=== block 1 ===
block_1/cell_classes.png
The bar under the picture is 20 um long.
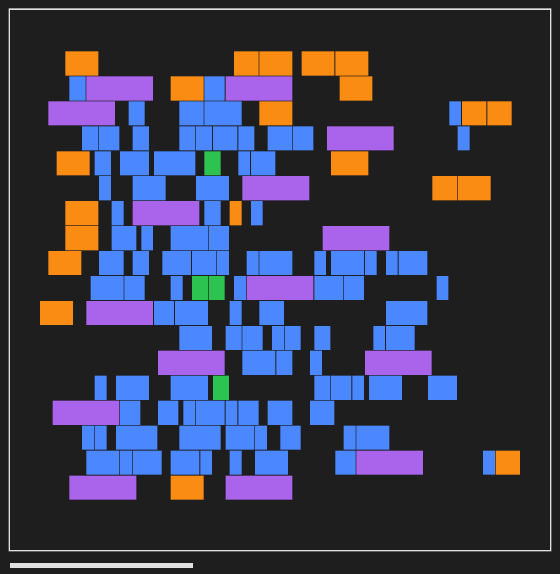

--- src/rtl/sc_mux5_sequencer_pkg.sv ---
// Shared state codes and display-mux select constants for the game-flow sequencer.
// The mux instantiation reuses the SEL_* constants so the select codes stay in one place.
package sc_mux5_sequencer_pkg;

  typedef enum logic [2:0] {
    COMIENZO = 3'd0,
    PLAY     = 3'd1,
    TRANSI   = 3'd2,
    PIERDO   = 3'd3
  } stateT;

  localparam logic [1:0] SEL_COMIENZO = 2'd0;
  localparam logic [1:0] SEL_RANDOM   = 2'd1;
  localparam logic [1:0] SEL_TRANSI   = 2'd2;
  localparam logic [1:0] SEL_PIERDO   = 2'd3;

  function automatic logic isDwellState(input stateT s);
    return (s == TRANSI) || (s == PIERDO);
  endfunction

endpackage

--- src/rtl/sc_mux5_sequencer_dwell_counter.sv ---
// Tick-enabled dwell counter with clear; done fires on the tick seen while at terminal.
// The count saturates at terminal, so it never wraps however many ticks follow.
module sc_dwell_counter #(
  parameter int DWELLWIDTH = 8
) (
  input  logic                  CLOCK_50,
  input  logic                  RESET_InHigh,
  input  logic                  clear,
  input  logic                  tick,
  input  logic [DWELLWIDTH-1:0] terminal,
  output logic                  done
);

  logic [DWELLWIDTH-1:0] dwellQ;

  always_ff @(posedge CLOCK_50) begin
    if (RESET_InHigh || clear) begin
      dwellQ <= '0;
    end else if (tick && (dwellQ != terminal)) begin
      dwellQ <= dwellQ + DWELLWIDTH'(1);
    end
  end

  assign done = tick && !clear && (dwellQ == terminal);

endmodule

--- src/rtl/sc_mux5_sequencer.sv ---
// Game-flow FSM: drives the 4-way display mux select, the display-register load
// strobe and the level counter; dwell timing is delegated to sc_dwell_counter.
module sc_mux5_sequencer
  import sc_mux5_sequencer_pkg::*;
#(
  parameter int SELECTWIDTH  = 4,
  parameter int LEVELWIDTH   = 4,
  parameter int LEVEL_MAX    = 7,
  parameter int DWELLWIDTH   = 8,
  parameter int TRANSI_TICKS = 8,
  parameter int PIERDO_TICKS = 16
) (
  input  logic                   SC_MUX5SEQ_CLOCK_50,
  input  logic                   SC_MUX5SEQ_RESET_InHigh,
  input  logic                   SC_MUX5SEQ_start_InHigh,
  input  logic                   SC_MUX5SEQ_tick_InHigh,
  input  logic                   SC_MUX5SEQ_crash_InHigh,
  input  logic                   SC_MUX5SEQ_levelDone_InHigh,
  output logic [SELECTWIDTH-1:0] SC_MUX5SEQ_select_OutBUS,
  output logic                   SC_MUX5SEQ_load_OutHigh,
  output logic [LEVELWIDTH-1:0]  SC_MUX5SEQ_level_OutBUS,
  output logic [2:0]             SC_MUX5SEQ_state_OutBUS
);

  stateT                 stateQ;
  logic [SELECTWIDTH-1:0] selectQ;
  logic                  loadQ;
  logic [LEVELWIDTH-1:0] levelQ;

  logic                  dwellClear;
  logic                  dwellDone;
  logic [DWELLWIDTH-1:0] dwellTerminal;

  // Counter is held clear outside the dwell screens, so every entry starts at zero.
  assign dwellClear    = !isDwellState(stateQ);
  assign dwellTerminal = (stateQ == TRANSI) ? DWELLWIDTH'(TRANSI_TICKS - 1)
                                            : DWELLWIDTH'(PIERDO_TICKS - 1);

  sc_dwell_counter #(
    .DWELLWIDTH(DWELLWIDTH)
  ) uDwell (
    .CLOCK_50    (SC_MUX5SEQ_CLOCK_50),
    .RESET_InHigh(SC_MUX5SEQ_RESET_InHigh),
    .clear       (dwellClear),
    .tick        (SC_MUX5SEQ_tick_InHigh),
    .terminal    (dwellTerminal),
    .done        (dwellDone)
  );

  always_ff @(posedge SC_MUX5SEQ_CLOCK_50) begin
    if (SC_MUX5SEQ_RESET_InHigh) begin
      stateQ  <= COMIENZO;
      selectQ <= SELECTWIDTH'(SEL_COMIENZO);
      loadQ   <= 1'b0;
      levelQ  <= '0;
    end else begin
      loadQ <= 1'b0;
      case (stateQ)
        COMIENZO: begin
          if (SC_MUX5SEQ_start_InHigh) begin
            stateQ  <= PLAY;
            selectQ <= SELECTWIDTH'(SEL_RANDOM);
            loadQ   <= 1'b1;
            levelQ  <= '0;
          end
        end
        PLAY: begin
          // Crash has priority over levelDone; an entry load absorbs a coincident tick.
          if (SC_MUX5SEQ_crash_InHigh) begin
            stateQ  <= PIERDO;
            selectQ <= SELECTWIDTH'(SEL_PIERDO);
            loadQ   <= 1'b1;
          end else if (SC_MUX5SEQ_levelDone_InHigh) begin
            stateQ  <= TRANSI;
            selectQ <= SELECTWIDTH'(SEL_TRANSI);
            loadQ   <= 1'b1;
          end else if (SC_MUX5SEQ_tick_InHigh) begin
            loadQ <= 1'b1;
          end
        end
        TRANSI: begin
          if (dwellDone) begin
            loadQ <= 1'b1;
            if (levelQ == LEVELWIDTH'(LEVEL_MAX)) begin
              stateQ  <= COMIENZO;
              selectQ <= SELECTWIDTH'(SEL_COMIENZO);
              levelQ  <= '0;
            end else begin
              stateQ  <= PLAY;
              selectQ <= SELECTWIDTH'(SEL_RANDOM);
              levelQ  <= levelQ + LEVELWIDTH'(1);
            end
          end
        end
        PIERDO: begin
          if (dwellDone) begin
            stateQ  <= COMIENZO;
            selectQ <= SELECTWIDTH'(SEL_COMIENZO);
            loadQ   <= 1'b1;
          end
        end
        default: begin
          stateQ  <= COMIENZO;
          selectQ <= SELECTWIDTH'(SEL_COMIENZO);
          loadQ   <= 1'b1;
        end
      endcase
    end
  end

  assign SC_MUX5SEQ_select_OutBUS = selectQ;
  assign SC_MUX5SEQ_load_OutHigh  = loadQ;
  assign SC_MUX5SEQ_level_OutBUS  = levelQ;
  assign SC_MUX5SEQ_state_OutBUS  = stateQ;

endmodule

--- config.mk ---
export PLATFORM = sky130hd
export DESIGN_NAME = sc_mux5_sequencer
export DESIGN_NICKNAME = d
export VERILOG_FILES = /design/src/rtl/sc_mux5_sequencer_pkg.sv /design/src/rtl/sc_mux5_sequencer_dwell_counter.sv /design/src/rtl/sc_mux5_sequencer.sv
export SDC_FILE = /design/constraint.sdc
export NUM_CORES = 1
export LEC_CHECK = 0
export CAP_MARGIN = 20
export CORE_MARGIN = 3
export CORE_UTILIZATION = 35
export CTS_BUF_LIST = sky130_fd_sc_hd__clkbuf_2
export DETAILED_ROUTE_END_ITERATION = 16
export GPL_TIMING_DRIVEN = 0
export HOLD_SLACK_MARGIN = 0.02
export SLEW_MARGIN = 20
export SYNTH_ARGS = -nofsm -noshare
export SYNTH_HDL_FRONTEND = slang
export SYNTH_HIERARCHICAL = 1
export SYNTH_SLANG_ARGS = --single-unit
--- constraint.sdc ---
create_clock -name SC_MUX5SEQ_CLOCK_50 -period 5.3 [get_ports SC_MUX5SEQ_CLOCK_50]
set_input_delay 0.53 -clock SC_MUX5SEQ_CLOCK_50 [delete_from_list [all_inputs] [get_ports SC_MUX5SEQ_CLOCK_50]]
set_output_delay 0.53 -clock SC_MUX5SEQ_CLOCK_50 [all_outputs]
set_load 0.05 [all_outputs]
=== block 2 ===
File: config.mk
export PLATFORM = sky130hd
export DESIGN_NAME = lsu
export DESIGN_NICKNAME = d
export VERILOG_FILES = /design/src/rtl/lsu_pkg.sv /design/src/rtl/lsu_align.sv /design/src/rtl/lsu.sv
export SDC_FILE = /design/constraint.sdc
export NUM_CORES = 1
export LEC_CHECK = 0
export CORE_ASPECT_RATIO = 1.25
export CORE_MARGIN = 4
export CORE_UTILIZATION = 40
export DETAILED_ROUTE_END_ITERATION = 7
export GPL_TIMING_DRIVEN = 0
export PLACE_DENSITY = 0.68
export SETUP_SLACK_MARGIN = 0.3
export SYNTH_ARGS = -nofsm -noshare
export SYNTH_HDL_FRONTEND = slang
export SYNTH_HIERARCHICAL = 1
export SYNTH_SLANG_ARGS = --single-unit
export TNS_END_PERCENT = 100
File: constraint.sdc
create_clock -name clk -period 3.6 [get_ports clk]
set_input_delay 0.36 -clock clk [delete_from_list [all_inputs] [get_ports clk]]
set_output_delay 0.36 -clock clk [all_outputs]
set_load 0.05 [all_outputs]
File: src/rtl/lsu_pkg.sv
// Shared types and constants for the RV32I load/store unit.
package lsu_pkg;

  // Transaction FSM states
  typedef enum logic [1:0] {
    IDLE = 2'd0,
    REQ  = 2'd1,
    WAIT = 2'd2,
    DONE = 2'd3
  } lsu_state_e;

  // Access width of the latched op
  typedef enum logic [1:0] {
    BYTE = 2'd0,
    HALF = 2'd1,
    WORD = 2'd2
  } lsu_size_e;

  // Completion fault causes
  localparam logic [1:0] FAULT_NONE        = 2'd0;
  localparam logic [1:0] FAULT_LD_MISALIGN = 2'd1;
  localparam logic [1:0] FAULT_ST_MISALIGN = 2'd2;
  localparam logic [1:0] FAULT_TIMEOUT     = 2'd3;

endpackage

File: src/rtl/lsu_align.sv
// Byte-lane steering shared by the store path (strobe, replicated data)
// and the load path (lane select plus sign/zero extension).
module lsu_align
  import lsu_pkg::*;
(
  input  lsu_size_e   i_size,
  input  logic [1:0]  i_addr_lo,
  input  logic        i_signed,
  input  logic [31:0] i_rs2_val,
  input  logic [31:0] i_mem_rdata,
  output logic [3:0]  o_wstrb,
  output logic [31:0] o_wdata,
  output logic [31:0] o_rdata
);

  logic [31:0] w_lane;

  // Move the addressed byte/half down to bit 0
  assign w_lane = i_mem_rdata >> {i_addr_lo, 3'b000};

  // Strobe, write data and extended read data for the access size
  always_comb begin
    // NOTE: every output gets a default before the case so no path leaves one unassigned (no latch).
    o_wstrb = 4'b1111;
    o_wdata = i_rs2_val;
    o_rdata = w_lane;
    case (i_size)
      BYTE: begin
        o_wstrb = 4'b0001 << i_addr_lo;
        o_wdata = {4{i_rs2_val[7:0]}};
        o_rdata = {{24{i_signed & w_lane[7]}}, w_lane[7:0]};
      end
      HALF: begin
        o_wstrb = 4'b0011 << i_addr_lo;
        o_wdata = {2{i_rs2_val[15:0]}};
        o_rdata = {{16{i_signed & w_lane[15]}}, w_lane[15:0]};
      end
      default: ;
    endcase
  end

endmodule

File: src/rtl/lsu.sv
// Load/store unit: accepts one op from the ALU, runs a single data-memory
// transaction over a valid/ready bus and returns the extended load result
// or a fault (misalignment or bus timeout).
module lsu
  import lsu_pkg::*;
#(
  parameter int TIMEOUT_CYCLES = 255
) (
  input  logic        clk,
  input  logic        rst,
  input  logic        in_valid,
  output logic        in_ready,
  input  logic [31:0] addr,
  input  logic [31:0] rs2_val,
  input  logic        is_lb,
  input  logic        is_lh,
  input  logic        is_lw,
  input  logic        is_lbu,
  input  logic        is_lhu,
  input  logic        is_sb,
  input  logic        is_sh,
  input  logic        is_sw,
  output logic        mem_req_valid,
  input  logic        mem_req_ready,
  output logic [31:0] mem_addr,
  output logic        mem_we,
  output logic [3:0]  mem_wstrb,
  output logic [31:0] mem_wdata,
  input  logic        mem_rsp_valid,
  input  logic [31:0] mem_rdata,
  output logic        out_valid,
  output logic [31:0] rd_val,
  output logic        fault,
  output logic [1:0]  fault_cause,
  output logic [31:0] fault_addr
);

  localparam logic [15:0] LP_TIMEOUT = 16'(TIMEOUT_CYCLES);

  lsu_state_e  r_state, w_next;
  lsu_size_e   r_size, w_dec_size, w_al_size;
  logic        r_signed, r_store;
  logic [31:0] r_addr;
  logic [15:0] r_cnt;
  logic [31:0] r_mem_addr, r_mem_wdata, r_rd_val, r_fault_addr;
  logic [3:0]  r_mem_wstrb;
  logic        r_mem_we, r_fault;
  logic [1:0]  r_fault_cause;

  logic        w_dec_any, w_dec_store, w_dec_signed, w_misalign;
  logic [1:0]  w_al_lo;
  logic [3:0]  w_al_wstrb;
  logic [31:0] w_al_wdata, w_al_rdata;

  // One-hot op decode; illegal multi-hot resolves by fixed priority
  always_comb begin
    w_dec_any    = 1'b1;
    w_dec_store  = 1'b0;
    w_dec_signed = 1'b0;
    w_dec_size   = WORD;
    if (is_lw) begin
      w_dec_size = WORD;
    end else if (is_lh) begin
      w_dec_size   = HALF;
      w_dec_signed = 1'b1;
    end else if (is_lhu) begin
      w_dec_size = HALF;
    end else if (is_lb) begin
      w_dec_size   = BYTE;
      w_dec_signed = 1'b1;
    end else if (is_lbu) begin
      w_dec_size = BYTE;
    end else if (is_sw) begin
      w_dec_size  = WORD;
      w_dec_store = 1'b1;
    end else if (is_sh) begin
      w_dec_size  = HALF;
      w_dec_store = 1'b1;
    end else if (is_sb) begin
      w_dec_size  = BYTE;
      w_dec_store = 1'b1;
    end else begin
      w_dec_any = 1'b0;
    end
  end

  assign w_misalign = w_dec_any &&
                      (((w_dec_size == HALF) && addr[0]) ||
                       ((w_dec_size == WORD) && (addr[1:0] != 2'b00)));

  // In IDLE the aligner builds the store request from the incoming op;
  // afterwards it steers the load response using the latched op.
  assign w_al_size = (r_state == IDLE) ? w_dec_size : r_size;
  assign w_al_lo   = (r_state == IDLE) ? addr[1:0]  : r_addr[1:0];

  lsu_align u_align (
    .i_size      (w_al_size),
    .i_addr_lo   (w_al_lo),
    .i_signed    (r_signed),
    .i_rs2_val   (rs2_val),
    .i_mem_rdata (mem_rdata),
    .o_wstrb     (w_al_wstrb),
    .o_wdata     (w_al_wdata),
    .o_rdata     (w_al_rdata)
  );

  // State register
  always_ff @(posedge clk) begin
    // NOTE: sequential state is written with non-blocking assignments only.
    if (rst) r_state <= IDLE;
    else     r_state <= w_next;
  end

  // Next-state decode
  always_comb begin
    w_next = r_state;
    case (r_state)
      IDLE:    if (in_valid) w_next = (!w_dec_any || w_misalign) ? DONE : REQ;
      REQ:     if (mem_req_ready) w_next = WAIT;
      WAIT:    if (mem_rsp_valid || (r_cnt == LP_TIMEOUT)) w_next = DONE;
      DONE:    w_next = IDLE;
      default: w_next = IDLE;
    endcase
  end

  // Operand latches, request registers, timeout counter and result registers
  always_ff @(posedge clk) begin
    if (rst) begin
      r_addr        <= '0;
      r_size        <= BYTE;
      r_signed      <= 1'b0;
      r_store       <= 1'b0;
      r_cnt         <= '0;
      r_mem_addr    <= '0;
      r_mem_we      <= 1'b0;
      r_mem_wstrb   <= '0;
      r_mem_wdata   <= '0;
      r_rd_val      <= '0;
      r_fault       <= 1'b0;
      r_fault_cause <= FAULT_NONE;
      r_fault_addr  <= '0;
    end else begin
      case (r_state)
        IDLE: if (in_valid) begin
          r_addr   <= addr;
          r_size   <= w_dec_size;
          r_signed <= w_dec_signed;
          r_store  <= w_dec_store;
          if (!w_dec_any) begin
            r_rd_val      <= '0;
            r_fault       <= 1'b0;
            r_fault_cause <= FAULT_NONE;
            r_fault_addr  <= '0;
          end else if (w_misalign) begin
            r_rd_val      <= '0;
            r_fault       <= 1'b1;
            r_fault_cause <= w_dec_store ? FAULT_ST_MISALIGN : FAULT_LD_MISALIGN;
            r_fault_addr  <= addr;
          end else begin
            r_mem_addr  <= {addr[31:2], 2'b00};
            r_mem_we    <= w_dec_store;
            r_mem_wstrb <= w_dec_store ? w_al_wstrb : 4'b0000;
            r_mem_wdata <= w_dec_store ? w_al_wdata : 32'd0;
          end
        end
        REQ: r_cnt <= '0;
        WAIT: begin
          r_cnt <= r_cnt + 16'd1;
          if (mem_rsp_valid) begin
            r_rd_val      <= r_store ? 32'd0 : w_al_rdata;
            r_fault       <= 1'b0;
            r_fault_cause <= FAULT_NONE;
            r_fault_addr  <= '0;
          end else if (r_cnt == LP_TIMEOUT) begin
            r_rd_val      <= '0;
            r_fault       <= 1'b1;
            r_fault_cause <= FAULT_TIMEOUT;
            r_fault_addr  <= r_addr;
          end
        end
        default: ;
      endcase
    end
  end

  assign in_ready      = (r_state == IDLE);
  assign mem_req_valid = (r_state == REQ);
  assign out_valid     = (r_state == DONE);
  assign mem_addr      = r_mem_addr;
  assign mem_we        = r_mem_we;
  assign mem_wstrb     = r_mem_wstrb;
  assign mem_wdata     = r_mem_wdata;
  assign rd_val        = r_rd_val;
  assign fault         = r_fault;
  assign fault_cause   = r_fault_cause;
  assign fault_addr    = r_fault_addr;

endmodule

block_1/pdn.png
The bar under the picture is 20 um long. Pins as bars on the die edge.
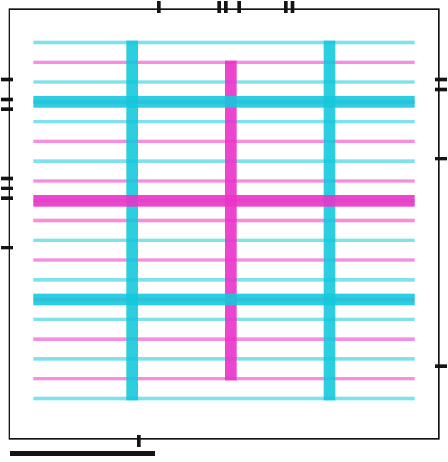
Magenta shows VDD. Cyan shows VSS.
3 straps on met5. The core has 18 rows.

## Picture notes: block_1/cell_classes.png
Blue shows all other logic, cells 100. Purple shows flip-flops, cells 15. Orange shows other buffers and delay cells, cells 21. Green shows clock drivers and dummy loads, cells 4.

==> impl_metrics.toml, block 1 <==
# implementation run metrics
[outcome]
outcome = "completed"

[finish]
nMultiInputCombCells = 98

[final_timing]
maxSlewHeadroom = 0.520
hold_viol = 0

[setup_path]
r2r_cells = 9

[clock_tree]
cts_resized = 0
clock-sinks = 15

[synthesis]
edf_count = 0
synthCells = 114
synth_warnings = 6

[hold_path]
hold_class = "reg -> reg"

[pwr]
powerDensity_nw_per_um2 = 197

[global_routing]
grt_first_pass_wirelength_mm = 3.44
antenna_found_initial = 0

[routing]
route.met3.wl_um = 92
block_2/cell_classes.png
The bar under the picture is 50 um long.
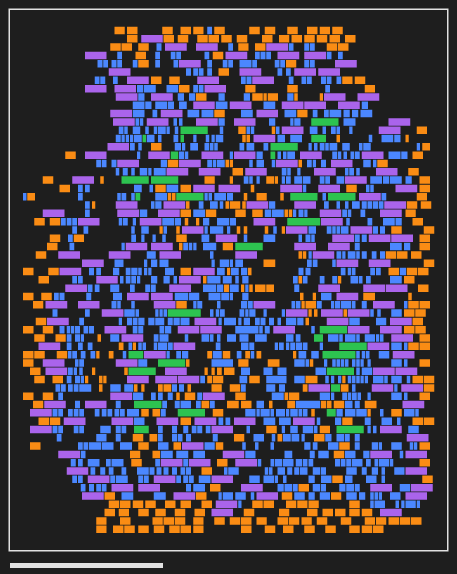
Orange shows other buffers and delay cells, cells 352. Purple shows flip-flops, cells 188. Blue shows all other logic, cells 809. Green shows clock drivers and dummy loads, cells 31.

==> impl_metrics.toml, block 2 <==
# implementation run metrics
[die]
fp.coreArea_um2 = 22400
ios = 248

[finish]
dominant_cells = "logic gates"
flop_area_um2 = 3760
lay_top_cells = "clkdlybuf4s50_1 (243), dfxtp_1 (188), nand2_1 (169), a21oi_1 (124), o21ai_0 (84)"
nonClkBufAreaFrac = 0.237

[routing]
ant_nets = 0

[setup_path]
start_kind = "input pin"
cp_slowest_stage_delay_ns = 0.57
cp_slowest_cell = "clkdlybuf4s50_1"
end_kind = "register"

[synthesis]
netlist_top_cells_count = "dfxtp_1 (188), nand2_1 (169), a21oi_1 (124)"
top_logic_kind = "simple AND/OR/NAND/NOR gates"
synth_adder_area_share = 0.00687
yosys_most_used_dff = "dfxtp_1"
ys_top_cells_by_area = "dfxtp_1 (41%), nand2_1 (7.0%), a21oi_1 (6.8%), mux2i_1 (6.5%), o21ai_0 (4.6%)"
synth_cell_types = 55

[hold_path]
hold_start = "r_addr[26]$_SDFFE_PP0P_"

[global_routing]
antenna_found_initial = 3
use_met3 = 0.0378

[final_timing]
max_freq_mhz = 353

[outcome]
outcome = "completed"

[place]
placed_cells = 1632

[pwr]
powerDensity_nw_per_um2 = 705

==> gallery <==
Congestion heat map.
(a)
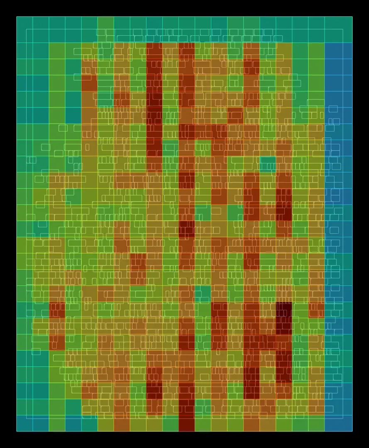
(b)
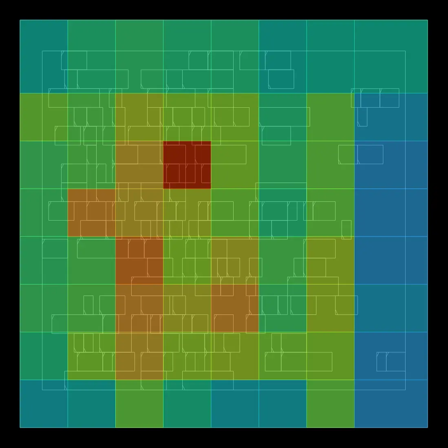
| picture | from |
|---|---|
| (b) | block 1 |
| (a) | block 2 |
- highest track usage: (a)


=== block 3 ===
block_3/metal_stack.png
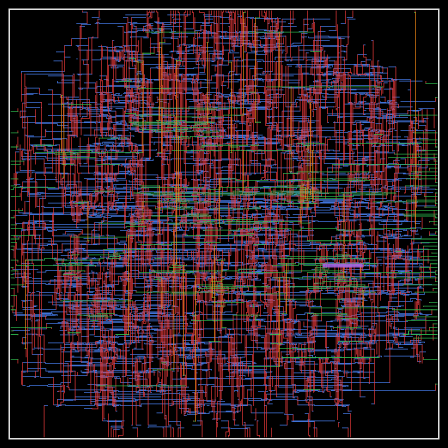

## src/rtl/dmem_wbuf_responder.sv

```systemverilog
// dmem_wbuf_responder
//   Memory-side responder between the core's split read/write data-memory
//   ports and a single-port SRAM macro. Writes are queued in a small circular
//   write buffer and drained to the SRAM in cycles that carry no read. Reads
//   keep 1-cycle latency. Bytes still sitting in the buffer are forwarded
//   into the read data, so a read always sees every earlier write.
//
// Ports
//   clk_i, reset_i      clock, synchronous active-high reset
//   dmem_csb_write_i    write request (active-low), with wmask/waddr/din
//   dmem_csb_read_i     read request (active-low), with raddr
//   dmem_dout_o         read data, valid the cycle after accept, then held
//   dmem_stall_o        write buffer full; no request is accepted
//   sram_*_o            single-port SRAM command (csb/web active-low)
//   sram_dout_i         SRAM read data, valid the cycle after a read access
module dmem_wbuf_responder #(
  parameter int ADDR_W   = 8,
  parameter int DATA_W   = 32,
  parameter int WB_DEPTH = 4
) (
  input  logic              clk_i,
  input  logic              reset_i,
  input  logic              dmem_csb_write_i,
  input  logic [3:0]        dmem_wmask_i,
  input  logic [ADDR_W-1:0] dmem_waddr_i,
  input  logic [DATA_W-1:0] dmem_din_i,
  input  logic              dmem_csb_read_i,
  input  logic [ADDR_W-1:0] dmem_raddr_i,
  output logic [DATA_W-1:0] dmem_dout_o,
  output logic              dmem_stall_o,
  output logic              sram_csb_o,
  output logic              sram_web_o,
  output logic [3:0]        sram_wmask_o,
  output logic [ADDR_W-1:0] sram_addr_o,
  output logic [DATA_W-1:0] sram_din_o,
  input  logic [DATA_W-1:0] sram_dout_i
);

  localparam int PW = $clog2(WB_DEPTH);

  logic [ADDR_W-1:0] wb_addr_q [WB_DEPTH];
  logic [DATA_W-1:0] wb_data_q [WB_DEPTH];
  logic [3:0]        wb_mask_q [WB_DEPTH];

  logic [PW-1:0]     head_q, head_d, tail_q, tail_d;
  logic [PW:0]       count_q, count_d;
  logic              rd_pend_q;
  logic [DATA_W-1:0] fwd_data_q, fwd_data_d;
  logic [3:0]        fwd_mask_q, fwd_mask_d;
  logic [DATA_W-1:0] hold_q, merged;

  logic wr_acc, rd_acc, drain;

  assign dmem_stall_o = (count_q == (PW+1)'(WB_DEPTH));
  assign wr_acc = !dmem_csb_write_i && !dmem_stall_o && !reset_i;
  assign rd_acc = !dmem_csb_read_i && !dmem_stall_o && !reset_i;
  // A full buffer still drains, so a steady read stream cannot starve it.
  assign drain  = !reset_i && !rd_acc && (count_q != '0);

  always_comb begin
    sram_csb_o   = 1'b1;
    sram_web_o   = 1'b1;
    sram_wmask_o = '0;
    sram_addr_o  = '0;
    sram_din_o   = '0;
    if (rd_acc) begin
      sram_csb_o  = 1'b0;
      sram_addr_o = dmem_raddr_i;
    end else if (drain) begin
      sram_csb_o   = 1'b0;
      sram_web_o   = 1'b0;
      sram_wmask_o = wb_mask_q[head_q];
      sram_addr_o  = wb_addr_q[head_q];
      sram_din_o   = wb_data_q[head_q];
    end
  end

  // Walk entries oldest to youngest so the youngest match per lane wins.
  // A write accepted this cycle is not yet in the array, so it is excluded.
  always_comb begin
    logic [PW-1:0] idx;
    idx        = '0;
    fwd_data_d = '0;
    fwd_mask_d = '0;
    for (int k = 0; k < WB_DEPTH; k++) begin
      idx = head_q + PW'(k);
      if (((PW+1)'(k) < count_q) && (wb_addr_q[idx] == dmem_raddr_i)) begin
        for (int b = 0; b < 4; b++) begin
          if (wb_mask_q[idx][b]) begin
            fwd_data_d[8*b +: 8] = wb_data_q[idx][8*b +: 8];
            fwd_mask_d[b]        = 1'b1;
          end
        end
      end
    end
  end

  always_comb begin
    merged = '0;
    for (int b = 0; b < 4; b++) begin
      merged[8*b +: 8] = fwd_mask_q[b] ? fwd_data_q[8*b +: 8] : sram_dout_i[8*b +: 8];
    end
  end

  assign dmem_dout_o = rd_pend_q ? merged : hold_q;

  always_comb begin
    head_d  = drain ? head_q + 1'b1 : head_q;
    tail_d  = wr_acc ? tail_q + 1'b1 : tail_q;
    count_d = count_q;
    if (wr_acc && !drain)      count_d = count_q + 1'b1;
    else if (!wr_acc && drain) count_d = count_q - 1'b1;
  end

  always_ff @(posedge clk_i) begin
    if (reset_i) begin
      head_q     <= '0;
      tail_q     <= '0;
      count_q    <= '0;
      rd_pend_q  <= 1'b0;
      fwd_data_q <= '0;
      fwd_mask_q <= '0;
      hold_q     <= '0;
    end else begin
      head_q    <= head_d;
      tail_q    <= tail_d;
      count_q   <= count_d;
      rd_pend_q <= rd_acc;
      if (rd_acc) begin
        fwd_data_q <= fwd_data_d;
        fwd_mask_q <= fwd_mask_d;
      end
      if (rd_pend_q) hold_q <= merged;
    end
  end

  // Entry storage needs no reset: count gates every use of it.
  always_ff @(posedge clk_i) begin
    if (wr_acc) begin
      wb_addr_q[tail_q] <= dmem_waddr_i;
      wb_data_q[tail_q] <= dmem_din_i;
      wb_mask_q[tail_q] <= dmem_wmask_i;
    end
  end

endmodule

```

## config.mk

```make
export PLATFORM = sky130hd
export DESIGN_NAME = dmem_wbuf_responder
export DESIGN_NICKNAME = d
export VERILOG_FILES = /design/src/rtl/dmem_wbuf_responder.sv
export SDC_FILE = /design/constraint.sdc
export NUM_CORES = 1
export LEC_CHECK = 0
export CAP_MARGIN = 20
export CORE_UTILIZATION = 55
export DETAILED_ROUTE_END_ITERATION = 7
export PLACE_DENSITY_LB_ADDON = 0.3
export SYNTH_ARGS = -nofsm -noshare
export SYNTH_HDL_FRONTEND = slang
export SYNTH_SLANG_ARGS = --single-unit
export TNS_END_PERCENT = 1
```

## constraint.sdc

```tcl
create_clock -name clk_i -period 3 [get_ports clk_i]
set_input_delay 0.3 -clock clk_i [delete_from_list [all_inputs] [get_ports clk_i]]
set_output_delay 0.3 -clock clk_i [all_outputs]
set_load 0.02 [all_outputs]
```

=== block 4 ===
$ cat config.mk
export PLATFORM = sky130hd
export DESIGN_NAME = instr_decode_queue
export DESIGN_NICKNAME = d
export VERILOG_FILES = /design/src/rtl/decode_pkg.sv /design/src/rtl/instr_fifo.sv /design/src/rtl/instr_decode_queue.sv
export SDC_FILE = /design/constraint.sdc
export NUM_CORES = 1
export LEC_CHECK = 0
export ABC_AREA = 1
export CAP_MARGIN = 5
export CORE_MARGIN = 2
export CORE_UTILIZATION = 52
export DETAILED_ROUTE_END_ITERATION = 10
export GPL_TIMING_DRIVEN = 0
export PLACE_DENSITY_LB_ADDON = 0.15
export SYNTH_ARGS = -nofsm -noshare
export SYNTH_HDL_FRONTEND = slang
export SYNTH_HIERARCHICAL = 1
export SYNTH_SLANG_ARGS = --single-unit
$ cat constraint.sdc
create_clock -name clk -period 5 [get_ports clk]
set_clock_uncertainty 0.2 [all_clocks]
set_input_delay 1 -clock clk [delete_from_list [all_inputs] [get_ports clk]]
set_output_delay 1 -clock clk [all_outputs]
set_load 0.02 [all_outputs]
$ cat src/rtl/decode_pkg.sv
// decode_pkg: opcode constants and decoded-entry field layout shared by the decode queue
package decode_pkg;
  localparam logic [3:0] OP_POS    = 4'h0;
  localparam logic [3:0] OP_MEM    = 4'h1;
  localparam logic [3:0] OP_OFFSET = 4'h2;
  localparam logic [3:0] OP_FRAME  = 4'h3;
  localparam logic [3:0] OP_NOP    = 4'hF;
  localparam int OPC_LSB = 0;
  localparam int REG_LSB = 4;
  localparam int POS_REG_W = 5;
  localparam int MEM_REG_W = 14;
  function automatic logic is_legal(input logic [3:0] op);
    return op <= OP_FRAME;
  endfunction
endpackage

$ cat src/rtl/instr_fifo.sv
// instr_fifo: first-word-fall-through FIFO with occupancy level output
module instr_fifo #(
  parameter int DEPTH = 8,
  parameter int W = 50
) (
  input  logic                       clk,
  input  logic                       reset,
  input  logic                       push,
  input  logic                       pop,
  input  logic [W-1:0]               din,
  output logic [W-1:0]               dout,
  output logic                       valid,
  output logic [$clog2(DEPTH):0]     level
);
  localparam int AW = $clog2(DEPTH);
  logic [W-1:0] mem [DEPTH];
  logic [AW-1:0] wp, rp;
  assign dout = mem[rp];
  assign valid = level != '0;
  // storage array needs no reset; validity comes from level
  always_ff @(posedge clk)
    if (push) mem[wp] <= din;
  // pointers wrap naturally at power-of-two depth; level tracks push/pop balance
  always_ff @(posedge clk or posedge reset)
    if (reset) begin
      wp <= '0;
      rp <= '0;
      level <= '0;
    end else begin
      if (push) wp <= wp + 1'b1;
      if (pop) rp <= rp + 1'b1;
      level <= level + (AW+1)'(push) - (AW+1)'(pop);
    end
endmodule

$ cat src/rtl/instr_decode_queue.sv
// instr_decode_queue: decodes sprite/frame instructions into a FWFT queue; DECODE_ERR_EN enables sticky error flags
module instr_decode_queue
  import decode_pkg::*;
#(
  parameter int DEPTH = 8,
  parameter int OPCODE_W = 4,
  parameter int REG_W = 14,
  parameter int DATA_W = 32
) (
  input  logic                     clk,
  input  logic                     reset,
  input  logic                     clk_en,
  input  logic [31:0]              dataA,
  input  logic [DATA_W-1:0]        dataB,
  output logic                     in_ready,
  input  logic                     out_ready,
  output logic                     out_valid,
  output logic [OPCODE_W-1:0]      out_opcode,
  output logic [REG_W-1:0]         out_register,
  output logic [DATA_W-1:0]        out_data,
  output logic [$clog2(DEPTH):0]   level,
  output logic                     err_illegal,
  output logic                     err_overflow,
  input  logic                     err_clear
);
  localparam int EW = OPCODE_W + REG_W + DATA_W;
  localparam int LW = $clog2(DEPTH) + 1;
  logic [3:0] op;
  logic legal, push, pop, valid;
  logic [REG_W-1:0] reg_field;
  logic [EW-1:0] head;
  logic unused_ok;
  assign op = dataA[OPC_LSB +: 4];
  assign legal = is_legal(op);
  // register field selection; frame control carries no register
  always_comb
    reg_field = op == OP_MEM ? REG_W'(dataA[REG_LSB +: MEM_REG_W]) :
                op == OP_FRAME ? '0 : REG_W'(dataA[REG_LSB +: POS_REG_W]);
  assign pop = valid & out_ready;
  assign in_ready = level < LW'(DEPTH) || pop;
  assign push = clk_en & legal & in_ready;
  instr_fifo #(.DEPTH(DEPTH), .W(EW)) u_fifo (
    .clk(clk), .reset(reset), .push(push), .pop(pop),
    .din({OPCODE_W'(op), reg_field, dataB}),
    .dout(head), .valid(valid), .level(level)
  );
  assign out_valid = valid;
  assign out_opcode = valid ? head[EW-1 -: OPCODE_W] : OPCODE_W'(OP_NOP);
  assign out_register = valid ? head[DATA_W +: REG_W] : '0;
  assign out_data = valid ? head[DATA_W-1:0] : '0;
  assign unused_ok = ^{dataA[31:18], err_clear};
`ifdef DECODE_ERR_EN
  // sticky flags: a same-cycle set wins over clear
  always_ff @(posedge clk or posedge reset)
    if (reset) begin
      err_illegal <= 1'b0;
      err_overflow <= 1'b0;
    end else begin
      err_illegal <= (clk_en & ~legal) | (err_illegal & ~err_clear);
      err_overflow <= (clk_en & legal & ~in_ready) | (err_overflow & ~err_clear);
    end
`else
  assign err_illegal = 1'b0;
  assign err_overflow = 1'b0;
`endif
endmodule

block_3/final_congestion.png
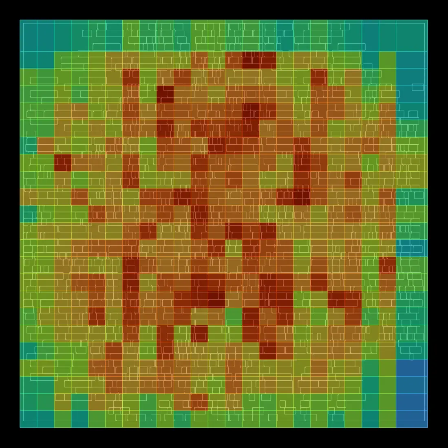
post-route core utilization: 0.682
met1 global-route usage: 0.378
Tot GR Track Use: 0.286

## Picture notes: block_3/metal_stack.png
Purple shows met5, wire length 13.8 um. Green shows met3, wire length 3,120 um. Red shows met2, wire length 18,200 um. Blue shows met1, wire length 15,600 um. Orange shows met4, wire length 1,140 um.

==> impl_metrics.toml, block 3 <==
# implementation run metrics
[routing]
top_layer = "met5"
drt-met1-wl_mm = 15.6
wl_met2_mm = 18.2
route.met3.wl_mm = 3.12

[global_routing]
overflow = 0

[synthesis]
synth_chip_area_um2 = 14500
yosysMostFrequentCell = "edfxtp_1"
synth_cell_types = 66
fp_nets = 1248
aoi_share = 0.105

[finish]
largest_register_ffs = 128
dominant_cells = "logic gates"
flop_area_um2 = 6860
clk_share = 0.0491
seq_cell_count = 254
nNonClkInverters = 41
nets = 1424

[clock_tree]
clk_pin_slew_ns = 0.06
numCtsBuffers = 28

[pwr]
powerDensity_nw_per_um2 = 640
p_clk_frac = 0.286
sw_frac_of_total = 0.314

[place]
placed_cells = 1631

[final_timing]
fin_tns_setup_ns = 0
whs_ns = 0.277

[setup_path]
r2r_cells = 8
cp_max_fo = 12
end_kind = "output port"
critPathTopFamily = "buffers and inverters"

[outcome]
outcome = "completed"
block_4/clock_map.png
The bar under the picture is 50 um long.
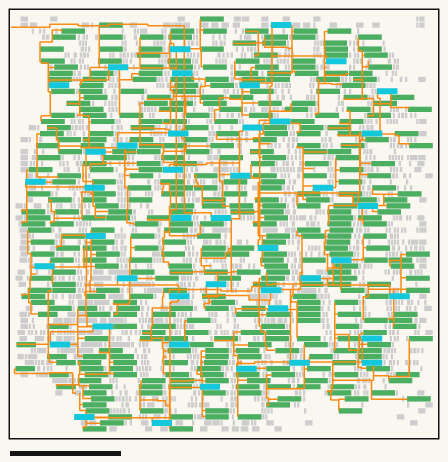
Orange shows clock wires, length 4,520 um. Cyan shows cells driving clock nets, count 43. Green shows flip-flops, count 410.
Position of the flops: all over the die. There are 44 routed clock nets.

block_4/pdn.png
The bar under the picture is 50 um long. Pins as bars on the die edge.
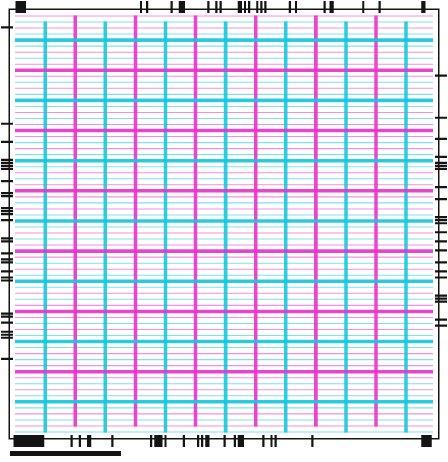
Cyan shows VSS. Magenta shows VDD.
127 signal pins sit on the boundary. 70 met1 rails follow the rows. 13 straps on met5. The core has 69 rows. 13 straps on met4.

==> impl_metrics.toml, block 4 <==
# implementation run metrics
[global_routing]
grt_pass1_vias = 12200
overflow = 0

[pwr]
power_leader = "combinational cells"
p_leak_nw = 10.4
internal_power_w = 0.00750

[outcome]
outcome = "completed"

[die]
rows = 69
taps = 461

[clock_tree]
clock-sinks = 410
numCtsBuffers = 43
clockRootBuffer = "clkbuf_16"
post_cts_buffers = 0

[hold_path]
hold_class = "reg -> reg"
hold_start = "u_fifo/level[0]$_DFF_PP0_"

[synthesis]
synth.cellmix.xorXnorShare = 0.00235
edf_count = 400

[routing]
firstDrtPassIters = 8
vias = 12700
route.met3.wl_mm = 3.10

[finish]
nonClkBufAreaFrac = 0.0880
syn2layout_area_growth_pct = 18.0

[setup_path]
r2r-start = "u_fifo/level[2]$_DFF_PP0_"

=== block 5 ===
block_5/metal_stack.png
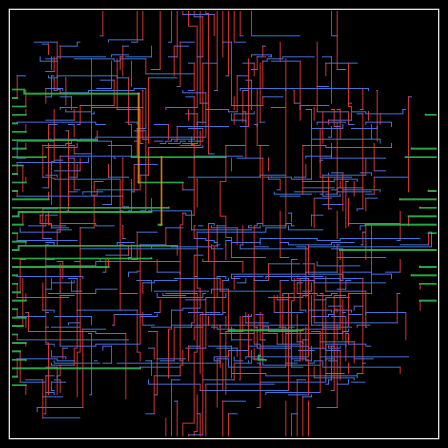

File: config.mk
export PLATFORM = sky130hd
export DESIGN_NAME = regfile_write_arbiter
export DESIGN_NICKNAME = d
export VERILOG_FILES = /design/src/rtl/regfile_pkg.sv /design/src/rtl/regfile_scoreboard.sv /design/src/rtl/regfile_write_arbiter.sv
export SDC_FILE = /design/constraint.sdc
export NUM_CORES = 1
export LEC_CHECK = 0
export CORE_UTILIZATION = 40
export DETAILED_ROUTE_END_ITERATION = 10
export HOLD_SLACK_MARGIN = 0.02
export MAX_ROUTING_LAYER = met4
export PLACE_DENSITY = 0.78
export SETUP_SLACK_MARGIN = 0.02
export SYNTH_ARGS = -nofsm -noshare
export SYNTH_HDL_FRONTEND = slang
export SYNTH_SLANG_ARGS = --single-unit
export TNS_END_PERCENT = 30
File: constraint.sdc
create_clock -name clk -period 4.6 [get_ports clk]
set_input_delay 1.15 -clock clk [delete_from_list [all_inputs] [get_ports clk]]
set_output_delay 1.15 -clock clk [all_outputs]
set_load 0.005 [all_outputs]
File: src/rtl/regfile_pkg.sv
// Shared defaults and grant-source encoding for the register file write arbiter.
package regfile_pkg;

  localparam int unsigned DEFAULT_DATA_WIDTH = 16;
  localparam int unsigned DEFAULT_ADDR_WIDTH = 3;
  localparam int unsigned REG_COUNT          = 2 ** DEFAULT_ADDR_WIDTH;

  typedef enum logic {
    SRC_ALU = 1'b0,
    SRC_MEM = 1'b1
  } src_e;

endpackage

File: src/rtl/regfile_scoreboard.sv
// Per-register pending-load bits: set on load issue, cleared on load writeback, set wins.
module regfile_scoreboard
  import regfile_pkg::*;
#(
  parameter int unsigned ADDR_WIDTH = DEFAULT_ADDR_WIDTH
) (
  input  logic                         clk,
  input  logic                         rst,
  input  logic                         set_valid,
  input  logic [ADDR_WIDTH-1:0]        set_address,
  input  logic                         clr_valid,
  input  logic [ADDR_WIDTH-1:0]        clr_address,
  output logic [(2**ADDR_WIDTH)-1:0]   busy
);

  logic [(2**ADDR_WIDTH)-1:0] busy_d;

  // Clear applied first so a same-cycle reservation of the same register survives.
  always_comb begin
    busy_d = busy;
    if (clr_valid) busy_d[clr_address] = 1'b0;
    if (set_valid) busy_d[set_address] = 1'b1;
  end

  always_ff @(posedge clk) begin
    if (rst) busy <= '0;
    else     busy <= busy_d;
  end

endmodule

File: src/rtl/regfile_write_arbiter.sv
// Arbitrates ALU and load writebacks onto a single register file write port,
// holding ALU writes behind pending loads to the same register.
module regfile_write_arbiter
  import regfile_pkg::*;
#(
  parameter int unsigned DATA_WIDTH = DEFAULT_DATA_WIDTH,
  parameter int unsigned ADDR_WIDTH = DEFAULT_ADDR_WIDTH
) (
  input  logic                         clk,
  input  logic                         rst,
  input  logic                         alu_valid,
  input  logic [ADDR_WIDTH-1:0]        alu_address,
  input  logic [DATA_WIDTH-1:0]        alu_data,
  output logic                         alu_ready,
  input  logic                         mem_valid,
  input  logic [ADDR_WIDTH-1:0]        mem_address,
  input  logic [DATA_WIDTH-1:0]        mem_data,
  output logic                         mem_ready,
  input  logic                         reserve_valid,
  input  logic [ADDR_WIDTH-1:0]        reserve_address,
  output logic                         register_write,
  output logic [ADDR_WIDTH-1:0]        write_address,
  output logic [DATA_WIDTH-1:0]        write_data,
  output logic [(2**ADDR_WIDTH)-1:0]   busy,
  output logic [7:0]                   conflict_count
);

  src_e last_grant;
  src_e last_grant_d;
  logic alu_elig;
  logic mem_elig;
  logic write_q;

  regfile_scoreboard #(
    .ADDR_WIDTH (ADDR_WIDTH)
  ) u_scoreboard (
    .clk         (clk),
    .rst         (rst),
    .set_valid   (reserve_valid),
    .set_address (reserve_address),
    .clr_valid   (mem_ready),
    .clr_address (mem_address),
    .busy        (busy)
  );

  // Grant selection: single eligible requester wins, ties alternate.
  always_comb begin
    alu_ready    = 1'b0;
    mem_ready    = 1'b0;
    last_grant_d = last_grant;
    alu_elig     = alu_valid && !busy[alu_address];
    mem_elig     = mem_valid;
    if (!rst) begin
      if (alu_elig && mem_elig) begin
        if (last_grant == SRC_MEM) alu_ready = 1'b1;
        else                       mem_ready = 1'b1;
      end else if (alu_elig) begin
        alu_ready = 1'b1;
      end else if (mem_elig) begin
        mem_ready = 1'b1;
      end
    end
    if (alu_ready)      last_grant_d = SRC_ALU;
    else if (mem_ready) last_grant_d = SRC_MEM;
  end

  always_ff @(posedge clk) begin
    if (rst) begin
      last_grant     <= SRC_MEM;
      write_q        <= 1'b0;
      write_address  <= '0;
      write_data     <= '0;
      conflict_count <= '0;
    end else begin
      last_grant <= last_grant_d;
      write_q    <= alu_ready || mem_ready;
      if (alu_ready) begin
        write_address <= alu_address;
        write_data    <= alu_data;
      end else if (mem_ready) begin
        write_address <= mem_address;
        write_data    <= mem_data;
      end
      if (alu_valid && mem_valid && (conflict_count != 8'hFF))
        conflict_count <= conflict_count + 8'd1;
    end
  end

  // A write latched just before reset must never reach the register file.
  assign register_write = write_q && !rst;

endmodule

=== block 6 ===
===== src/rtl/i2c_apb_pkg.sv =====
// Shared constants for the APB-to-I2C register block: register offsets,
// CTRL/STATUS bit positions and the byte-sequencer state encoding.
package i2c_apb_pkg;

    localparam int CTRL_OFF   = 'h00;
    localparam int ADDR_OFF   = 'h04;
    localparam int TXDATA_OFF = 'h08;
    localparam int STATUS_OFF = 'h0C;
    localparam int RXDATA_OFF = 'h10;

    localparam int CTRL_EN     = 0;
    localparam int CTRL_RW     = 1;
    localparam int CTRL_START  = 2;
    localparam int CTRL_IRQ_EN = 3;

    localparam int ST_BUSY     = 0;
    localparam int ST_TX_FULL  = 1;
    localparam int ST_TX_EMPTY = 2;
    localparam int ST_RX_VALID = 3;
    localparam int ST_NACK     = 4;
    localparam int ST_CNT_LO   = 5;
    localparam int ST_CNT_HI   = 7;
    localparam int ST_DONE     = 8;

    typedef enum logic [1:0] {
        IDLE = 2'd0,
        LOAD = 2'd1,
        XFER = 2'd2
    } state_e;

endpackage


===== src/rtl/apb_i2c_regs_if.sv =====
// APB3 bus bundle between a bus master and the I2C register block.
interface apb_i2c_regs_if #(
    parameter int AW = 5
);
    logic          psel;
    logic          penable;
    logic          pwrite;
    logic [AW-1:0] paddr;
    logic [31:0]   pwdata;
    logic [31:0]   prdata;
    logic          pready;
    logic          pslverr;

    modport master (
        output psel, penable, pwrite, paddr, pwdata,
        input  prdata, pready, pslverr
    );

    modport slave (
        input  psel, penable, pwrite, paddr, pwdata,
        output prdata, pready, pslverr
    );
endinterface


===== src/rtl/i2c_tx_fifo.sv =====
// Small synchronous TX byte FIFO. Push is refused when full (judged before
// any same-cycle pop), pop is refused when empty, flush empties it.
module i2c_tx_fifo #(
    parameter int FIFO_DEPTH = 4,
    parameter int W          = 8,
    localparam int PW        = $clog2(FIFO_DEPTH),
    localparam int CW        = PW + 1
) (
    input  logic          clk,
    input  logic          rst,
    input  logic          push,
    input  logic          pop,
    input  logic          flush,
    input  logic [W-1:0]  wdata,
    output logic [W-1:0]  rdata,
    output logic          full,
    output logic          empty,
    output logic [CW-1:0] count
);
    logic [W-1:0]  mem [FIFO_DEPTH];
    logic [PW-1:0] wr_ptr_q, wr_ptr_d, rd_ptr_q, rd_ptr_d;
    logic [CW-1:0] count_q, count_d;
    logic          do_push, do_pop;

    assign full    = (count_q == CW'(FIFO_DEPTH));
    assign empty   = (count_q == '0);
    assign count   = count_q;
    assign rdata   = mem[rd_ptr_q];
    assign do_push = push & ~full;
    assign do_pop  = pop & ~empty;

    // Next pointer/count values; flush overrides any push/pop.
    always_comb begin
        wr_ptr_d = wr_ptr_q;
        rd_ptr_d = rd_ptr_q;
        count_d  = count_q;
        if (flush) begin
            wr_ptr_d = '0;
            rd_ptr_d = '0;
            count_d  = '0;
        end else begin
            if (do_push) wr_ptr_d = wr_ptr_q + PW'(1);
            if (do_pop)  rd_ptr_d = rd_ptr_q + PW'(1);
            count_d = count_q + CW'(do_push) - CW'(do_pop);
        end
    end

    // Pointer and count state.
    always_ff @(posedge clk or posedge rst) begin
        if (rst) begin
            wr_ptr_q <= '0;
            rd_ptr_q <= '0;
            count_q  <= '0;
        end else begin
            wr_ptr_q <= wr_ptr_d;
            rd_ptr_q <= rd_ptr_d;
            count_q  <= count_d;
        end
    end

    // Storage write; contents need no reset since count gates visibility.
    always_ff @(posedge clk) begin
        if (do_push && !flush) mem[wr_ptr_q] <= wdata;
    end
endmodule


===== src/rtl/apb_i2c_regs.sv =====
// APB3 register front-end for i2c_core: CTRL/ADDR/TXDATA/STATUS/RXDATA,
// a TX byte FIFO and a sequencer feeding the core one byte at a time.
// Optional interrupt output enabled by defining I2C_APB_IRQ_EN.
module apb_i2c_regs
    import i2c_apb_pkg::*;
#(
    parameter int FIFO_DEPTH = 4,
    parameter int AW         = 5
) (
    input  logic       clk,
    input  logic       rst,
    apb_i2c_regs_if.slave apb,
    output logic       enable,
    output logic [6:0] slave_address,
    output logic [7:0] data_in,
    output logic       rw,
    input  logic       core_done,
    input  logic       core_nack,
    input  logic [7:0] core_rx_data
`ifdef I2C_APB_IRQ_EN
    ,
    output logic       irq
`endif
);
    localparam int CW = $clog2(FIFO_DEPTH) + 1;

    state_e        state_q;
    logic          enable_q, rw_q;
    logic [6:0]    slave_address_q;
    logic [7:0]    data_in_q;
    logic          ctrl_en_q, ctrl_en_d, ctrl_rw_q, ctrl_rw_d;
    logic [6:0]    addr_q, addr_d;
    logic          nack_q, nack_d, rxv_q, rxv_d;
    logic [7:0]    rxd_q, rxd_d;
    logic          fifo_full, fifo_empty, push, pop, flush;
    logic [CW-1:0] fifo_count;
    logic [7:0]    fifo_head;
    logic [31:0]   rdata;
    logic          acc, wr, rd, sel_ctrl, sel_addr, sel_tx, sel_status, sel_rx;
    logic          busy, abort, start, byte_done, more, nack_set, rx_set, done_set;
`ifdef I2C_APB_IRQ_EN
    logic          irq_en_q, irq_en_d, done_q, done_d, irq_q;
    logic          unused_pwdata;
    assign unused_pwdata = ^apb.pwdata[31:9];
`else
    logic          unused_pwdata;
    assign unused_pwdata = ^{apb.pwdata[31:8], done_set};
`endif

    assign acc        = apb.psel & apb.penable;
    assign wr         = acc & apb.pwrite;
    assign rd         = acc & ~apb.pwrite;
    assign sel_ctrl   = (apb.paddr == AW'(CTRL_OFF));
    assign sel_addr   = (apb.paddr == AW'(ADDR_OFF));
    assign sel_tx     = (apb.paddr == AW'(TXDATA_OFF));
    assign sel_status = (apb.paddr == AW'(STATUS_OFF));
    assign sel_rx     = (apb.paddr == AW'(RXDATA_OFF));

    assign apb.pready  = 1'b1;
    assign apb.pslverr = acc & (~(sel_ctrl | sel_addr | sel_tx | sel_status | sel_rx)
                                | (apb.pwrite & sel_tx & fifo_full));

    // Sequencer events. Clearing EN outranks a same-cycle core_done.
    assign busy      = (state_q != IDLE);
    assign abort     = busy & ~ctrl_en_q;
    assign start     = wr & sel_ctrl & (state_q == IDLE) & apb.pwdata[CTRL_EN]
                       & apb.pwdata[CTRL_START] & (apb.pwdata[CTRL_RW] | ~fifo_empty);
    assign byte_done = (state_q == XFER) & ctrl_en_q & core_done;
    assign more      = ~rw_q & ~fifo_empty;
    assign nack_set  = byte_done & core_nack;
    assign rx_set    = byte_done & ~core_nack & rw_q;
    assign done_set  = byte_done & (core_nack | ~more);
    assign push      = wr & sel_tx & ~fifo_full;
    assign pop       = (state_q == LOAD) & ctrl_en_q & ~ctrl_rw_q & ~fifo_empty;
    assign flush     = abort | nack_set;

    i2c_tx_fifo #(.FIFO_DEPTH(FIFO_DEPTH), .W(8)) u_fifo (
        .clk   (clk),
        .rst   (rst),
        .push  (push),
        .pop   (pop),
        .flush (flush),
        .wdata (apb.pwdata[7:0]),
        .rdata (fifo_head),
        .full  (fifo_full),
        .empty (fifo_empty),
        .count (fifo_count)
    );

    // Software-visible register updates; hardware set events win over clears.
    always_comb begin
        ctrl_en_d = ctrl_en_q;
        ctrl_rw_d = ctrl_rw_q;
        addr_d    = addr_q;
        nack_d    = nack_q;
        rxv_d     = rxv_q;
        rxd_d     = rxd_q;
`ifdef I2C_APB_IRQ_EN
        irq_en_d  = irq_en_q;
        done_d    = done_q;
`endif
        if (wr && sel_ctrl) begin
            ctrl_en_d = apb.pwdata[CTRL_EN];
            ctrl_rw_d = apb.pwdata[CTRL_RW];
`ifdef I2C_APB_IRQ_EN
            irq_en_d  = apb.pwdata[CTRL_IRQ_EN];
`endif
        end
        if (wr && sel_addr) addr_d = apb.pwdata[6:0];
        if (wr && sel_status) begin
            if (apb.pwdata[ST_NACK]) nack_d = 1'b0;
`ifdef I2C_APB_IRQ_EN
            if (apb.pwdata[ST_DONE]) done_d = 1'b0;
`endif
        end
        if (rd && sel_rx) rxv_d = 1'b0;
        if (nack_set) nack_d = 1'b1;
        if (rx_set) begin
            rxv_d = 1'b1;
            rxd_d = core_rx_data;
        end
`ifdef I2C_APB_IRQ_EN
        if (done_set) done_d = 1'b1;
`endif
    end

    // Register state.
    always_ff @(posedge clk or posedge rst) begin
        if (rst) begin
            ctrl_en_q <= 1'b0;
            ctrl_rw_q <= 1'b0;
            addr_q    <= '0;
            nack_q    <= 1'b0;
            rxv_q     <= 1'b0;
            rxd_q     <= '0;
`ifdef I2C_APB_IRQ_EN
            irq_en_q  <= 1'b0;
            done_q    <= 1'b0;
            irq_q     <= 1'b0;
`endif
        end else begin
            ctrl_en_q <= ctrl_en_d;
            ctrl_rw_q <= ctrl_rw_d;
            addr_q    <= addr_d;
            nack_q    <= nack_d;
            rxv_q     <= rxv_d;
            rxd_q     <= rxd_d;
`ifdef I2C_APB_IRQ_EN
            irq_en_q  <= irq_en_d;
            done_q    <= done_d;
            irq_q     <= irq_en_d & (done_d | nack_d | rxv_d);
`endif
        end
    end

    // Byte sequencer with registered core-side outputs; LOAD is the one
    // cycle where enable is low between consecutive bytes.
    always_ff @(posedge clk or posedge rst) begin
        if (rst) begin
            state_q         <= IDLE;
            enable_q        <= 1'b0;
            slave_address_q <= '0;
            data_in_q       <= '0;
            rw_q            <= 1'b0;
        end else begin
            case (state_q)
                IDLE: if (start) state_q <= LOAD;
                LOAD: begin
                    if (!ctrl_en_q) begin
                        state_q <= IDLE;
                    end else begin
                        slave_address_q <= addr_q;
                        rw_q            <= ctrl_rw_q;
                        if (!ctrl_rw_q) data_in_q <= fifo_head;
                        enable_q        <= 1'b1;
                        state_q         <= XFER;
                    end
                end
                XFER: begin
                    if (!ctrl_en_q) begin
                        enable_q <= 1'b0;
                        state_q  <= IDLE;
                    end else if (core_done) begin
                        enable_q <= 1'b0;
                        state_q  <= (!core_nack && more) ? LOAD : IDLE;
                    end
                end
                default: state_q <= IDLE;
            endcase
        end
    end

    // Read mux; unused fields read as zero.
    always_comb begin
        rdata = '0;
        if (sel_ctrl) begin
            rdata[CTRL_EN] = ctrl_en_q;
            rdata[CTRL_RW] = ctrl_rw_q;
`ifdef I2C_APB_IRQ_EN
            rdata[CTRL_IRQ_EN] = irq_en_q;
`endif
        end
        if (sel_addr) rdata[6:0] = addr_q;
        if (sel_status) begin
            rdata[ST_BUSY]              = busy;
            rdata[ST_TX_FULL]           = fifo_full;
            rdata[ST_TX_EMPTY]          = fifo_empty;
            rdata[ST_RX_VALID]          = rxv_q;
            rdata[ST_NACK]              = nack_q;
            rdata[ST_CNT_HI:ST_CNT_LO]  = 3'(fifo_count);
`ifdef I2C_APB_IRQ_EN
            rdata[ST_DONE]              = done_q;
`endif
        end
        if (sel_rx) rdata[7:0] = rxd_q;
    end

    assign apb.prdata    = rd ? rdata : '0;
    assign enable        = enable_q;
    assign slave_address = slave_address_q;
    assign data_in       = data_in_q;
    assign rw            = rw_q;
`ifdef I2C_APB_IRQ_EN
    assign irq           = irq_q;
`endif
endmodule


===== src/flat_wrapper.sv =====
// flat-port wrapper written by rule: the top's interface ports become plain ports
module apb_i2c_regs_flat import i2c_apb_pkg::*;
#(
    parameter int FIFO_DEPTH = 4,
    parameter int AW         = 5
)
  (clk, rst, enable, slave_address, data_in, rw, core_done, core_nack, core_rx_data, apb_psel, apb_penable, apb_pwrite, apb_paddr, apb_pwdata, apb_prdata, apb_pready, apb_pslverr);
  apb_i2c_regs_if #(.AW(AW)) apb_i ();
  input  logic clk;
  input  logic rst;
  output logic enable;
  output logic [6:0] slave_address;
  output logic [7:0] data_in;
  output logic rw;
  input  logic core_done;
  input  logic core_nack;
  input  logic [7:0] core_rx_data;
  input wire logic [$bits(apb_i.psel)-1:0] apb_psel;
  input wire logic [$bits(apb_i.penable)-1:0] apb_penable;
  input wire logic [$bits(apb_i.pwrite)-1:0] apb_pwrite;
  input wire logic [$bits(apb_i.paddr)-1:0] apb_paddr;
  input wire logic [$bits(apb_i.pwdata)-1:0] apb_pwdata;
  output wire logic [$bits(apb_i.prdata)-1:0] apb_prdata;
  output wire logic [$bits(apb_i.pready)-1:0] apb_pready;
  output wire logic [$bits(apb_i.pslverr)-1:0] apb_pslverr;
  assign apb_i.psel = apb_psel;
  assign apb_i.penable = apb_penable;
  assign apb_i.pwrite = apb_pwrite;
  assign apb_i.paddr = apb_paddr;
  assign apb_i.pwdata = apb_pwdata;
  assign apb_prdata = apb_i.prdata;
  assign apb_pready = apb_i.pready;
  assign apb_pslverr = apb_i.pslverr;
  apb_i2c_regs #(.FIFO_DEPTH(FIFO_DEPTH), .AW(AW)) u_core (.clk(clk), .rst(rst), .apb(apb_i), .enable(enable), .slave_address(slave_address), .data_in(data_in), .rw(rw), .core_done(core_done), .core_nack(core_nack), .core_rx_data(core_rx_data));
endmodule

===== config.mk =====
export PLATFORM = sky130hd
export DESIGN_NAME = apb_i2c_regs_flat
export DESIGN_NICKNAME = d
export VERILOG_FILES = /design/src/rtl/i2c_apb_pkg.sv /design/src/rtl/apb_i2c_regs_if.sv /design/src/rtl/i2c_tx_fifo.sv /design/src/rtl/apb_i2c_regs.sv /design/src/flat_wrapper.sv
export SDC_FILE = /design/constraint.sdc
export NUM_CORES = 1
export LEC_CHECK = 0
export CELL_PAD_IN_SITES_DETAIL_PLACEMENT = 1
export CELL_PAD_IN_SITES_GLOBAL_PLACEMENT = 1
export CORE_UTILIZATION = 35
export DETAILED_ROUTE_END_ITERATION = 6
export MAX_ROUTING_LAYER = met4
export PLACE_DENSITY = 0.76
export SLEW_MARGIN = 20
export SYNTH_ARGS = -nofsm -noshare
export SYNTH_HDL_FRONTEND = slang
export SYNTH_SLANG_ARGS = --single-unit
export TNS_END_PERCENT = 5

===== constraint.sdc =====
create_clock -name clk -period 2.2 [get_ports clk]
set_input_delay 0.44 -clock clk [delete_from_list [all_inputs] [get_ports clk]]
set_output_delay 0.44 -clock clk [all_outputs]
set_load 0.03 [all_outputs]


## Gallery

Clock network drawn from the DEF.
The bar under the picture is 20 um long.
picture 1
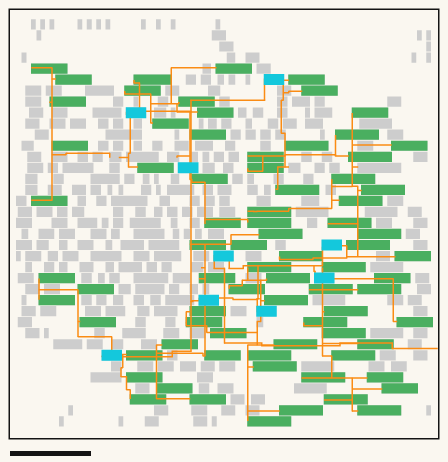
picture 2
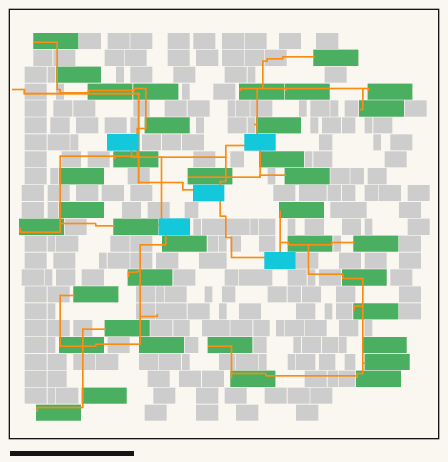
Block 5 is picture 2.
Block 6 is picture 1.
- largest die: picture 1
- most sequential cells: picture 1

Key to picture 1:
Green shows flip-flops, count 77. Orange shows clock wires, length 1,020 um. Cyan shows cells driving clock nets, count 9.
There are 10 routed clock nets.

block_5/cell_classes.png
The bar under the picture is 20 um long.
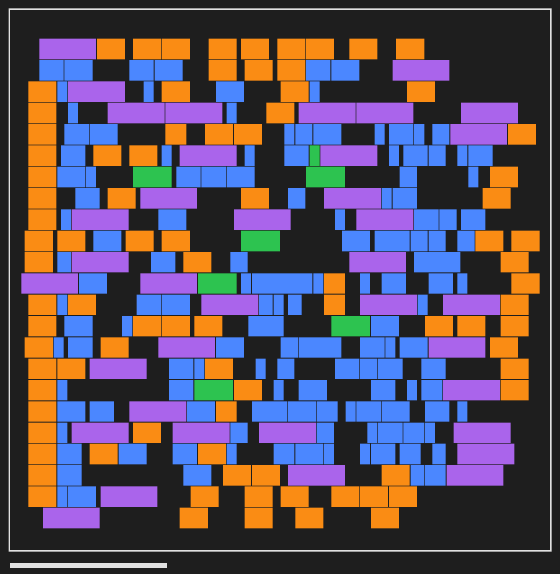
Green shows clock drivers and dummy loads, cells 7. Purple shows flip-flops, cells 37. Orange shows other buffers and delay cells, cells 87. Blue shows all other logic, cells 134.

block_5/pdn.png
The bar under the picture is 20 um long. Pins as bars on the die edge.
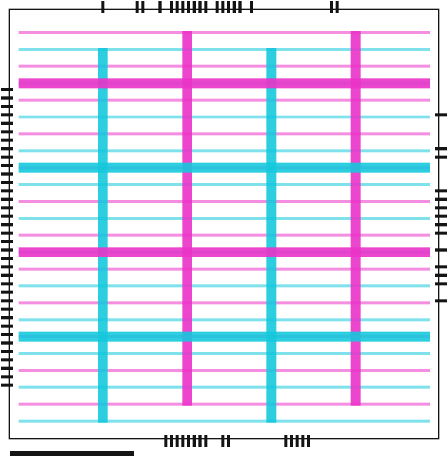
Magenta shows VDD. Cyan shows VSS.
4 straps on met5. 24 met1 rails follow the rows. 84 signal pins sit on the boundary.

About block_5/metal_stack.png:
Red shows met2, wire length 1,890 um. Blue shows met1, wire length 1,920 um. Orange shows met4, wire length 25.2 um. Green shows met3, wire length 316 um.

==> impl_metrics.toml, block 5 <==
# implementation run metrics
[outcome]
outcome = "completed"

[synthesis]
top_area_cell = "dfxtp_1"
synthCells = 180
netlist_top_cells_count = "dfxtp_1 (37), nand2_1 (27), mux2i_1 (24)"
synth_adder_area_share = 0.00699
edf_count = 0
yosysSeqAreaShare = 0.414

[die]
chipHeight_um = 68.9
taps = 50

[finish]
largest_register_ffs = 16
stdcell_area_um2 = 2730

[pwr]
max-vdd-ir-drop_v = 0.000184
powerDensity_nw_per_um2 = 278
p_sw_w = 0.000186

[routing]
route.met3.wl_um = 315
first_iter_violations = 57
vias_per_cell = 5.21

[clock_tree]
cts_buffer_depth = 2
clk_pin_slew_ns = 0.07
insertion_delay_ns = 0.28

[setup_path]
crit_type = "in -> out"

[global_routing]
grt_use_met1 = 0.230

[place]
globalplace.congestion = 0.806

[final_timing]
finalCriticalPeriod_ns = 4.20
hold_viol = 0
block_6/cell_classes.png
The bar under the picture is 20 um long.
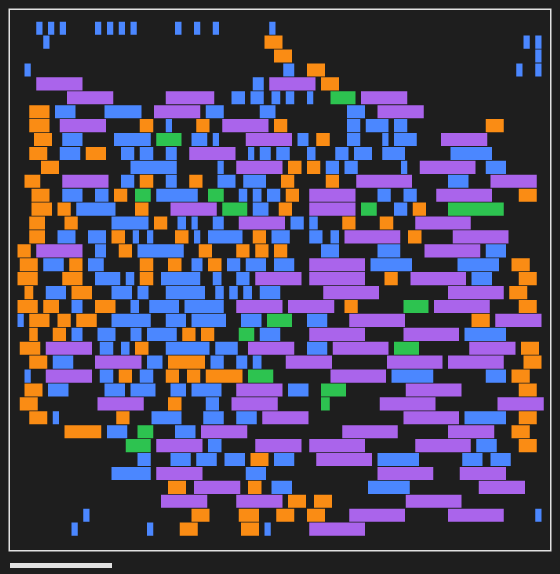
Orange shows other buffers and delay cells, cells 106. Purple shows flip-flops, cells 77. Blue shows all other logic, cells 182. Green shows clock drivers and dummy loads, cells 16.

==> impl_metrics.toml, block 6 <==
# implementation run metrics
[outcome]
outcome = "finished with violations"
violations = "setup timing"

[setup_path]
cp_max_fo = 5
end_kind = "output port"
reg2reg_to = "u_core.u_fifo.count[2]$_DFF_PP0_"

[job]
timing.max_cap.violations = 0

[global_routing]
overflow = 0
grt_pass1_vias = 2813
grtUsageTotal = 0.195

[place]
dpl_cell_area_um2 = 4650

[finish]
fill_cells = 1069
flop_area_um2 = 2090
nonClkBufAreaFrac = 0.188

[synthesis]
synth_chip_area_um2 = 3750

[final_timing]
finalSetupViolCount = 3
setup_ws_ns = -0.127

[die]
initial_core_util = 0.362

[routing]
routed_wl_mm = 9.97

=== block 7 ===
block_7/metal_stack.png
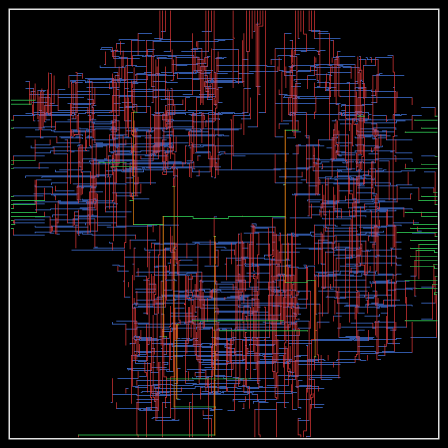

$ cat config.mk
export PLATFORM = sky130hd
export DESIGN_NAME = branch_history_table
export DESIGN_NICKNAME = d
export VERILOG_FILES = /design/src/rtl/branch_history_table_pkg.sv /design/src/rtl/branch_history_table_sat_counter2.sv /design/src/rtl/branch_history_table.sv
export SDC_FILE = /design/constraint.sdc
export NUM_CORES = 1
export LEC_CHECK = 0
export CELL_PAD_IN_SITES_DETAIL_PLACEMENT = 2
export CELL_PAD_IN_SITES_GLOBAL_PLACEMENT = 2
export CORE_MARGIN = 4
export CORE_UTILIZATION = 27
export CTS_CLUSTER_DIAMETER = 30
export DETAILED_ROUTE_END_ITERATION = 6
export GPL_TIMING_DRIVEN = 0
export PLACE_DENSITY = 0.74
export SLEW_MARGIN = 25
export SYNTH_ARGS = -nofsm -noshare
export SYNTH_HDL_FRONTEND = slang
export SYNTH_SLANG_ARGS = --single-unit
$ cat constraint.sdc
create_clock -name clk -period 3.14 [get_ports clk]
set_clock_uncertainty 0.1 [all_clocks]
set_input_delay 0.628 -clock clk [delete_from_list [all_inputs] [get_ports clk]]
set_output_delay 0.628 -clock clk [all_outputs]
set_load 0.005 [all_outputs]
$ cat src/rtl/branch_history_table_pkg.sv
// Shared definitions for the branch history table: 2-bit counter encodings
// and the saturating statistics helper.
package branch_history_table_pkg;

  localparam logic [1:0] BHT_SNT   = 2'b00;
  localparam logic [1:0] BHT_WNT   = 2'b01;
  localparam logic [1:0] BHT_WT    = 2'b10;
  localparam logic [1:0] BHT_ST    = 2'b11;
  localparam logic [1:0] BHT_RESET = BHT_WNT;

  localparam logic [31:0] STAT_MAX = 32'hFFFF_FFFF;

  function automatic logic [31:0] sat_inc32(input logic [31:0] value, input logic en);
    sat_inc32 = (en && (value != STAT_MAX)) ? value + 32'd1 : value;
  endfunction

endpackage

$ cat src/rtl/branch_history_table_sat_counter2.sv
// Combinational next-state of a 2-bit saturating branch counter.
module sat_counter2
  import branch_history_table_pkg::*;
(
  input  logic [1:0] count,
  input  logic       taken,
  output logic [1:0] next
);

  always_comb begin
    next = count;
    if (taken) begin
      if (count != BHT_ST) next = count + 2'd1;
    end else begin
      if (count != BHT_SNT) next = count - 2'd1;
    end
  end

endmodule

$ cat src/rtl/branch_history_table.sv
// Bimodal / gshare branch predictor with 2-bit counters, write-first bypass
// and saturating branch / mispredict statistics.
module branch_history_table
  import branch_history_table_pkg::*;
#(
  parameter int INDEX_BITS = 4,
  parameter int HIST_BITS  = 0
) (
  input  logic                  clk,
  input  logic                  reset,
  input  logic                  lookup_valid,
  input  logic [31:0]           lookup_pc,
  output logic                  predict_valid,
  output logic                  predict_taken,
  input  logic                  update_valid,
  input  logic [31:0]           update_pc,
  input  logic [INDEX_BITS-1:0] update_index,
  input  logic                  update_predicted,
  input  logic                  branch_enable,
  output logic                  mispredict,
  output logic [INDEX_BITS-1:0] lookup_index,
  output logic [31:0]           branch_count,
  output logic [31:0]           mispredict_count
);

  localparam int ENTRIES = 1 << INDEX_BITS;
  localparam int GW      = (HIST_BITS > 0) ? HIST_BITS : 1;

  logic [1:0]            table_q [ENTRIES];
  logic [GW-1:0]         ghr_q, ghr_d;
  logic [INDEX_BITS-1:0] hist_term;
  logic [INDEX_BITS-1:0] cur_index;
  logic [1:0]            upd_cur, upd_next, lookup_cnt;

  logic                  predict_valid_q, predict_valid_d;
  logic                  predict_taken_q, predict_taken_d;
  logic [INDEX_BITS-1:0] lookup_index_q, lookup_index_d;
  logic [31:0]           branch_count_q, branch_count_d;
  logic [31:0]           mispredict_count_q, mispredict_count_d;

  // update_pc is carried for debug visibility only
  logic unused_bits;
  assign unused_bits = ^{update_pc, lookup_pc[31:INDEX_BITS+2], lookup_pc[1:0]};

  generate
    if (HIST_BITS == 0) begin : g_bimodal
      assign hist_term = '0;
      assign ghr_d     = ghr_q;
    end else begin : g_gshare
      always_comb begin
        hist_term                = '0;
        hist_term[HIST_BITS-1:0] = ghr_q;
      end
      if (HIST_BITS == 1) begin : g_h1
        assign ghr_d = update_valid ? branch_enable : ghr_q;
      end else begin : g_hn
        assign ghr_d = update_valid ? {ghr_q[HIST_BITS-2:0], branch_enable} : ghr_q;
      end
    end
  endgenerate

  assign cur_index = lookup_pc[INDEX_BITS+1:2] ^ hist_term;
  assign upd_cur   = table_q[update_index];

  sat_counter2 u_sat (
    .count (upd_cur),
    .taken (branch_enable),
    .next  (upd_next)
  );

  // Write-first: a lookup hitting the entry being trained sees the new value
  assign lookup_cnt = (update_valid && (update_index == cur_index)) ? upd_next
                                                                    : table_q[cur_index];
  assign mispredict = update_valid & (update_predicted ^ branch_enable);

  always_comb begin
    predict_valid_d    = lookup_valid;
    predict_taken_d    = lookup_valid & lookup_cnt[1];
    lookup_index_d     = lookup_valid ? cur_index : lookup_index_q;
    branch_count_d     = sat_inc32(branch_count_q, update_valid);
    mispredict_count_d = sat_inc32(mispredict_count_q, mispredict);
  end

  always_ff @(posedge clk or posedge reset) begin
    if (reset) begin
      for (int i = 0; i < ENTRIES; i++) table_q[i] <= BHT_RESET;
    end else if (update_valid) begin
      table_q[update_index] <= upd_next;
    end
  end

  always_ff @(posedge clk or posedge reset) begin
    if (reset) begin
      ghr_q              <= '0;
      predict_valid_q    <= 1'b0;
      predict_taken_q    <= 1'b0;
      lookup_index_q     <= '0;
      branch_count_q     <= '0;
      mispredict_count_q <= '0;
    end else begin
      ghr_q              <= ghr_d;
      predict_valid_q    <= predict_valid_d;
      predict_taken_q    <= predict_taken_d;
      lookup_index_q     <= lookup_index_d;
      branch_count_q     <= branch_count_d;
      mispredict_count_q <= mispredict_count_d;
    end
  end

  assign predict_valid    = predict_valid_q;
  assign predict_taken    = predict_taken_q;
  assign lookup_index     = lookup_index_q;
  assign branch_count     = branch_count_q;
  assign mispredict_count = mispredict_count_q;

endmodule
=== block 8 ===
### config.mk
export PLATFORM = sky130hd
export DESIGN_NAME = seven_segment_counter_mux
export DESIGN_NICKNAME = d
export VERILOG_FILES = /design/src/rtl/seven_segment_counter_mux.sv
export SDC_FILE = /design/constraint.sdc
export NUM_CORES = 1
export LEC_CHECK = 0
export ABC_AREA = 1
export CORE_MARGIN = 2
export CORE_UTILIZATION = 57
export DETAILED_ROUTE_END_ITERATION = 12
export PLACE_DENSITY_LB_ADDON = 0.1
export SLEW_MARGIN = 20
export SYNTH_ARGS = -nofsm -noshare
export SYNTH_HDL_FRONTEND = slang
export SYNTH_SLANG_ARGS = --single-unit
### constraint.sdc
create_clock -name clk -period 2.6 [get_ports clk]
set_input_delay 0.78 -clock clk [delete_from_list [all_inputs] [get_ports clk]]
set_output_delay 0.78 -clock clk [all_outputs]
set_load 0.02 [all_outputs]
### src/rtl/seven_segment_counter_mux.sv
// ---------------------------------------------------------------------------
// seven_segment_counter_mux
//
// Multi-digit BCD up/down counter driving a time-multiplexed common-cathode
// seven-segment display.  A prescaler produces one count step every
// TICK_COUNT clock cycles while run is high; a free-running refresh counter
// walks the display through the digits every REFRESH_COUNT cycles.
//
// Ports:
//   clk         clock
//   reset       synchronous, active-high reset
//   run         1 = prescaler and counter advance, 0 = both hold
//   up_down     1 = count up, 0 = count down (sampled on each step)
//   load        synchronous load strobe (wins over a simultaneous step)
//   load_value  BCD load data, nibble 0 = least significant digit
//   count_bcd   current BCD count
//   segments    active-high segments for the selected digit (bit0=a..bit6=g)
//   digit_sel   one-hot active-high digit enable
//   tick        one-cycle pulse when the count changes by counting
//   rollover    one-cycle pulse on wrap (up: max->0, down: 0->max)
//
// No handshakes: every input is sampled on each rising clk edge and all
// outputs are registered.
// ---------------------------------------------------------------------------
module seven_segment_counter_mux #(
    parameter int TICK_COUNT    = 10_000_000,
    parameter int NUM_DIGITS    = 4,
    parameter int REFRESH_COUNT = 10_000,
    parameter bit BLANK_LEADING = 1'b1
) (
    input  logic                    clk,
    input  logic                    reset,
    input  logic                    run,
    input  logic                    up_down,
    input  logic                    load,
    input  logic [4*NUM_DIGITS-1:0] load_value,
    output logic [4*NUM_DIGITS-1:0] count_bcd,
    output logic [6:0]              segments,
    output logic [NUM_DIGITS-1:0]   digit_sel,
    output logic                    tick,
    output logic                    rollover
);

    localparam int PRE_W = $clog2(TICK_COUNT);
    localparam int REF_W = $clog2(REFRESH_COUNT);
    localparam int IDX_W = (NUM_DIGITS > 1) ? $clog2(NUM_DIGITS) : 1;

    localparam logic [PRE_W-1:0] PRE_MAX = PRE_W'(TICK_COUNT - 1);
    localparam logic [REF_W-1:0] REF_MAX = REF_W'(REFRESH_COUNT - 1);
    localparam logic [IDX_W-1:0] IDX_MAX = IDX_W'(NUM_DIGITS - 1);

    logic [PRE_W-1:0]        prescaler;
    logic [REF_W-1:0]        refresh;
    logic [IDX_W-1:0]        mux_idx;

    logic                    step;
    logic                    wrap;
    logic                    carry;
    logic [3:0]              digit;
    logic [4*NUM_DIGITS-1:0] next_count;
    logic [4*NUM_DIGITS-1:0] load_clamped;
    logic [3:0]              sel_digit;
    logic                    zero_above;
    logic                    blank;

    function automatic logic [6:0] decode(input logic [3:0] d);
        case (d)
            4'd0:    decode = 7'h3F;
            4'd1:    decode = 7'h06;
            4'd2:    decode = 7'h5B;
            4'd3:    decode = 7'h4F;
            4'd4:    decode = 7'h66;
            4'd5:    decode = 7'h6D;
            4'd6:    decode = 7'h7D;
            4'd7:    decode = 7'h07;
            4'd8:    decode = 7'h7F;
            4'd9:    decode = 7'h6F;
            default: decode = 7'h00;
        endcase
    endfunction

    assign step = run && (prescaler == PRE_MAX);

    // BCD ripple: carry means "every lower digit was at its wrap value",
    // so it starts at 1 for digit 0.  A carry out of the top digit is a wrap.
    always_comb begin
        next_count = count_bcd;
        carry      = 1'b1;
        digit      = 4'd0;
        for (int i = 0; i < NUM_DIGITS; i++) begin
            digit = count_bcd[4*i +: 4];
            if (carry) begin
                if (up_down) begin
                    if (digit >= 4'd9) begin
                        next_count[4*i +: 4] = 4'd0;
                    end else begin
                        next_count[4*i +: 4] = digit + 4'd1;
                        carry                = 1'b0;
                    end
                end else begin
                    if (digit == 4'd0) begin
                        next_count[4*i +: 4] = 4'd9;
                    end else begin
                        next_count[4*i +: 4] = digit - 4'd1;
                        carry                = 1'b0;
                    end
                end
            end
        end
        wrap = carry;
    end

    // Out-of-range load nibbles saturate to 9 so a digit never holds 10..15.
    always_comb begin
        load_clamped = '0;
        for (int i = 0; i < NUM_DIGITS; i++) begin
            load_clamped[4*i +: 4] = (load_value[4*i +: 4] > 4'd9) ? 4'd9
                                                                   : load_value[4*i +: 4];
        end
    end

    // Selected digit plus leading-zero detection: the digit is blanked when
    // it and every higher digit are zero (digit 0 always shows).
    always_comb begin
        sel_digit  = 4'd0;
        zero_above = 1'b1;
        for (int i = 0; i < NUM_DIGITS; i++) begin
            if (IDX_W'(i) == mux_idx) begin
                sel_digit = count_bcd[4*i +: 4];
            end
            if ((IDX_W'(i) >= mux_idx) && (count_bcd[4*i +: 4] != 4'd0)) begin
                zero_above = 1'b0;
            end
        end
        blank = BLANK_LEADING && (mux_idx != '0) && zero_above;
    end

    always_ff @(posedge clk) begin
        if (reset) begin
            count_bcd <= '0;
            prescaler <= '0;
            refresh   <= '0;
            mux_idx   <= '0;
            digit_sel <= NUM_DIGITS'(1);
            segments  <= 7'h3F;
            tick      <= 1'b0;
            rollover  <= 1'b0;
        end else begin
            if (load) begin
                count_bcd <= load_clamped;
                prescaler <= '0;
                tick      <= 1'b0;
                rollover  <= 1'b0;
            end else if (step) begin
                count_bcd <= next_count;
                prescaler <= '0;
                tick      <= 1'b1;
                rollover  <= wrap;
            end else begin
                tick      <= 1'b0;
                rollover  <= 1'b0;
                if (run) begin
                    prescaler <= prescaler + PRE_W'(1);
                end
            end

            // Display refresh runs regardless of run.
            if (refresh == REF_MAX) begin
                refresh <= '0;
                mux_idx <= (mux_idx == IDX_MAX) ? '0 : mux_idx + IDX_W'(1);
            end else begin
                refresh <= refresh + REF_W'(1);
            end

            digit_sel <= NUM_DIGITS'(1) << mux_idx;
            segments  <= blank ? 7'h00 : decode(sel_digit);
        end
    end

endmodule

==> notes/layouts.md <==
Pictures saved along the way, in no particular order.

Floorplan with the power grid.
image #1
The bar under the picture is 20 um long. Pins as bars on the die edge.
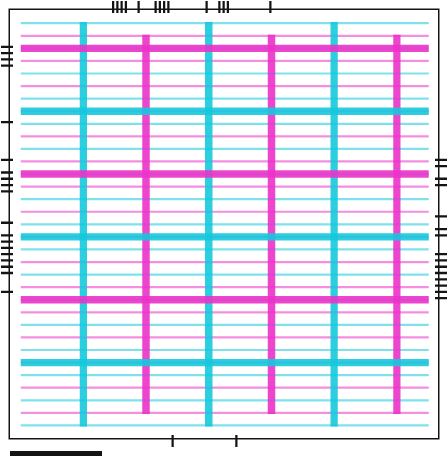
image #2
The bar under the picture is 50 um long. Pins as bars on the die edge.
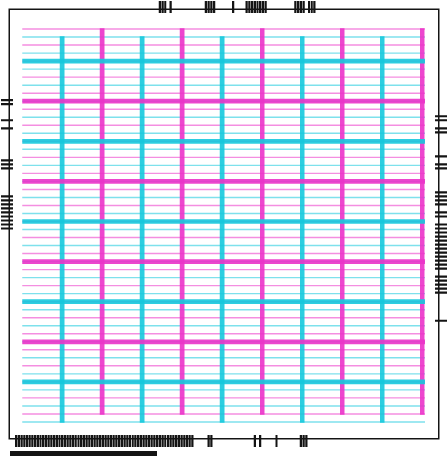
- most pins: image #2
| from | picture |
|---|---|
| block 8 | image #1 |
| block 7 | image #2 |

Key to image #1:
Magenta shows VDD. Cyan shows VSS.
6 straps on met4. The core has 32 rows. 50 signal pins sit on the boundary.

block_7/final_congestion.png
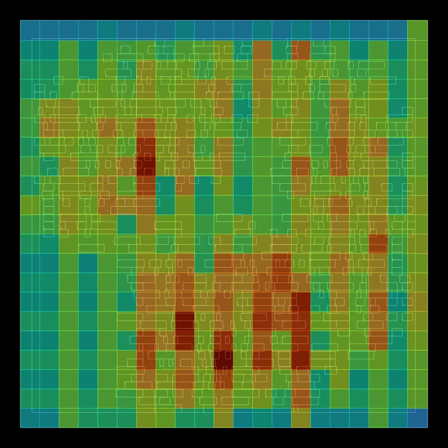
drt wl/cell: 19.9 um
Tot GR Track Use: 0.149
gr busiest metal: met2
met1 global-route usage: 0.183
met2 Use GR: 0.263

Notes on block_7/metal_stack.png above:
Green shows met3, wire length 504 um. Blue shows met1, wire length 6,750 um. Red shows met2, wire length 7,910 um. Orange shows met4, wire length 324 um.

==> impl_metrics.toml, block 7 <==
# implementation run metrics
[setup_path]
crit_chain = "clkdlybuf4s50_1 > xor2_2 > nand2_2 > inv_2 > clkdlybuf4s50_1"
crit_top_cell = "clkdlybuf4s50_1"
regToRegSetupSlack_ns = 0.33
cp_slowest_stage_delay_ns = 0.60

[synthesis]
synthCells = 446
synth_cell_types = 43
edf_count = 0
ys_cells = 446

[routing]
top_layer = "met4"

[place]
dpl_cell_area_um2 = 6260
globalplace.congestion = 0.805
dp_slack_ns = -0.290

[finish]
syn2layout_area_growth_pct = 30.3
stdcell_area_um2 = 6620
nonClkBufAreaFrac = 0.149
fin_util = 0.363

[outcome]
outcome = "completed"

[pwr]
seq-power_w = 0.00188
powerComb_w = 0.000957

[hold_path]
hold_end = "branch_count[26]$_DFFE_PP0P_"

[clock_tree]
cts_tree = "built"

[global_routing]
antenna_found_initial = 0

[final_timing]
worst_slew_pin_slew_ns = 0.989
block_8/final_congestion.png
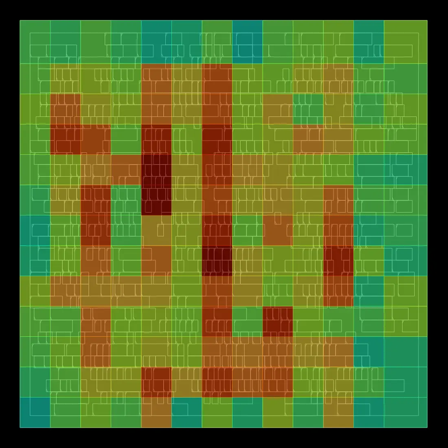
GR met3 Demand/Resource: 0.0488
met1 global-route usage: 0.354
gr busiest metal: met2
drt wl/cell: 12.3 um

==> impl_metrics.toml, block 8 <==
# implementation run metrics
[outcome]
outcome = "completed"

[global_routing]
overflow = 0
grtUsageTotal = 0.256
grt_pass1_vias = 4104

[hold_path]
hold_start = "refresh[0]$_SDFF_PP0_"

[pwr]
internal_power_w = 0.00174

[finish]
comb_share = 0.515
seq_cell_count = 69

[routing]
drc = 0
vias = 4574

[synthesis]
ys_cells = 692
synth_adder_area_share = 0.0671
ys_top_cells_by_area = "dfxtp_1 (31%), nand2_1 (15%), nor2_1 (8.9%), nand3_1 (8.3%), ha_1 (6.7%)"

[setup_path]
worstPathRequired_ns = 1.82

[clock_tree]
cts_buffer_depth = 2
insertion_delay_ns = 0.36

[die]
initial_core_util = 0.582

[place]
placed_cells = 834

=== block 9 ===
**config.mk**
```make
export PLATFORM = sky130hd
export DESIGN_NAME = palette_port_arbiter
export DESIGN_NICKNAME = d
export VERILOG_FILES = /design/src/rtl/palette_port_arbiter.sv
export SDC_FILE = /design/constraint.sdc
export NUM_CORES = 1
export LEC_CHECK = 0
export ABC_AREA = 1
export CORE_MARGIN = 1.5
export CORE_UTILIZATION = 46
export DETAILED_ROUTE_END_ITERATION = 7
export PLACE_DENSITY = 0.77
export SYNTH_ARGS = -nofsm -noshare
export SYNTH_HDL_FRONTEND = slang
export SYNTH_SLANG_ARGS = --single-unit
```
**constraint.sdc**
```tcl
create_clock -name clk -period 3 [get_ports clk]
set_clock_uncertainty 0.2 [all_clocks]
set_input_delay 0.9 -clock clk [delete_from_list [all_inputs] [get_ports clk]]
set_output_delay 0.9 -clock clk [all_outputs]
set_load 0.03 [all_outputs]
```
**src/rtl/palette_port_arbiter.sv**
```systemverilog
// Shares a 1-cycle-latency palette memory: pixel reads always win, queued updates drain in blanking.
// Read data is a passthrough of mem_q; the update queue backpressures via registered wr_ready.
module palette_port_arbiter #(
  parameter int FIFO_DEPTH  = 4,
  parameter bit VBLANK_ONLY = 1'b0,
  parameter int ADDR_W      = 6,
  parameter int DATA_W      = 24
) (
  input  logic              clk,
  input  logic              rst,
  input  logic              vs,
  input  logic              vid_req,
  input  logic [ADDR_W-1:0] vid_addr,
  output logic [DATA_W-1:0] vid_q,
  output logic              vid_q_vld,
  input  logic              wr_valid,
  output logic              wr_ready,
  input  logic [ADDR_W-1:0] wr_addr,
  input  logic [DATA_W-1:0] wr_data,
  output logic [ADDR_W-1:0] mem_addr,
  output logic              mem_we,
  output logic [DATA_W-1:0] mem_wdata,
  input  logic [DATA_W-1:0] mem_q,
  output logic [4:0]        wr_pending,
  output logic [15:0]       stall_cnt
);

  localparam int PTR_W = (FIFO_DEPTH > 1) ? $clog2(FIFO_DEPTH) : 1;

  typedef enum logic {WIN_CLOSED, WIN_OPEN} win_state_e;

  logic [ADDR_W-1:0] q_addr [FIFO_DEPTH];
  logic [DATA_W-1:0] q_data [FIFO_DEPTH];

  logic [PTR_W-1:0] rd_ptr_q, rd_ptr_d;
  logic [PTR_W-1:0] wr_ptr_q, wr_ptr_d;
  logic [4:0]       cnt_q, cnt_d;
  logic             wr_ready_q, wr_ready_d;
  logic             vid_q_vld_q;
  logic             vs_q;
  logic [15:0]      stall_q, stall_d;
  win_state_e       win_q, win_d;

  logic push, pop, win_open, vs_fall, q_empty;

  assign q_empty  = (cnt_q == 5'd0);
  assign vs_fall  = vs_q & ~vs;
  assign win_open = VBLANK_ONLY ? (win_q == WIN_OPEN) : 1'b1;

  // Gating with rst drops a write that is in flight when reset arrives.
  assign push = rst & wr_valid & wr_ready_q;
  assign pop  = rst & ~vid_req & win_open & ~q_empty;

  always_comb begin
    win_d = win_q;
    if (!VBLANK_ONLY) begin
      win_d = WIN_OPEN;
    end else begin
      case (win_q)
        WIN_CLOSED: if (vs_fall) win_d = WIN_OPEN;
        WIN_OPEN:   if (vid_req) win_d = WIN_CLOSED;
        default:    win_d = WIN_CLOSED;
      endcase
    end
  end

  always_comb begin
    rd_ptr_d = pop  ? rd_ptr_q + PTR_W'(1) : rd_ptr_q;
    wr_ptr_d = push ? wr_ptr_q + PTR_W'(1) : wr_ptr_q;
    case ({push, pop})
      2'b10:   cnt_d = cnt_q + 5'd1;
      2'b01:   cnt_d = cnt_q - 5'd1;
      default: cnt_d = cnt_q;
    endcase
    wr_ready_d = (cnt_d != 5'(FIFO_DEPTH));
    stall_d    = stall_q;
    if (!q_empty && !pop && stall_q != 16'hFFFF) stall_d = stall_q + 16'd1;
  end

  always_ff @(posedge clk) begin
    if (!rst) begin
      rd_ptr_q    <= '0;
      wr_ptr_q    <= '0;
      cnt_q       <= '0;
      wr_ready_q  <= 1'b1;
      vid_q_vld_q <= 1'b0;
      vs_q        <= 1'b1;
      stall_q     <= '0;
      win_q       <= WIN_CLOSED;
    end else begin
      rd_ptr_q    <= rd_ptr_d;
      wr_ptr_q    <= wr_ptr_d;
      cnt_q       <= cnt_d;
      wr_ready_q  <= wr_ready_d;
      vid_q_vld_q <= vid_req;
      vs_q        <= vs;
      stall_q     <= stall_d;
      win_q       <= win_d;
    end
  end

  always_ff @(posedge clk) begin
    if (push) begin
      q_addr[wr_ptr_q] <= wr_addr;
      q_data[wr_ptr_q] <= wr_data;
    end
  end

  assign mem_addr   = pop ? q_addr[rd_ptr_q] : vid_addr;
  assign mem_wdata  = q_data[rd_ptr_q];
  assign mem_we     = pop;
  assign vid_q      = mem_q;
  assign vid_q_vld  = vid_q_vld_q;
  assign wr_ready   = wr_ready_q;
  assign wr_pending = cnt_q;
  assign stall_cnt  = stall_q;

endmodule
```
=== block 10 ===
$ cat src/rtl/mod_counter_if.sv
// Bus bundle for mod_counter: the control strobes, load data and the count
// outputs. The controller side uses the master modport and the counter uses
// the slave modport.
interface mod_counter_if #(
  parameter int WIDTH = 4
) ();

  logic             en;
  logic             up;
  logic             load;
  logic [WIDTH-1:0] load_val;
  logic [WIDTH-1:0] out;
  logic             tc;
  logic             at_bound;

  modport master (
    output en,
    output up,
    output load,
    output load_val,
    input  out,
    input  tc,
    input  at_bound
  );

  modport slave (
    input  en,
    input  up,
    input  load,
    input  load_val,
    output out,
    output tc,
    output at_bound
  );

endinterface

$ cat src/rtl/mod_counter.sv
// Up/down modulo counter with a terminal value of MAX_VAL.
// MODE 0 wraps at either end of 0..MAX_VAL. MODE 1 saturates at either end.
// The count and the terminal-count pulse are registered.
// at_bound is decoded combinationally from the count and the current direction.
// A load takes priority over counting, and the load value is clamped to MAX_VAL.
module mod_counter #(
  parameter int               WIDTH   = 4,
  parameter logic [WIDTH-1:0] MAX_VAL = {WIDTH{1'b1}},
  parameter int unsigned      MODE    = 32'd0
) (
  input logic           clk,
  input logic           reset,
  mod_counter_if.slave  bus
);

  localparam logic [WIDTH-1:0] ZERO     = {WIDTH{1'b0}};
  localparam logic [WIDTH-1:0] ONE      = {{(WIDTH-1){1'b0}}, 1'b1};
  localparam logic             SATURATE = (MODE == 32'd1);

  logic [WIDTH-1:0] count_r;
  logic             tc_r;
  logic [WIDTH-1:0] next_count_s;
  logic             next_tc_s;
  logic             at_bound_s;

  // Load values above the terminal count are pulled down to MAX_VAL.
  // This keeps the count inside 0..MAX_VAL.
  function automatic logic [WIDTH-1:0] clamp_load(input logic [WIDTH-1:0] value);
    logic [WIDTH-1:0] result;
    if (value > MAX_VAL) begin
      result = MAX_VAL;
    end else begin
      result = value;
    end
    return result;
  endfunction

  // Next count and terminal-count flag. The priority order is load, then en, then hold.
  always_comb begin
    next_count_s = count_r;
    next_tc_s    = 1'b0;
    if (bus.load) begin
      next_count_s = clamp_load(bus.load_val);
      next_tc_s    = 1'b0;
    end else if (bus.en) begin
      if (bus.up) begin
        // Counting up. The >= test also pulls a corrupted count back into range.
        if (count_r >= MAX_VAL) begin
          if (SATURATE) begin
            next_count_s = MAX_VAL;
            next_tc_s    = 1'b0;
          end else begin
            next_count_s = ZERO;
            next_tc_s    = 1'b1;
          end
        end else begin
          next_count_s = count_r + ONE;
          // In saturate mode, flag the step that lands on the top bound.
          next_tc_s    = SATURATE && (count_r == (MAX_VAL - ONE));
        end
      end else begin
        // Counting down.
        if (count_r == ZERO) begin
          if (SATURATE) begin
            next_count_s = ZERO;
            next_tc_s    = 1'b0;
          end else begin
            next_count_s = MAX_VAL;
            next_tc_s    = 1'b1;
          end
        end else begin
          next_count_s = count_r - ONE;
          // In saturate mode, flag the step that lands on zero.
          next_tc_s    = SATURATE && (count_r == ONE);
        end
      end
    end else begin
      next_count_s = count_r;
      next_tc_s    = 1'b0;
    end
  end

  // State register. The asynchronous reset clears the count and the pulse immediately.
  always_ff @(posedge clk or negedge reset) begin
    if (!reset) begin
      count_r <= ZERO;
      tc_r    <= 1'b0;
    end else begin
      count_r <= next_count_s;
      tc_r    <= next_tc_s;
    end
  end

  // The bound depends on the direction: MAX_VAL when counting up, 0 when counting down.
  always_comb begin
    at_bound_s = 1'b0;
    if (bus.up) begin
      at_bound_s = (count_r == MAX_VAL);
    end else begin
      at_bound_s = (count_r == ZERO);
    end
  end

  assign bus.out      = count_r;
  assign bus.tc       = tc_r;
  assign bus.at_bound = at_bound_s;

endmodule

$ cat src/flat_wrapper.sv
// flat-port wrapper written by rule: the top's interface ports become plain ports
module mod_counter_flat 
#(
  parameter int               WIDTH   = 4,
  parameter logic [WIDTH-1:0] MAX_VAL = {WIDTH{1'b1}},
  parameter int unsigned      MODE    = 32'd0
)
  (clk, reset, bus_en, bus_up, bus_load, bus_load_val, bus_out, bus_tc, bus_at_bound);
  mod_counter_if #(.WIDTH(WIDTH)) bus_i ();
  input logic clk;
  input logic reset;
  input wire logic [$bits(bus_i.en)-1:0] bus_en;
  input wire logic [$bits(bus_i.up)-1:0] bus_up;
  input wire logic [$bits(bus_i.load)-1:0] bus_load;
  input wire logic [$bits(bus_i.load_val)-1:0] bus_load_val;
  output wire logic [$bits(bus_i.out)-1:0] bus_out;
  output wire logic [$bits(bus_i.tc)-1:0] bus_tc;
  output wire logic [$bits(bus_i.at_bound)-1:0] bus_at_bound;
  assign bus_i.en = bus_en;
  assign bus_i.up = bus_up;
  assign bus_i.load = bus_load;
  assign bus_i.load_val = bus_load_val;
  assign bus_out = bus_i.out;
  assign bus_tc = bus_i.tc;
  assign bus_at_bound = bus_i.at_bound;
  mod_counter #(.WIDTH(WIDTH), .MAX_VAL(MAX_VAL), .MODE(MODE)) u_core (.clk(clk), .reset(reset), .bus(bus_i));
endmodule
$ cat config.mk
export PLATFORM = sky130hd
export DESIGN_NAME = mod_counter_flat
export DESIGN_NICKNAME = d
export VERILOG_FILES = /design/src/rtl/mod_counter_if.sv /design/src/rtl/mod_counter.sv /design/src/flat_wrapper.sv
export SDC_FILE = /design/constraint.sdc
export NUM_CORES = 1
export LEC_CHECK = 0
export CORE_AREA = 8 8 45 47
export DETAILED_ROUTE_END_ITERATION = 12
export DIE_AREA = 0 0 53 55
export RECOVER_POWER = 25
export REMOVE_ABC_BUFFERS = 1
export SYNTH_ARGS = -nofsm -noshare
export SYNTH_HDL_FRONTEND = slang
export SYNTH_SLANG_ARGS = --single-unit
$ cat constraint.sdc
create_clock -name clk -period 2.3 [get_ports clk]
set_input_delay 0.23 -clock clk [delete_from_list [all_inputs] [get_ports clk]]
set_output_delay 0.23 -clock clk [all_outputs]
set_load 0.01 [all_outputs]
=== block 11 ===
## src/rtl/id_ex_hazard_reg.sv

```systemverilog
// ID/EX pipeline register with load-use hazard detection, bubble insertion on
// hazards and EX flushes, and saturating stall/flush event counters.
module id_ex_hazard_reg #(
    parameter int XLEN  = 32,
    parameter int CNT_W = 16
) (
    input  logic             clk,
    input  logic             rst,
    input  logic             id_valid,
    input  logic             id_branch,
    input  logic             id_MemRead,
    input  logic             id_MemtoReg,
    input  logic             id_MemWrite,
    input  logic             id_ALUsrc,
    input  logic             id_RegWrite,
    input  logic [1:0]       id_ALUop,
    input  logic [XLEN-1:0]  id_pc,
    input  logic [XLEN-1:0]  id_rs1_data,
    input  logic [XLEN-1:0]  id_rs2_data,
    input  logic [XLEN-1:0]  id_imm,
    input  logic [4:0]       id_rs1,
    input  logic [4:0]       id_rs2,
    input  logic [4:0]       id_rd,
    input  logic [2:0]       id_funct3,
    input  logic             id_funct7_5,
    input  logic             ex_flush,
    output logic             ex_valid,
    output logic             ex_branch,
    output logic             ex_MemRead,
    output logic             ex_MemtoReg,
    output logic             ex_MemWrite,
    output logic             ex_ALUsrc,
    output logic             ex_RegWrite,
    output logic [1:0]       ex_ALUop,
    output logic [XLEN-1:0]  ex_pc,
    output logic [XLEN-1:0]  ex_rs1_data,
    output logic [XLEN-1:0]  ex_rs2_data,
    output logic [XLEN-1:0]  ex_imm,
    output logic [4:0]       ex_rs1,
    output logic [4:0]       ex_rs2,
    output logic [4:0]       ex_rd,
    output logic [2:0]       ex_funct3,
    output logic             ex_funct7_5,
    output logic             stall,
    output logic [CNT_W-1:0] stall_cnt,
    output logic [CNT_W-1:0] flush_cnt
);

    function automatic logic [CNT_W-1:0] sat_inc(input logic [CNT_W-1:0] c);
        return (&c) ? c : c + CNT_W'(1);
    endfunction

    logic hz;

    // rs2 is checked for every consumer, including stores and branches
    always_comb begin
        hz = ex_valid & ex_MemRead & id_valid & (ex_rd != 5'd0) &
             ((ex_rd == id_rs1) | (ex_rd == id_rs2));
    end

    assign stall = hz & ~ex_flush;

    // ID -> EX register: a bubble zeroes everything so ex_rd=0 never forwards
    always_ff @(posedge clk) begin
        if (rst || ex_flush || hz) begin
            ex_valid    <= 1'b0;
            ex_branch   <= 1'b0;
            ex_MemRead  <= 1'b0;
            ex_MemtoReg <= 1'b0;
            ex_MemWrite <= 1'b0;
            ex_ALUsrc   <= 1'b0;
            ex_RegWrite <= 1'b0;
            ex_ALUop    <= 2'b00;
            ex_pc       <= '0;
            ex_rs1_data <= '0;
            ex_rs2_data <= '0;
            ex_imm      <= '0;
            ex_rs1      <= 5'd0;
            ex_rs2      <= 5'd0;
            ex_rd       <= 5'd0;
            ex_funct3   <= 3'd0;
            ex_funct7_5 <= 1'b0;
        end else begin
            ex_valid    <= id_valid;
            ex_branch   <= id_branch   & id_valid;
            ex_MemRead  <= id_MemRead  & id_valid;
            ex_MemtoReg <= id_MemtoReg & id_valid;
            ex_MemWrite <= id_MemWrite & id_valid;
            ex_ALUsrc   <= id_ALUsrc   & id_valid;
            ex_RegWrite <= id_RegWrite & id_valid;
            ex_ALUop    <= id_valid ? id_ALUop : 2'b00;
            ex_pc       <= id_pc;
            ex_rs1_data <= id_rs1_data;
            ex_rs2_data <= id_rs2_data;
            ex_imm      <= id_imm;
            ex_rs1      <= id_rs1;
            ex_rs2      <= id_rs2;
            ex_rd       <= id_rd;
            ex_funct3   <= id_funct3;
            ex_funct7_5 <= id_funct7_5;
        end
    end

    // Flush outranks hazard, so at most one counter moves per cycle
    always_ff @(posedge clk) begin
        if (rst) begin
            stall_cnt <= '0;
            flush_cnt <= '0;
        end else if (ex_flush) begin
            flush_cnt <= sat_inc(flush_cnt);
        end else if (hz) begin
            stall_cnt <= sat_inc(stall_cnt);
        end
    end

endmodule

```

## config.mk

```make
export PLATFORM = sky130hd
export DESIGN_NAME = id_ex_hazard_reg
export DESIGN_NICKNAME = d
export VERILOG_FILES = /design/src/rtl/id_ex_hazard_reg.sv
export SDC_FILE = /design/constraint.sdc
export NUM_CORES = 1
export LEC_CHECK = 0
export CORE_AREA = 2 2 137 139
export DETAILED_ROUTE_END_ITERATION = 7
export DIE_AREA = 0 0 139 141
export PLACE_DENSITY = 0.8
export REMOVE_ABC_BUFFERS = 1
export SLEW_MARGIN = 10
export SYNTH_ARGS = -nofsm -noshare
export SYNTH_HDL_FRONTEND = slang
export SYNTH_SLANG_ARGS = --single-unit
```

## constraint.sdc

```tcl
create_clock -name clk -period 4.18 [get_ports clk]
set_input_delay 0.627 -clock clk [delete_from_list [all_inputs] [get_ports clk]]
set_output_delay 0.627 -clock clk [all_outputs]
set_load 0.02 [all_outputs]
```

block_11/final_congestion.png
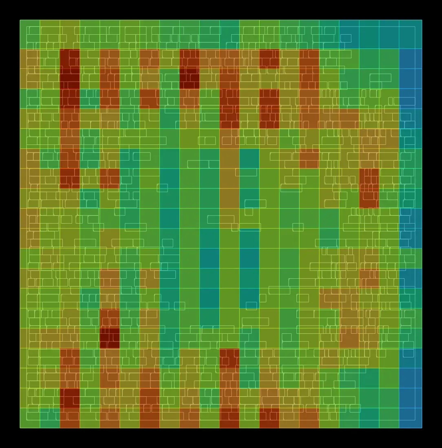
met2 Use GR: 0.325
met1 global-route usage: 0.200

block_11/metal_stack.png
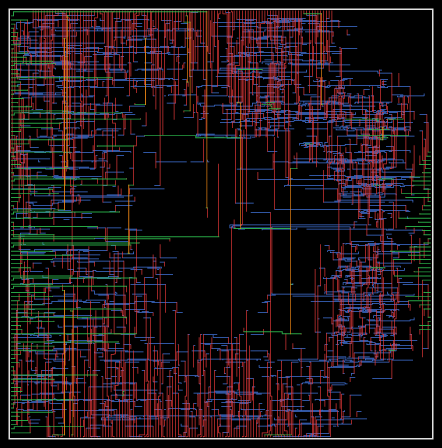
Red shows met2, wire length 9,510 um. Blue shows met1, wire length 6,920 um. Green shows met3, wire length 1,760 um. Orange shows met4, wire length 485 um.

==> impl_metrics.toml, block 11 <==
# implementation run metrics
[outcome]
outcome = "completed"

[final_timing]
worst_slew_pin_slew_ns = 0.876

[setup_path]
crit_chain = "clkdlybuf4s50_1 > nand3_1 > a21oi_2 > inv_1 > nor3_1 > clkdlybuf4s50_1"
crit_top_cell = "clkdlybuf4s50_1"

[clock_tree]
clock-sinks = 188
cts_hold_buf = 0

[place]
globalplace.congestion = 0.776

[routing]
drt-met1-wl_mm = 6.92
firstDrtPassIters = 4

[die]
taps = 234
fp.coreArea_um2 = 18300

[synthesis]
synth.cellmix.xorXnorShare = 0.0288
synth_chip_area_um2 = 6080
synth_cell_types = 50

[pwr]
internal_power_w = 0.00292
p_sw_w = 0.000976

[global_routing]
antenna_found_initial = 1

[finish]
lay_top_count = "clkdlybuf4s50_1"
block_9/clock_map.png
The bar under the picture is 20 um long.
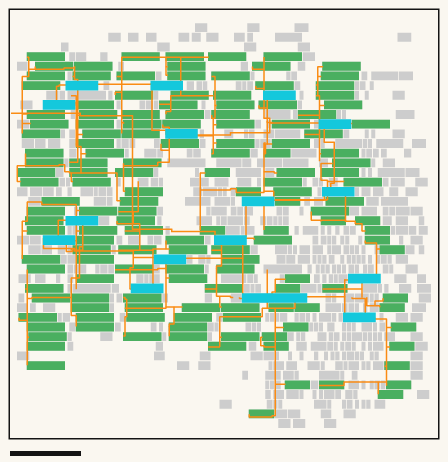
Cyan shows cells driving clock nets, count 17. Orange shows clock wires, length 1,510 um. Green shows flip-flops, count 149.
Position of the flops: all over the die. There are 18 routed clock nets.

==> impl_metrics.toml, block 9 <==
# implementation run metrics
[outcome]
outcome = "completed"

[die]
ios = 143
rows = 42

[routing]
vias_per_cell = 5.25
firstDrtPassIters = 5
drc = 0

[global_routing]
antenna_found_initial = 0
grtUsageTotal = 0.196

[final_timing]
maxSlewHeadroom = 0.713
slew_violations = 0
hold_viol = 0

[setup_path]
cp_max_fo = 32
end_kind = "output port"
crit_chain = "inv_2 > buf_12 > o21ai_0 > o22ai_1 > clkdlybuf4s15_1"

[synthesis]
fp_nets = 653
synth.cellmix.xorXnorShare = 0.0165
synth_warnings = 0
edf_count = 120
top_area_cell = "edfxtp_1"

[pwr]
power_frac_seq = 0.397
p_clk_frac = 0.362
p_sw_w = 0.00182
powerDensity_nw_per_um2 = 742

[clock_tree]
clk_pin_slew_ns = 0.06
clock-sinks = 149

[finish]
lay_top_count = "edfxtp_1"
fill_cells = 1036

[hold_path]
hold_start = "rd_ptr_q[1]$_SDFFE_PN0N_"
block_10/metal_stack.png
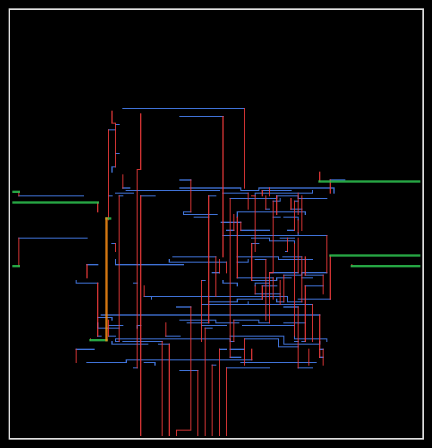
Red shows met2, wire length 463 um. Green shows met3, wire length 47.4 um. Orange shows met4, wire length 15.6 um. Blue shows met1, wire length 473 um.

==> impl_metrics.toml, block 10 <==
# implementation run metrics
[routing]
route.met3.wl_um = 47
firstDrtPassIters = 2

[place]
hpwl_um = 825

[synthesis]
yosysSeqAreaShare = 0.332
synth_warnings = 0
synth_area_um2 = 377
top_logic_kind = "simple AND/OR/NAND/NOR gates"
synthCells = 40

[finish]
fin_util = 0.420
nonClkBufAreaFrac = 0.292
syn2layout_area_growth_pct = 54.5
lay_top_cells = "clkdlybuf4s50_1 (13), nand2_1 (6), dfrtp_1 (5), buf_4 (4)"
buffers = 18
nNonClkInverters = 3

[die]
rows = 14
ios = 15
die_w_um = 53

[global_routing]
grt_pass1_vias = 359
grt_use_met1 = 0.0888
overflow = 0

[pwr]
powerDensity_nw_per_um2 = 598

[final_timing]
hold_viol = 0

[setup_path]
critPathTopFamily = "buffers and inverters"
crit_start = "u_core.bus.out[0]$_DFFE_PN0P_"
worstSetupPathDepth = 5
critPathBufInv = 2

[outcome]
outcome = "completed"

[clock_tree]
clockRootBuffer = "clkbuf_4"

==> gallery <==
Cell classes on the final placement.
Plate I
The bar under the picture is 50 um long.
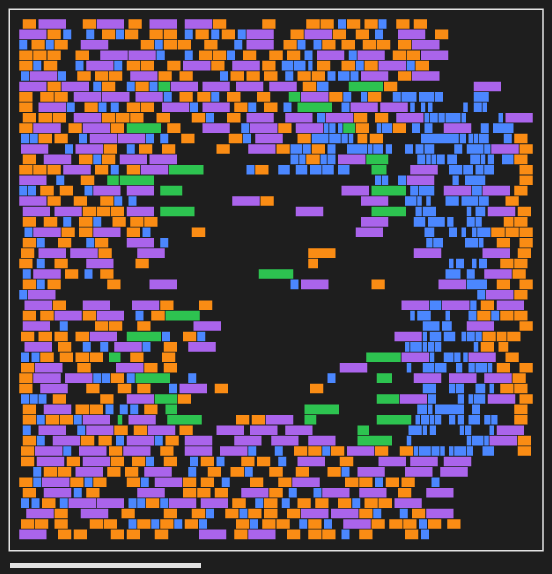
Plate II
The bar under the picture is 20 um long.
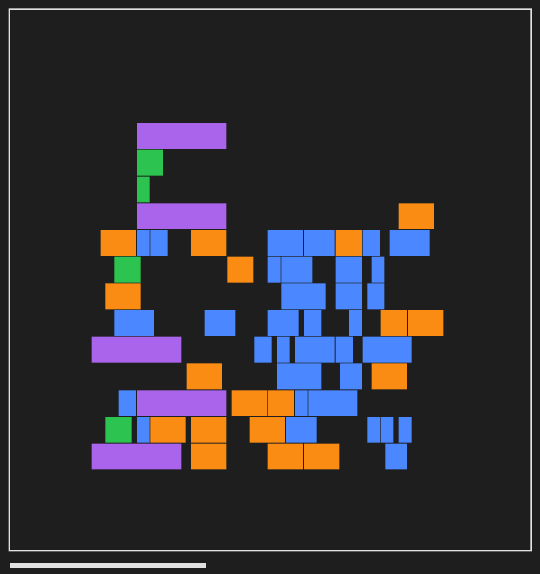
Plate III
The bar under the picture is 20 um long.
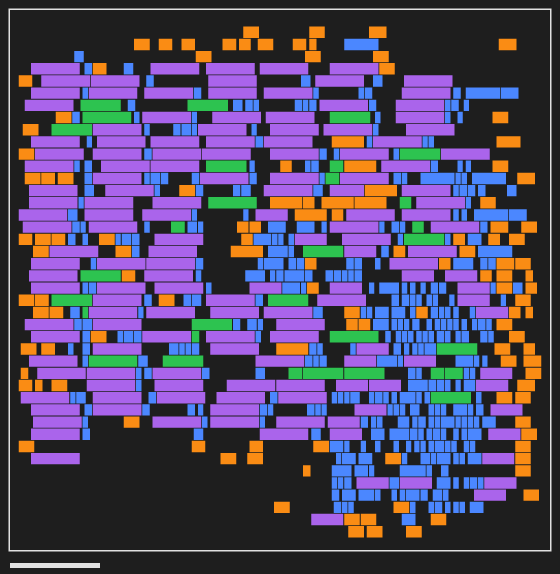
- most cells: Plate I
- most sequential cells: Plate I
Plate II comes from block 10.
Plate I comes from block 11.
Plate III comes from block 9.

Key to Plate III:
Blue shows all other logic, cells 380. Green shows clock drivers and dummy loads, cells 31. Purple shows flip-flops, cells 149. Orange shows other buffers and delay cells, cells 121.


=== block 12 ===
block_12/pdn.png
The bar under the picture is 20 um long. Pins as bars on the die edge.
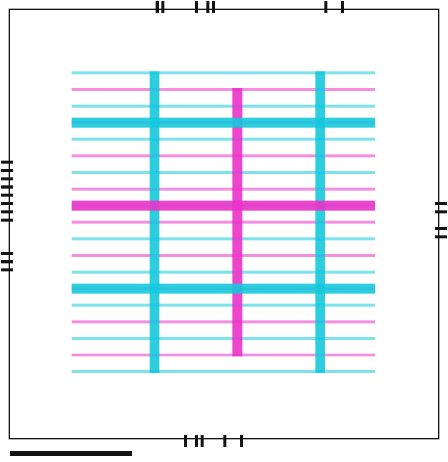
$ cat src/rtl/ctrl_pkg.sv
// Shared control definitions for the SCU multi-cycle controller.
// Holds the opcode map, FSM state encoding, alu_sel and pc_src encodings,
// and a helper that groups opcodes into the classes the FSM branches on.
// The datapath and the testbench import it as well.
package ctrl_pkg;

  // Opcodes, IR[31:28]
  localparam logic [3:0] OP_NOP  = 4'b0000;
  localparam logic [3:0] OP_ST   = 4'b0011;
  localparam logic [3:0] OP_ADD  = 4'b0100;
  localparam logic [3:0] OP_INC  = 4'b0101;
  localparam logic [3:0] OP_NEG  = 4'b0110;
  localparam logic [3:0] OP_SUB  = 4'b0111;
  localparam logic [3:0] OP_J    = 4'b1000;
  localparam logic [3:0] OP_BRZ  = 4'b1001;
  localparam logic [3:0] OP_JM   = 4'b1010;
  localparam logic [3:0] OP_BRN  = 4'b1011;
  localparam logic [3:0] OP_LD   = 4'b1110;
  localparam logic [3:0] OP_SVPC = 4'b1111;

  // FSM state encoding
  localparam logic [2:0] S_BOOT   = 3'd0;
  localparam logic [2:0] S_FETCH  = 3'd1;
  localparam logic [2:0] S_DECODE = 3'd2;
  localparam logic [2:0] S_EXEC   = 3'd3;
  localparam logic [2:0] S_MEM    = 3'd4;
  localparam logic [2:0] S_WB     = 3'd5;
  localparam logic [2:0] S_FAULT  = 3'd6;

  // alu_sel encoding
  localparam logic [2:0] ALU_ADD    = 3'd0;
  localparam logic [2:0] ALU_SUB    = 3'd1;
  localparam logic [2:0] ALU_NEG    = 3'd2;
  localparam logic [2:0] ALU_PASS_B = 3'd3;

  // pc_src encoding
  localparam logic [1:0] PC_SRC_INC  = 2'd0;
  localparam logic [1:0] PC_SRC_RS   = 2'd1;
  localparam logic [1:0] PC_SRC_DMEM = 2'd2;

  // What DECODE does with an opcode: retire now, go through EXEC,
  // go through MEM, or trap.
  typedef enum logic [1:0] {
    CLS_BRANCH,
    CLS_ALU,
    CLS_MEM,
    CLS_ILLEGAL
  } op_class_e;

  function automatic op_class_e op_class(input logic [3:0] op);
    op_class_e cls;
    case (op)
      OP_NOP, OP_J, OP_BRZ, OP_BRN:               cls = CLS_BRANCH;
      OP_ADD, OP_SUB, OP_NEG, OP_INC, OP_SVPC:    cls = CLS_ALU;
      OP_LD, OP_ST, OP_JM:                        cls = CLS_MEM;
      default:                                    cls = CLS_ILLEGAL;
    endcase
    return cls;
  endfunction

endpackage

$ cat src/rtl/ack_watchdog.sv
// Memory handshake watchdog.
// Counts cycles in which a request is outstanding without an ack and
// flags expiry on the TIMEOUT-th such cycle. An ack on that same cycle
// suppresses expiry. TIMEOUT = 0 disables the watchdog.
// Ports:
//   clk, rst  clock, synchronous active-high reset
//   clr       restart the count (new wait phase begins next cycle)
//   req, ack  the handshake being watched
//   expired   combinational; high on the cycle the budget runs out
module ack_watchdog #(
  parameter int TIMEOUT = 64
) (
  input  logic clk,
  input  logic rst,
  input  logic clr,
  input  logic req,
  input  logic ack,
  output logic expired
);

  localparam int CW = (TIMEOUT > 1) ? $clog2(TIMEOUT) : 1;
  localparam logic [CW-1:0] LAST = CW'((TIMEOUT > 0) ? TIMEOUT - 1 : 0);

  logic [CW-1:0] count_q;

  // NOTE: sequential state is written with non-blocking assignments only,
  // so every flop samples pre-edge values regardless of block ordering.
  always_ff @(posedge clk) begin
    if (rst || clr) begin
      count_q <= '0;
    end else if (req && !ack && count_q != LAST) begin
      count_q <= count_q + CW'(1);
    end
  end

  // count_q holds the number of unanswered cycles already seen, so the
  // current cycle is the TIMEOUT-th when it equals TIMEOUT-1.
  assign expired = (TIMEOUT != 0) && req && !ack && (count_q == LAST);

endmodule

$ cat src/rtl/mc_ctrl.sv
// Multi-cycle control FSM for the 32-bit SCU datapath.
// Sequences BOOT -> FETCH -> DECODE -> {EXEC -> WB | MEM [-> WB]} -> FETCH,
// with FAULT as a sticky trap for illegal opcodes and memory timeouts.
// All outputs are decoded from the current state and opcode (plus the acks
// for the handshake cycles) and are forced low while rst is high.
// Ports:
//   clk, rst                 clock, synchronous active-high reset
//   opcode, z_flag, n_flag   IR[31:28] and datapath flags
//   imem_req/imem_ack        instruction fetch handshake
//   dmem_req/dmem_we/ack     data memory handshake (we: 1 = store)
//   ir_we, pc_we, pc_src     IR load, PC update and PC source select
//   imm_gen, alu_*           immediate select and ALU operand/op controls
//   reg_we, wb_sel           register write-back enable and source
//   instr_done               retire pulse, coincides with pc_we
//   fault                    sticky trap indicator
module mc_ctrl
  import ctrl_pkg::*;
#(
  parameter int OPW     = 4,
  parameter int ALUW    = 3,
  parameter int TIMEOUT = 64
) (
  input  logic            clk,
  input  logic            rst,
  input  logic [OPW-1:0]  opcode,
  input  logic            z_flag,
  input  logic            n_flag,
  output logic            imem_req,
  input  logic            imem_ack,
  output logic            dmem_req,
  output logic            dmem_we,
  input  logic            dmem_ack,
  output logic            ir_we,
  output logic            pc_we,
  output logic [1:0]      pc_src,
  output logic            imm_gen,
  output logic [ALUW-1:0] alu_sel,
  output logic            alu_a_pc,
  output logic            alu_src_imm,
  output logic            reg_we,
  output logic            wb_sel,
  output logic            instr_done,
  output logic            fault
);

  logic [2:0]      state_q, state_d;
  op_class_e       cls;
  logic            wd_clr, wd_req, wd_ack, wd_expired;
  logic [ALUW-1:0] alu_sel_op;
  logic            alu_a_pc_op, alu_src_imm_op, imm_gen_op;
  logic [1:0]      branch_src;

  assign cls = op_class(opcode);

  // ALU setup implied by the opcode; applied in EXEC and held through WB
  // so the result stays stable while it is written back.
  // NOTE: every signal assigned in an always_comb gets a default first,
  // so no path through the case statements can infer a latch.
  always_comb begin
    alu_sel_op     = ALUW'(ALU_ADD);
    alu_a_pc_op    = 1'b0;
    alu_src_imm_op = 1'b0;
    imm_gen_op     = 1'b0;
    case (opcode)
      OP_SUB: alu_sel_op = ALUW'(ALU_SUB);
      OP_NEG: alu_sel_op = ALUW'(ALU_NEG);
      OP_INC: alu_src_imm_op = 1'b1;
      OP_SVPC: begin
        alu_a_pc_op    = 1'b1;
        alu_src_imm_op = 1'b1;
        imm_gen_op     = 1'b1;
      end
      default: ;
    endcase
  end

  // PC source for instructions that retire in DECODE.
  always_comb begin
    branch_src = PC_SRC_INC;
    case (opcode)
      OP_J:    branch_src = PC_SRC_RS;
      OP_BRZ:  branch_src = z_flag ? PC_SRC_RS : PC_SRC_INC;
      OP_BRN:  branch_src = n_flag ? PC_SRC_RS : PC_SRC_INC;
      default: ;
    endcase
  end

  always_comb begin
    state_d     = state_q;
    imem_req    = 1'b0;
    dmem_req    = 1'b0;
    dmem_we     = 1'b0;
    ir_we       = 1'b0;
    pc_we       = 1'b0;
    pc_src      = PC_SRC_INC;
    imm_gen     = 1'b0;
    alu_sel     = '0;
    alu_a_pc    = 1'b0;
    alu_src_imm = 1'b0;
    reg_we      = 1'b0;
    wb_sel      = 1'b0;
    instr_done  = 1'b0;
    fault       = 1'b0;
    if (!rst) begin
      case (state_q)
        S_BOOT: state_d = S_FETCH;

        S_FETCH: begin
          imem_req = 1'b1;
          if (imem_ack) begin
            ir_we   = 1'b1;
            state_d = S_DECODE;
          end else if (wd_expired) begin
            state_d = S_FAULT;
          end
        end

        S_DECODE: begin
          case (cls)
            CLS_BRANCH: begin
              pc_we      = 1'b1;
              pc_src     = branch_src;
              instr_done = 1'b1;
              state_d    = S_FETCH;
            end
            CLS_ALU:  state_d = S_EXEC;
            CLS_MEM:  state_d = S_MEM;
            default:  state_d = S_FAULT;
          endcase
        end

        S_EXEC: begin
          alu_sel     = alu_sel_op;
          alu_a_pc    = alu_a_pc_op;
          alu_src_imm = alu_src_imm_op;
          imm_gen     = imm_gen_op;
          state_d     = S_WB;
        end

        S_MEM: begin
          dmem_req = 1'b1;
          dmem_we  = (opcode == OP_ST);
          if (dmem_ack) begin
            if (opcode == OP_LD) begin
              state_d = S_WB;
            end else begin
              pc_we      = 1'b1;
              pc_src     = (opcode == OP_JM) ? PC_SRC_DMEM : PC_SRC_INC;
              instr_done = 1'b1;
              state_d    = S_FETCH;
            end
          end else if (wd_expired) begin
            state_d = S_FAULT;
          end
        end

        S_WB: begin
          if (cls == CLS_ALU) begin
            alu_sel     = alu_sel_op;
            alu_a_pc    = alu_a_pc_op;
            alu_src_imm = alu_src_imm_op;
            imm_gen     = imm_gen_op;
          end
          reg_we     = 1'b1;
          wb_sel     = (opcode == OP_LD);
          pc_we      = 1'b1;
          instr_done = 1'b1;
          state_d    = S_FETCH;
        end

        S_FAULT: fault = 1'b1;

        default: state_d = S_FAULT;
      endcase
    end
  end

  // The watchdog looks at whichever handshake the current state owns.
  // Any state change restarts it, so each FETCH/MEM wait starts at zero.
  assign wd_req = !rst && (state_q == S_FETCH || state_q == S_MEM);
  assign wd_ack = (state_q == S_FETCH) ? imem_ack : dmem_ack;
  assign wd_clr = (state_d != state_q);

  ack_watchdog #(
    .TIMEOUT (TIMEOUT)
  ) u_watchdog (
    .clk     (clk),
    .rst     (rst),
    .clr     (wd_clr),
    .req     (wd_req),
    .ack     (wd_ack),
    .expired (wd_expired)
  );

  always_ff @(posedge clk) begin
    if (rst) begin
      state_q <= S_BOOT;
    end else begin
      state_q <= state_d;
    end
  end

endmodule
$ cat config.mk
export PLATFORM = sky130hd
export DESIGN_NAME = mc_ctrl
export DESIGN_NICKNAME = d
export VERILOG_FILES = /design/src/rtl/ctrl_pkg.sv /design/src/rtl/ack_watchdog.sv /design/src/rtl/mc_ctrl.sv
export SDC_FILE = /design/constraint.sdc
export NUM_CORES = 1
export LEC_CHECK = 0
export CAP_MARGIN = 20
export CORE_MARGIN = 10
export CORE_UTILIZATION = 40
export DETAILED_ROUTE_END_ITERATION = 6
export GPL_ROUTABILITY_DRIVEN = 0
export PLACE_DENSITY = 0.68
export SLEW_MARGIN = 5
export SYNTH_ARGS = -nofsm -noshare
export SYNTH_HDL_FRONTEND = slang
export SYNTH_HIERARCHICAL = 1
export SYNTH_SLANG_ARGS = --single-unit
$ cat constraint.sdc
create_clock -name clk -period 4.6 [get_ports clk]
set_input_delay 1.38 -clock clk [delete_from_list [all_inputs] [get_ports clk]]
set_output_delay 1.38 -clock clk [all_outputs]
set_load 0.03 [all_outputs]
==> impl_metrics.toml <==
# implementation run metrics
[synthesis]
top_area_cell = "dfxtp_1"
postSynth.asyncResetShare = 0
ys_sh_simple = 0.410
netlist_top_cells_count = "nand2_1 (12), nor2_1 (10), dfxtp_1 (9)"
synth_area_um2 = 1010

[setup_path]
critPathCapture = "pc_src[0]"
crit_type = "in -> out"
critPathBufInv = 3

[outcome]
outcome = "completed"

[finish]
buffers = 30
reg.largest.list = "u_watchdog/count_q (6), state_q (3)"
largest_register_ffs = 6
lay_top_cells = "buf_4 (19), nand2_1 (12), clkdlybuf4s50_1 (11), nor2_1 (10), dfxtp_1 (9)"

[pwr]
power_leader = "combinational cells"
pg_clk_w = 0.0000614

[final_timing]
skew_ns = 0.00838
setup_ws_ns = 0.155

[routing]
wl_per_cell_um = 14.5
top_layer = "met4"

[global_routing]
grt_pass1_vias = 1045
grt_first_pass_wirelength_mm = 4.45

[clock_tree]
cts_resized = 0

[die]
ios = 27
## Picture notes: block_12/pdn.png
Magenta shows VDD. Cyan shows VSS.
The core has 18 rows. 3 straps on met4. 27 signal pins sit on the boundary. 19 met1 rails follow the rows.



==> notes/layouts.md <==
Pictures saved along the way, in no particular order.

Floorplan with the power grid.
shot_01.png
The bar under the picture is 20 um long. Pins as bars on the die edge.
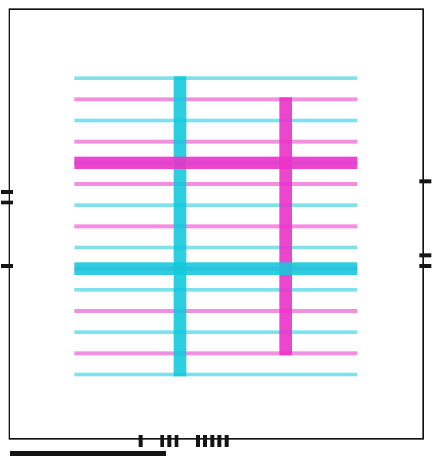
shot_02.png
The bar under the picture is 50 um long. Pins as bars on the die edge.
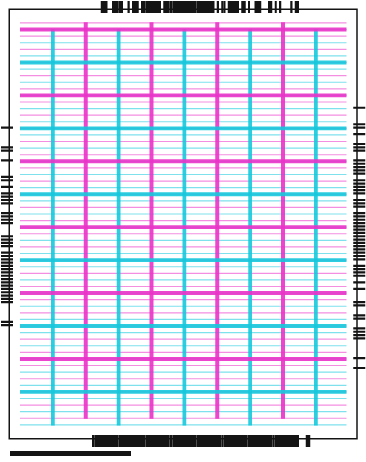
shot_03.png
The bar under the picture is 50 um long. Pins as bars on the die edge.
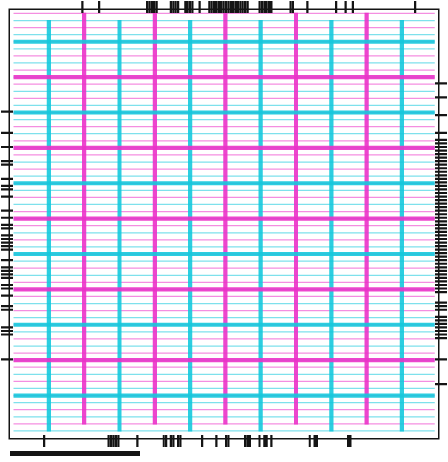
shot_04.png
The bar under the picture is 50 um long. Pins as bars on the die edge.
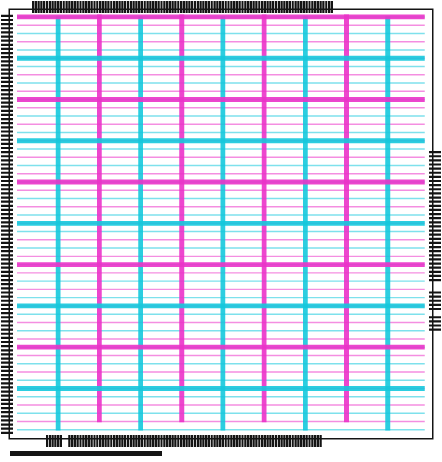
shot_05.png
The bar under the picture is 20 um long. Pins as bars on the die edge.
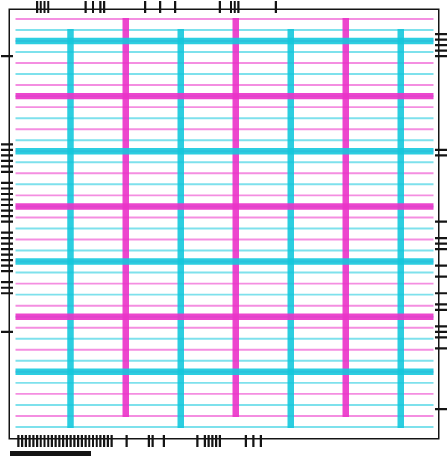
shot_06.png
The bar under the picture is 20 um long. Pins as bars on the die edge.
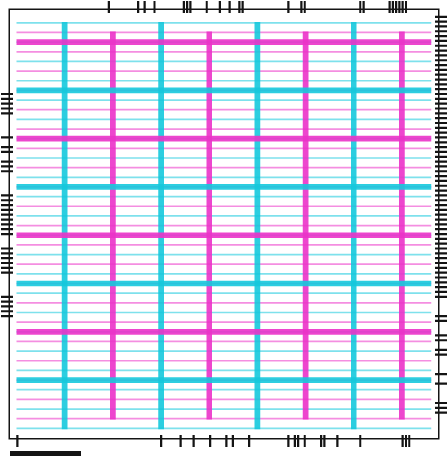
The one with the most pins is shot_04.png.
The one with the fewest pins is shot_01.png.
shot_01.png comes from block 10.
shot_04.png comes from block 11.
shot_02.png comes from block 2.
shot_06.png comes from block 9.
shot_05.png comes from block 6.
shot_03.png comes from block 3.

Key to shot_03.png:
Magenta shows VDD. Cyan shows VSS.
60 met1 rails follow the rows. 11 straps on met5. 11 straps on met4. 167 signal pins sit on the boundary. The core has 59 rows.


## Gallery

Clock network drawn from the DEF.
panel A
The bar under the picture is 50 um long.
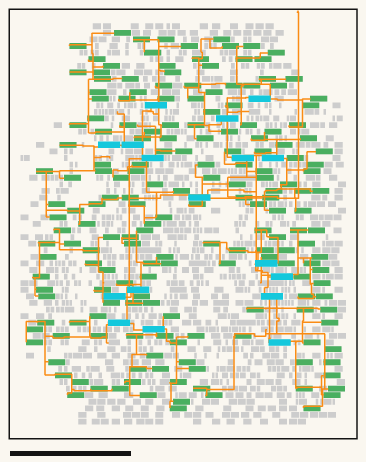
panel B
The bar under the picture is 20 um long.
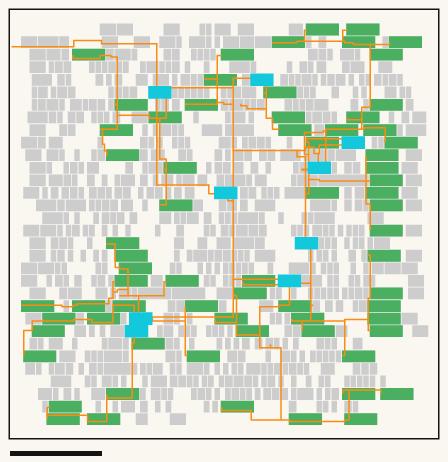
panel C
The bar under the picture is 20 um long.
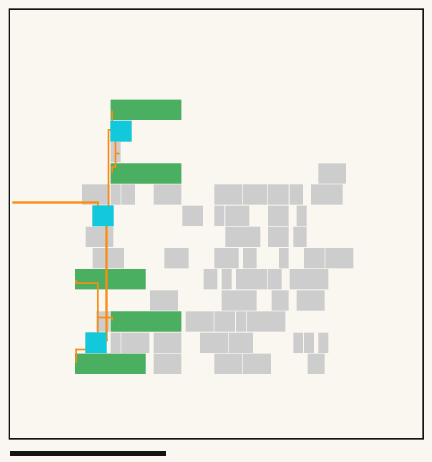
panel D
The bar under the picture is 50 um long.
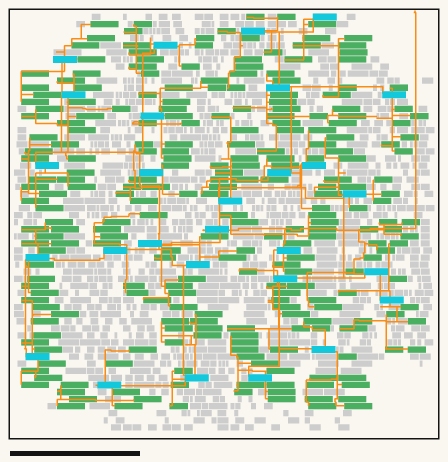
panel E
The bar under the picture is 20 um long.
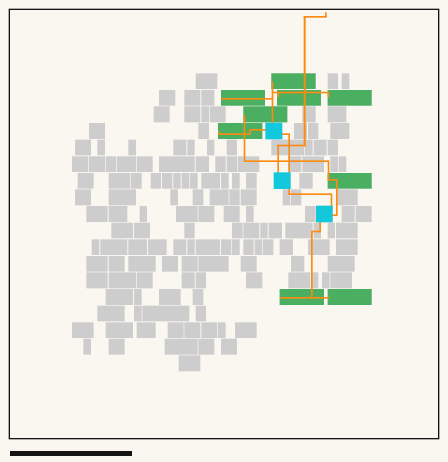
panel F
The bar under the picture is 50 um long.
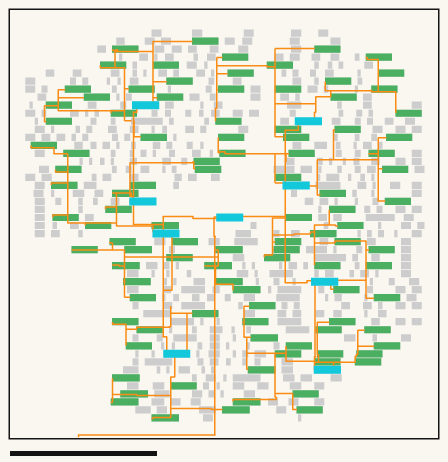
Of these, fewest sequential cells: panel C
Of these, smallest die: panel C
block 7 -> panel F
block 10 -> panel C
block 2 -> panel A
block 3 -> panel D
block 12 -> panel E
block 8 -> panel B

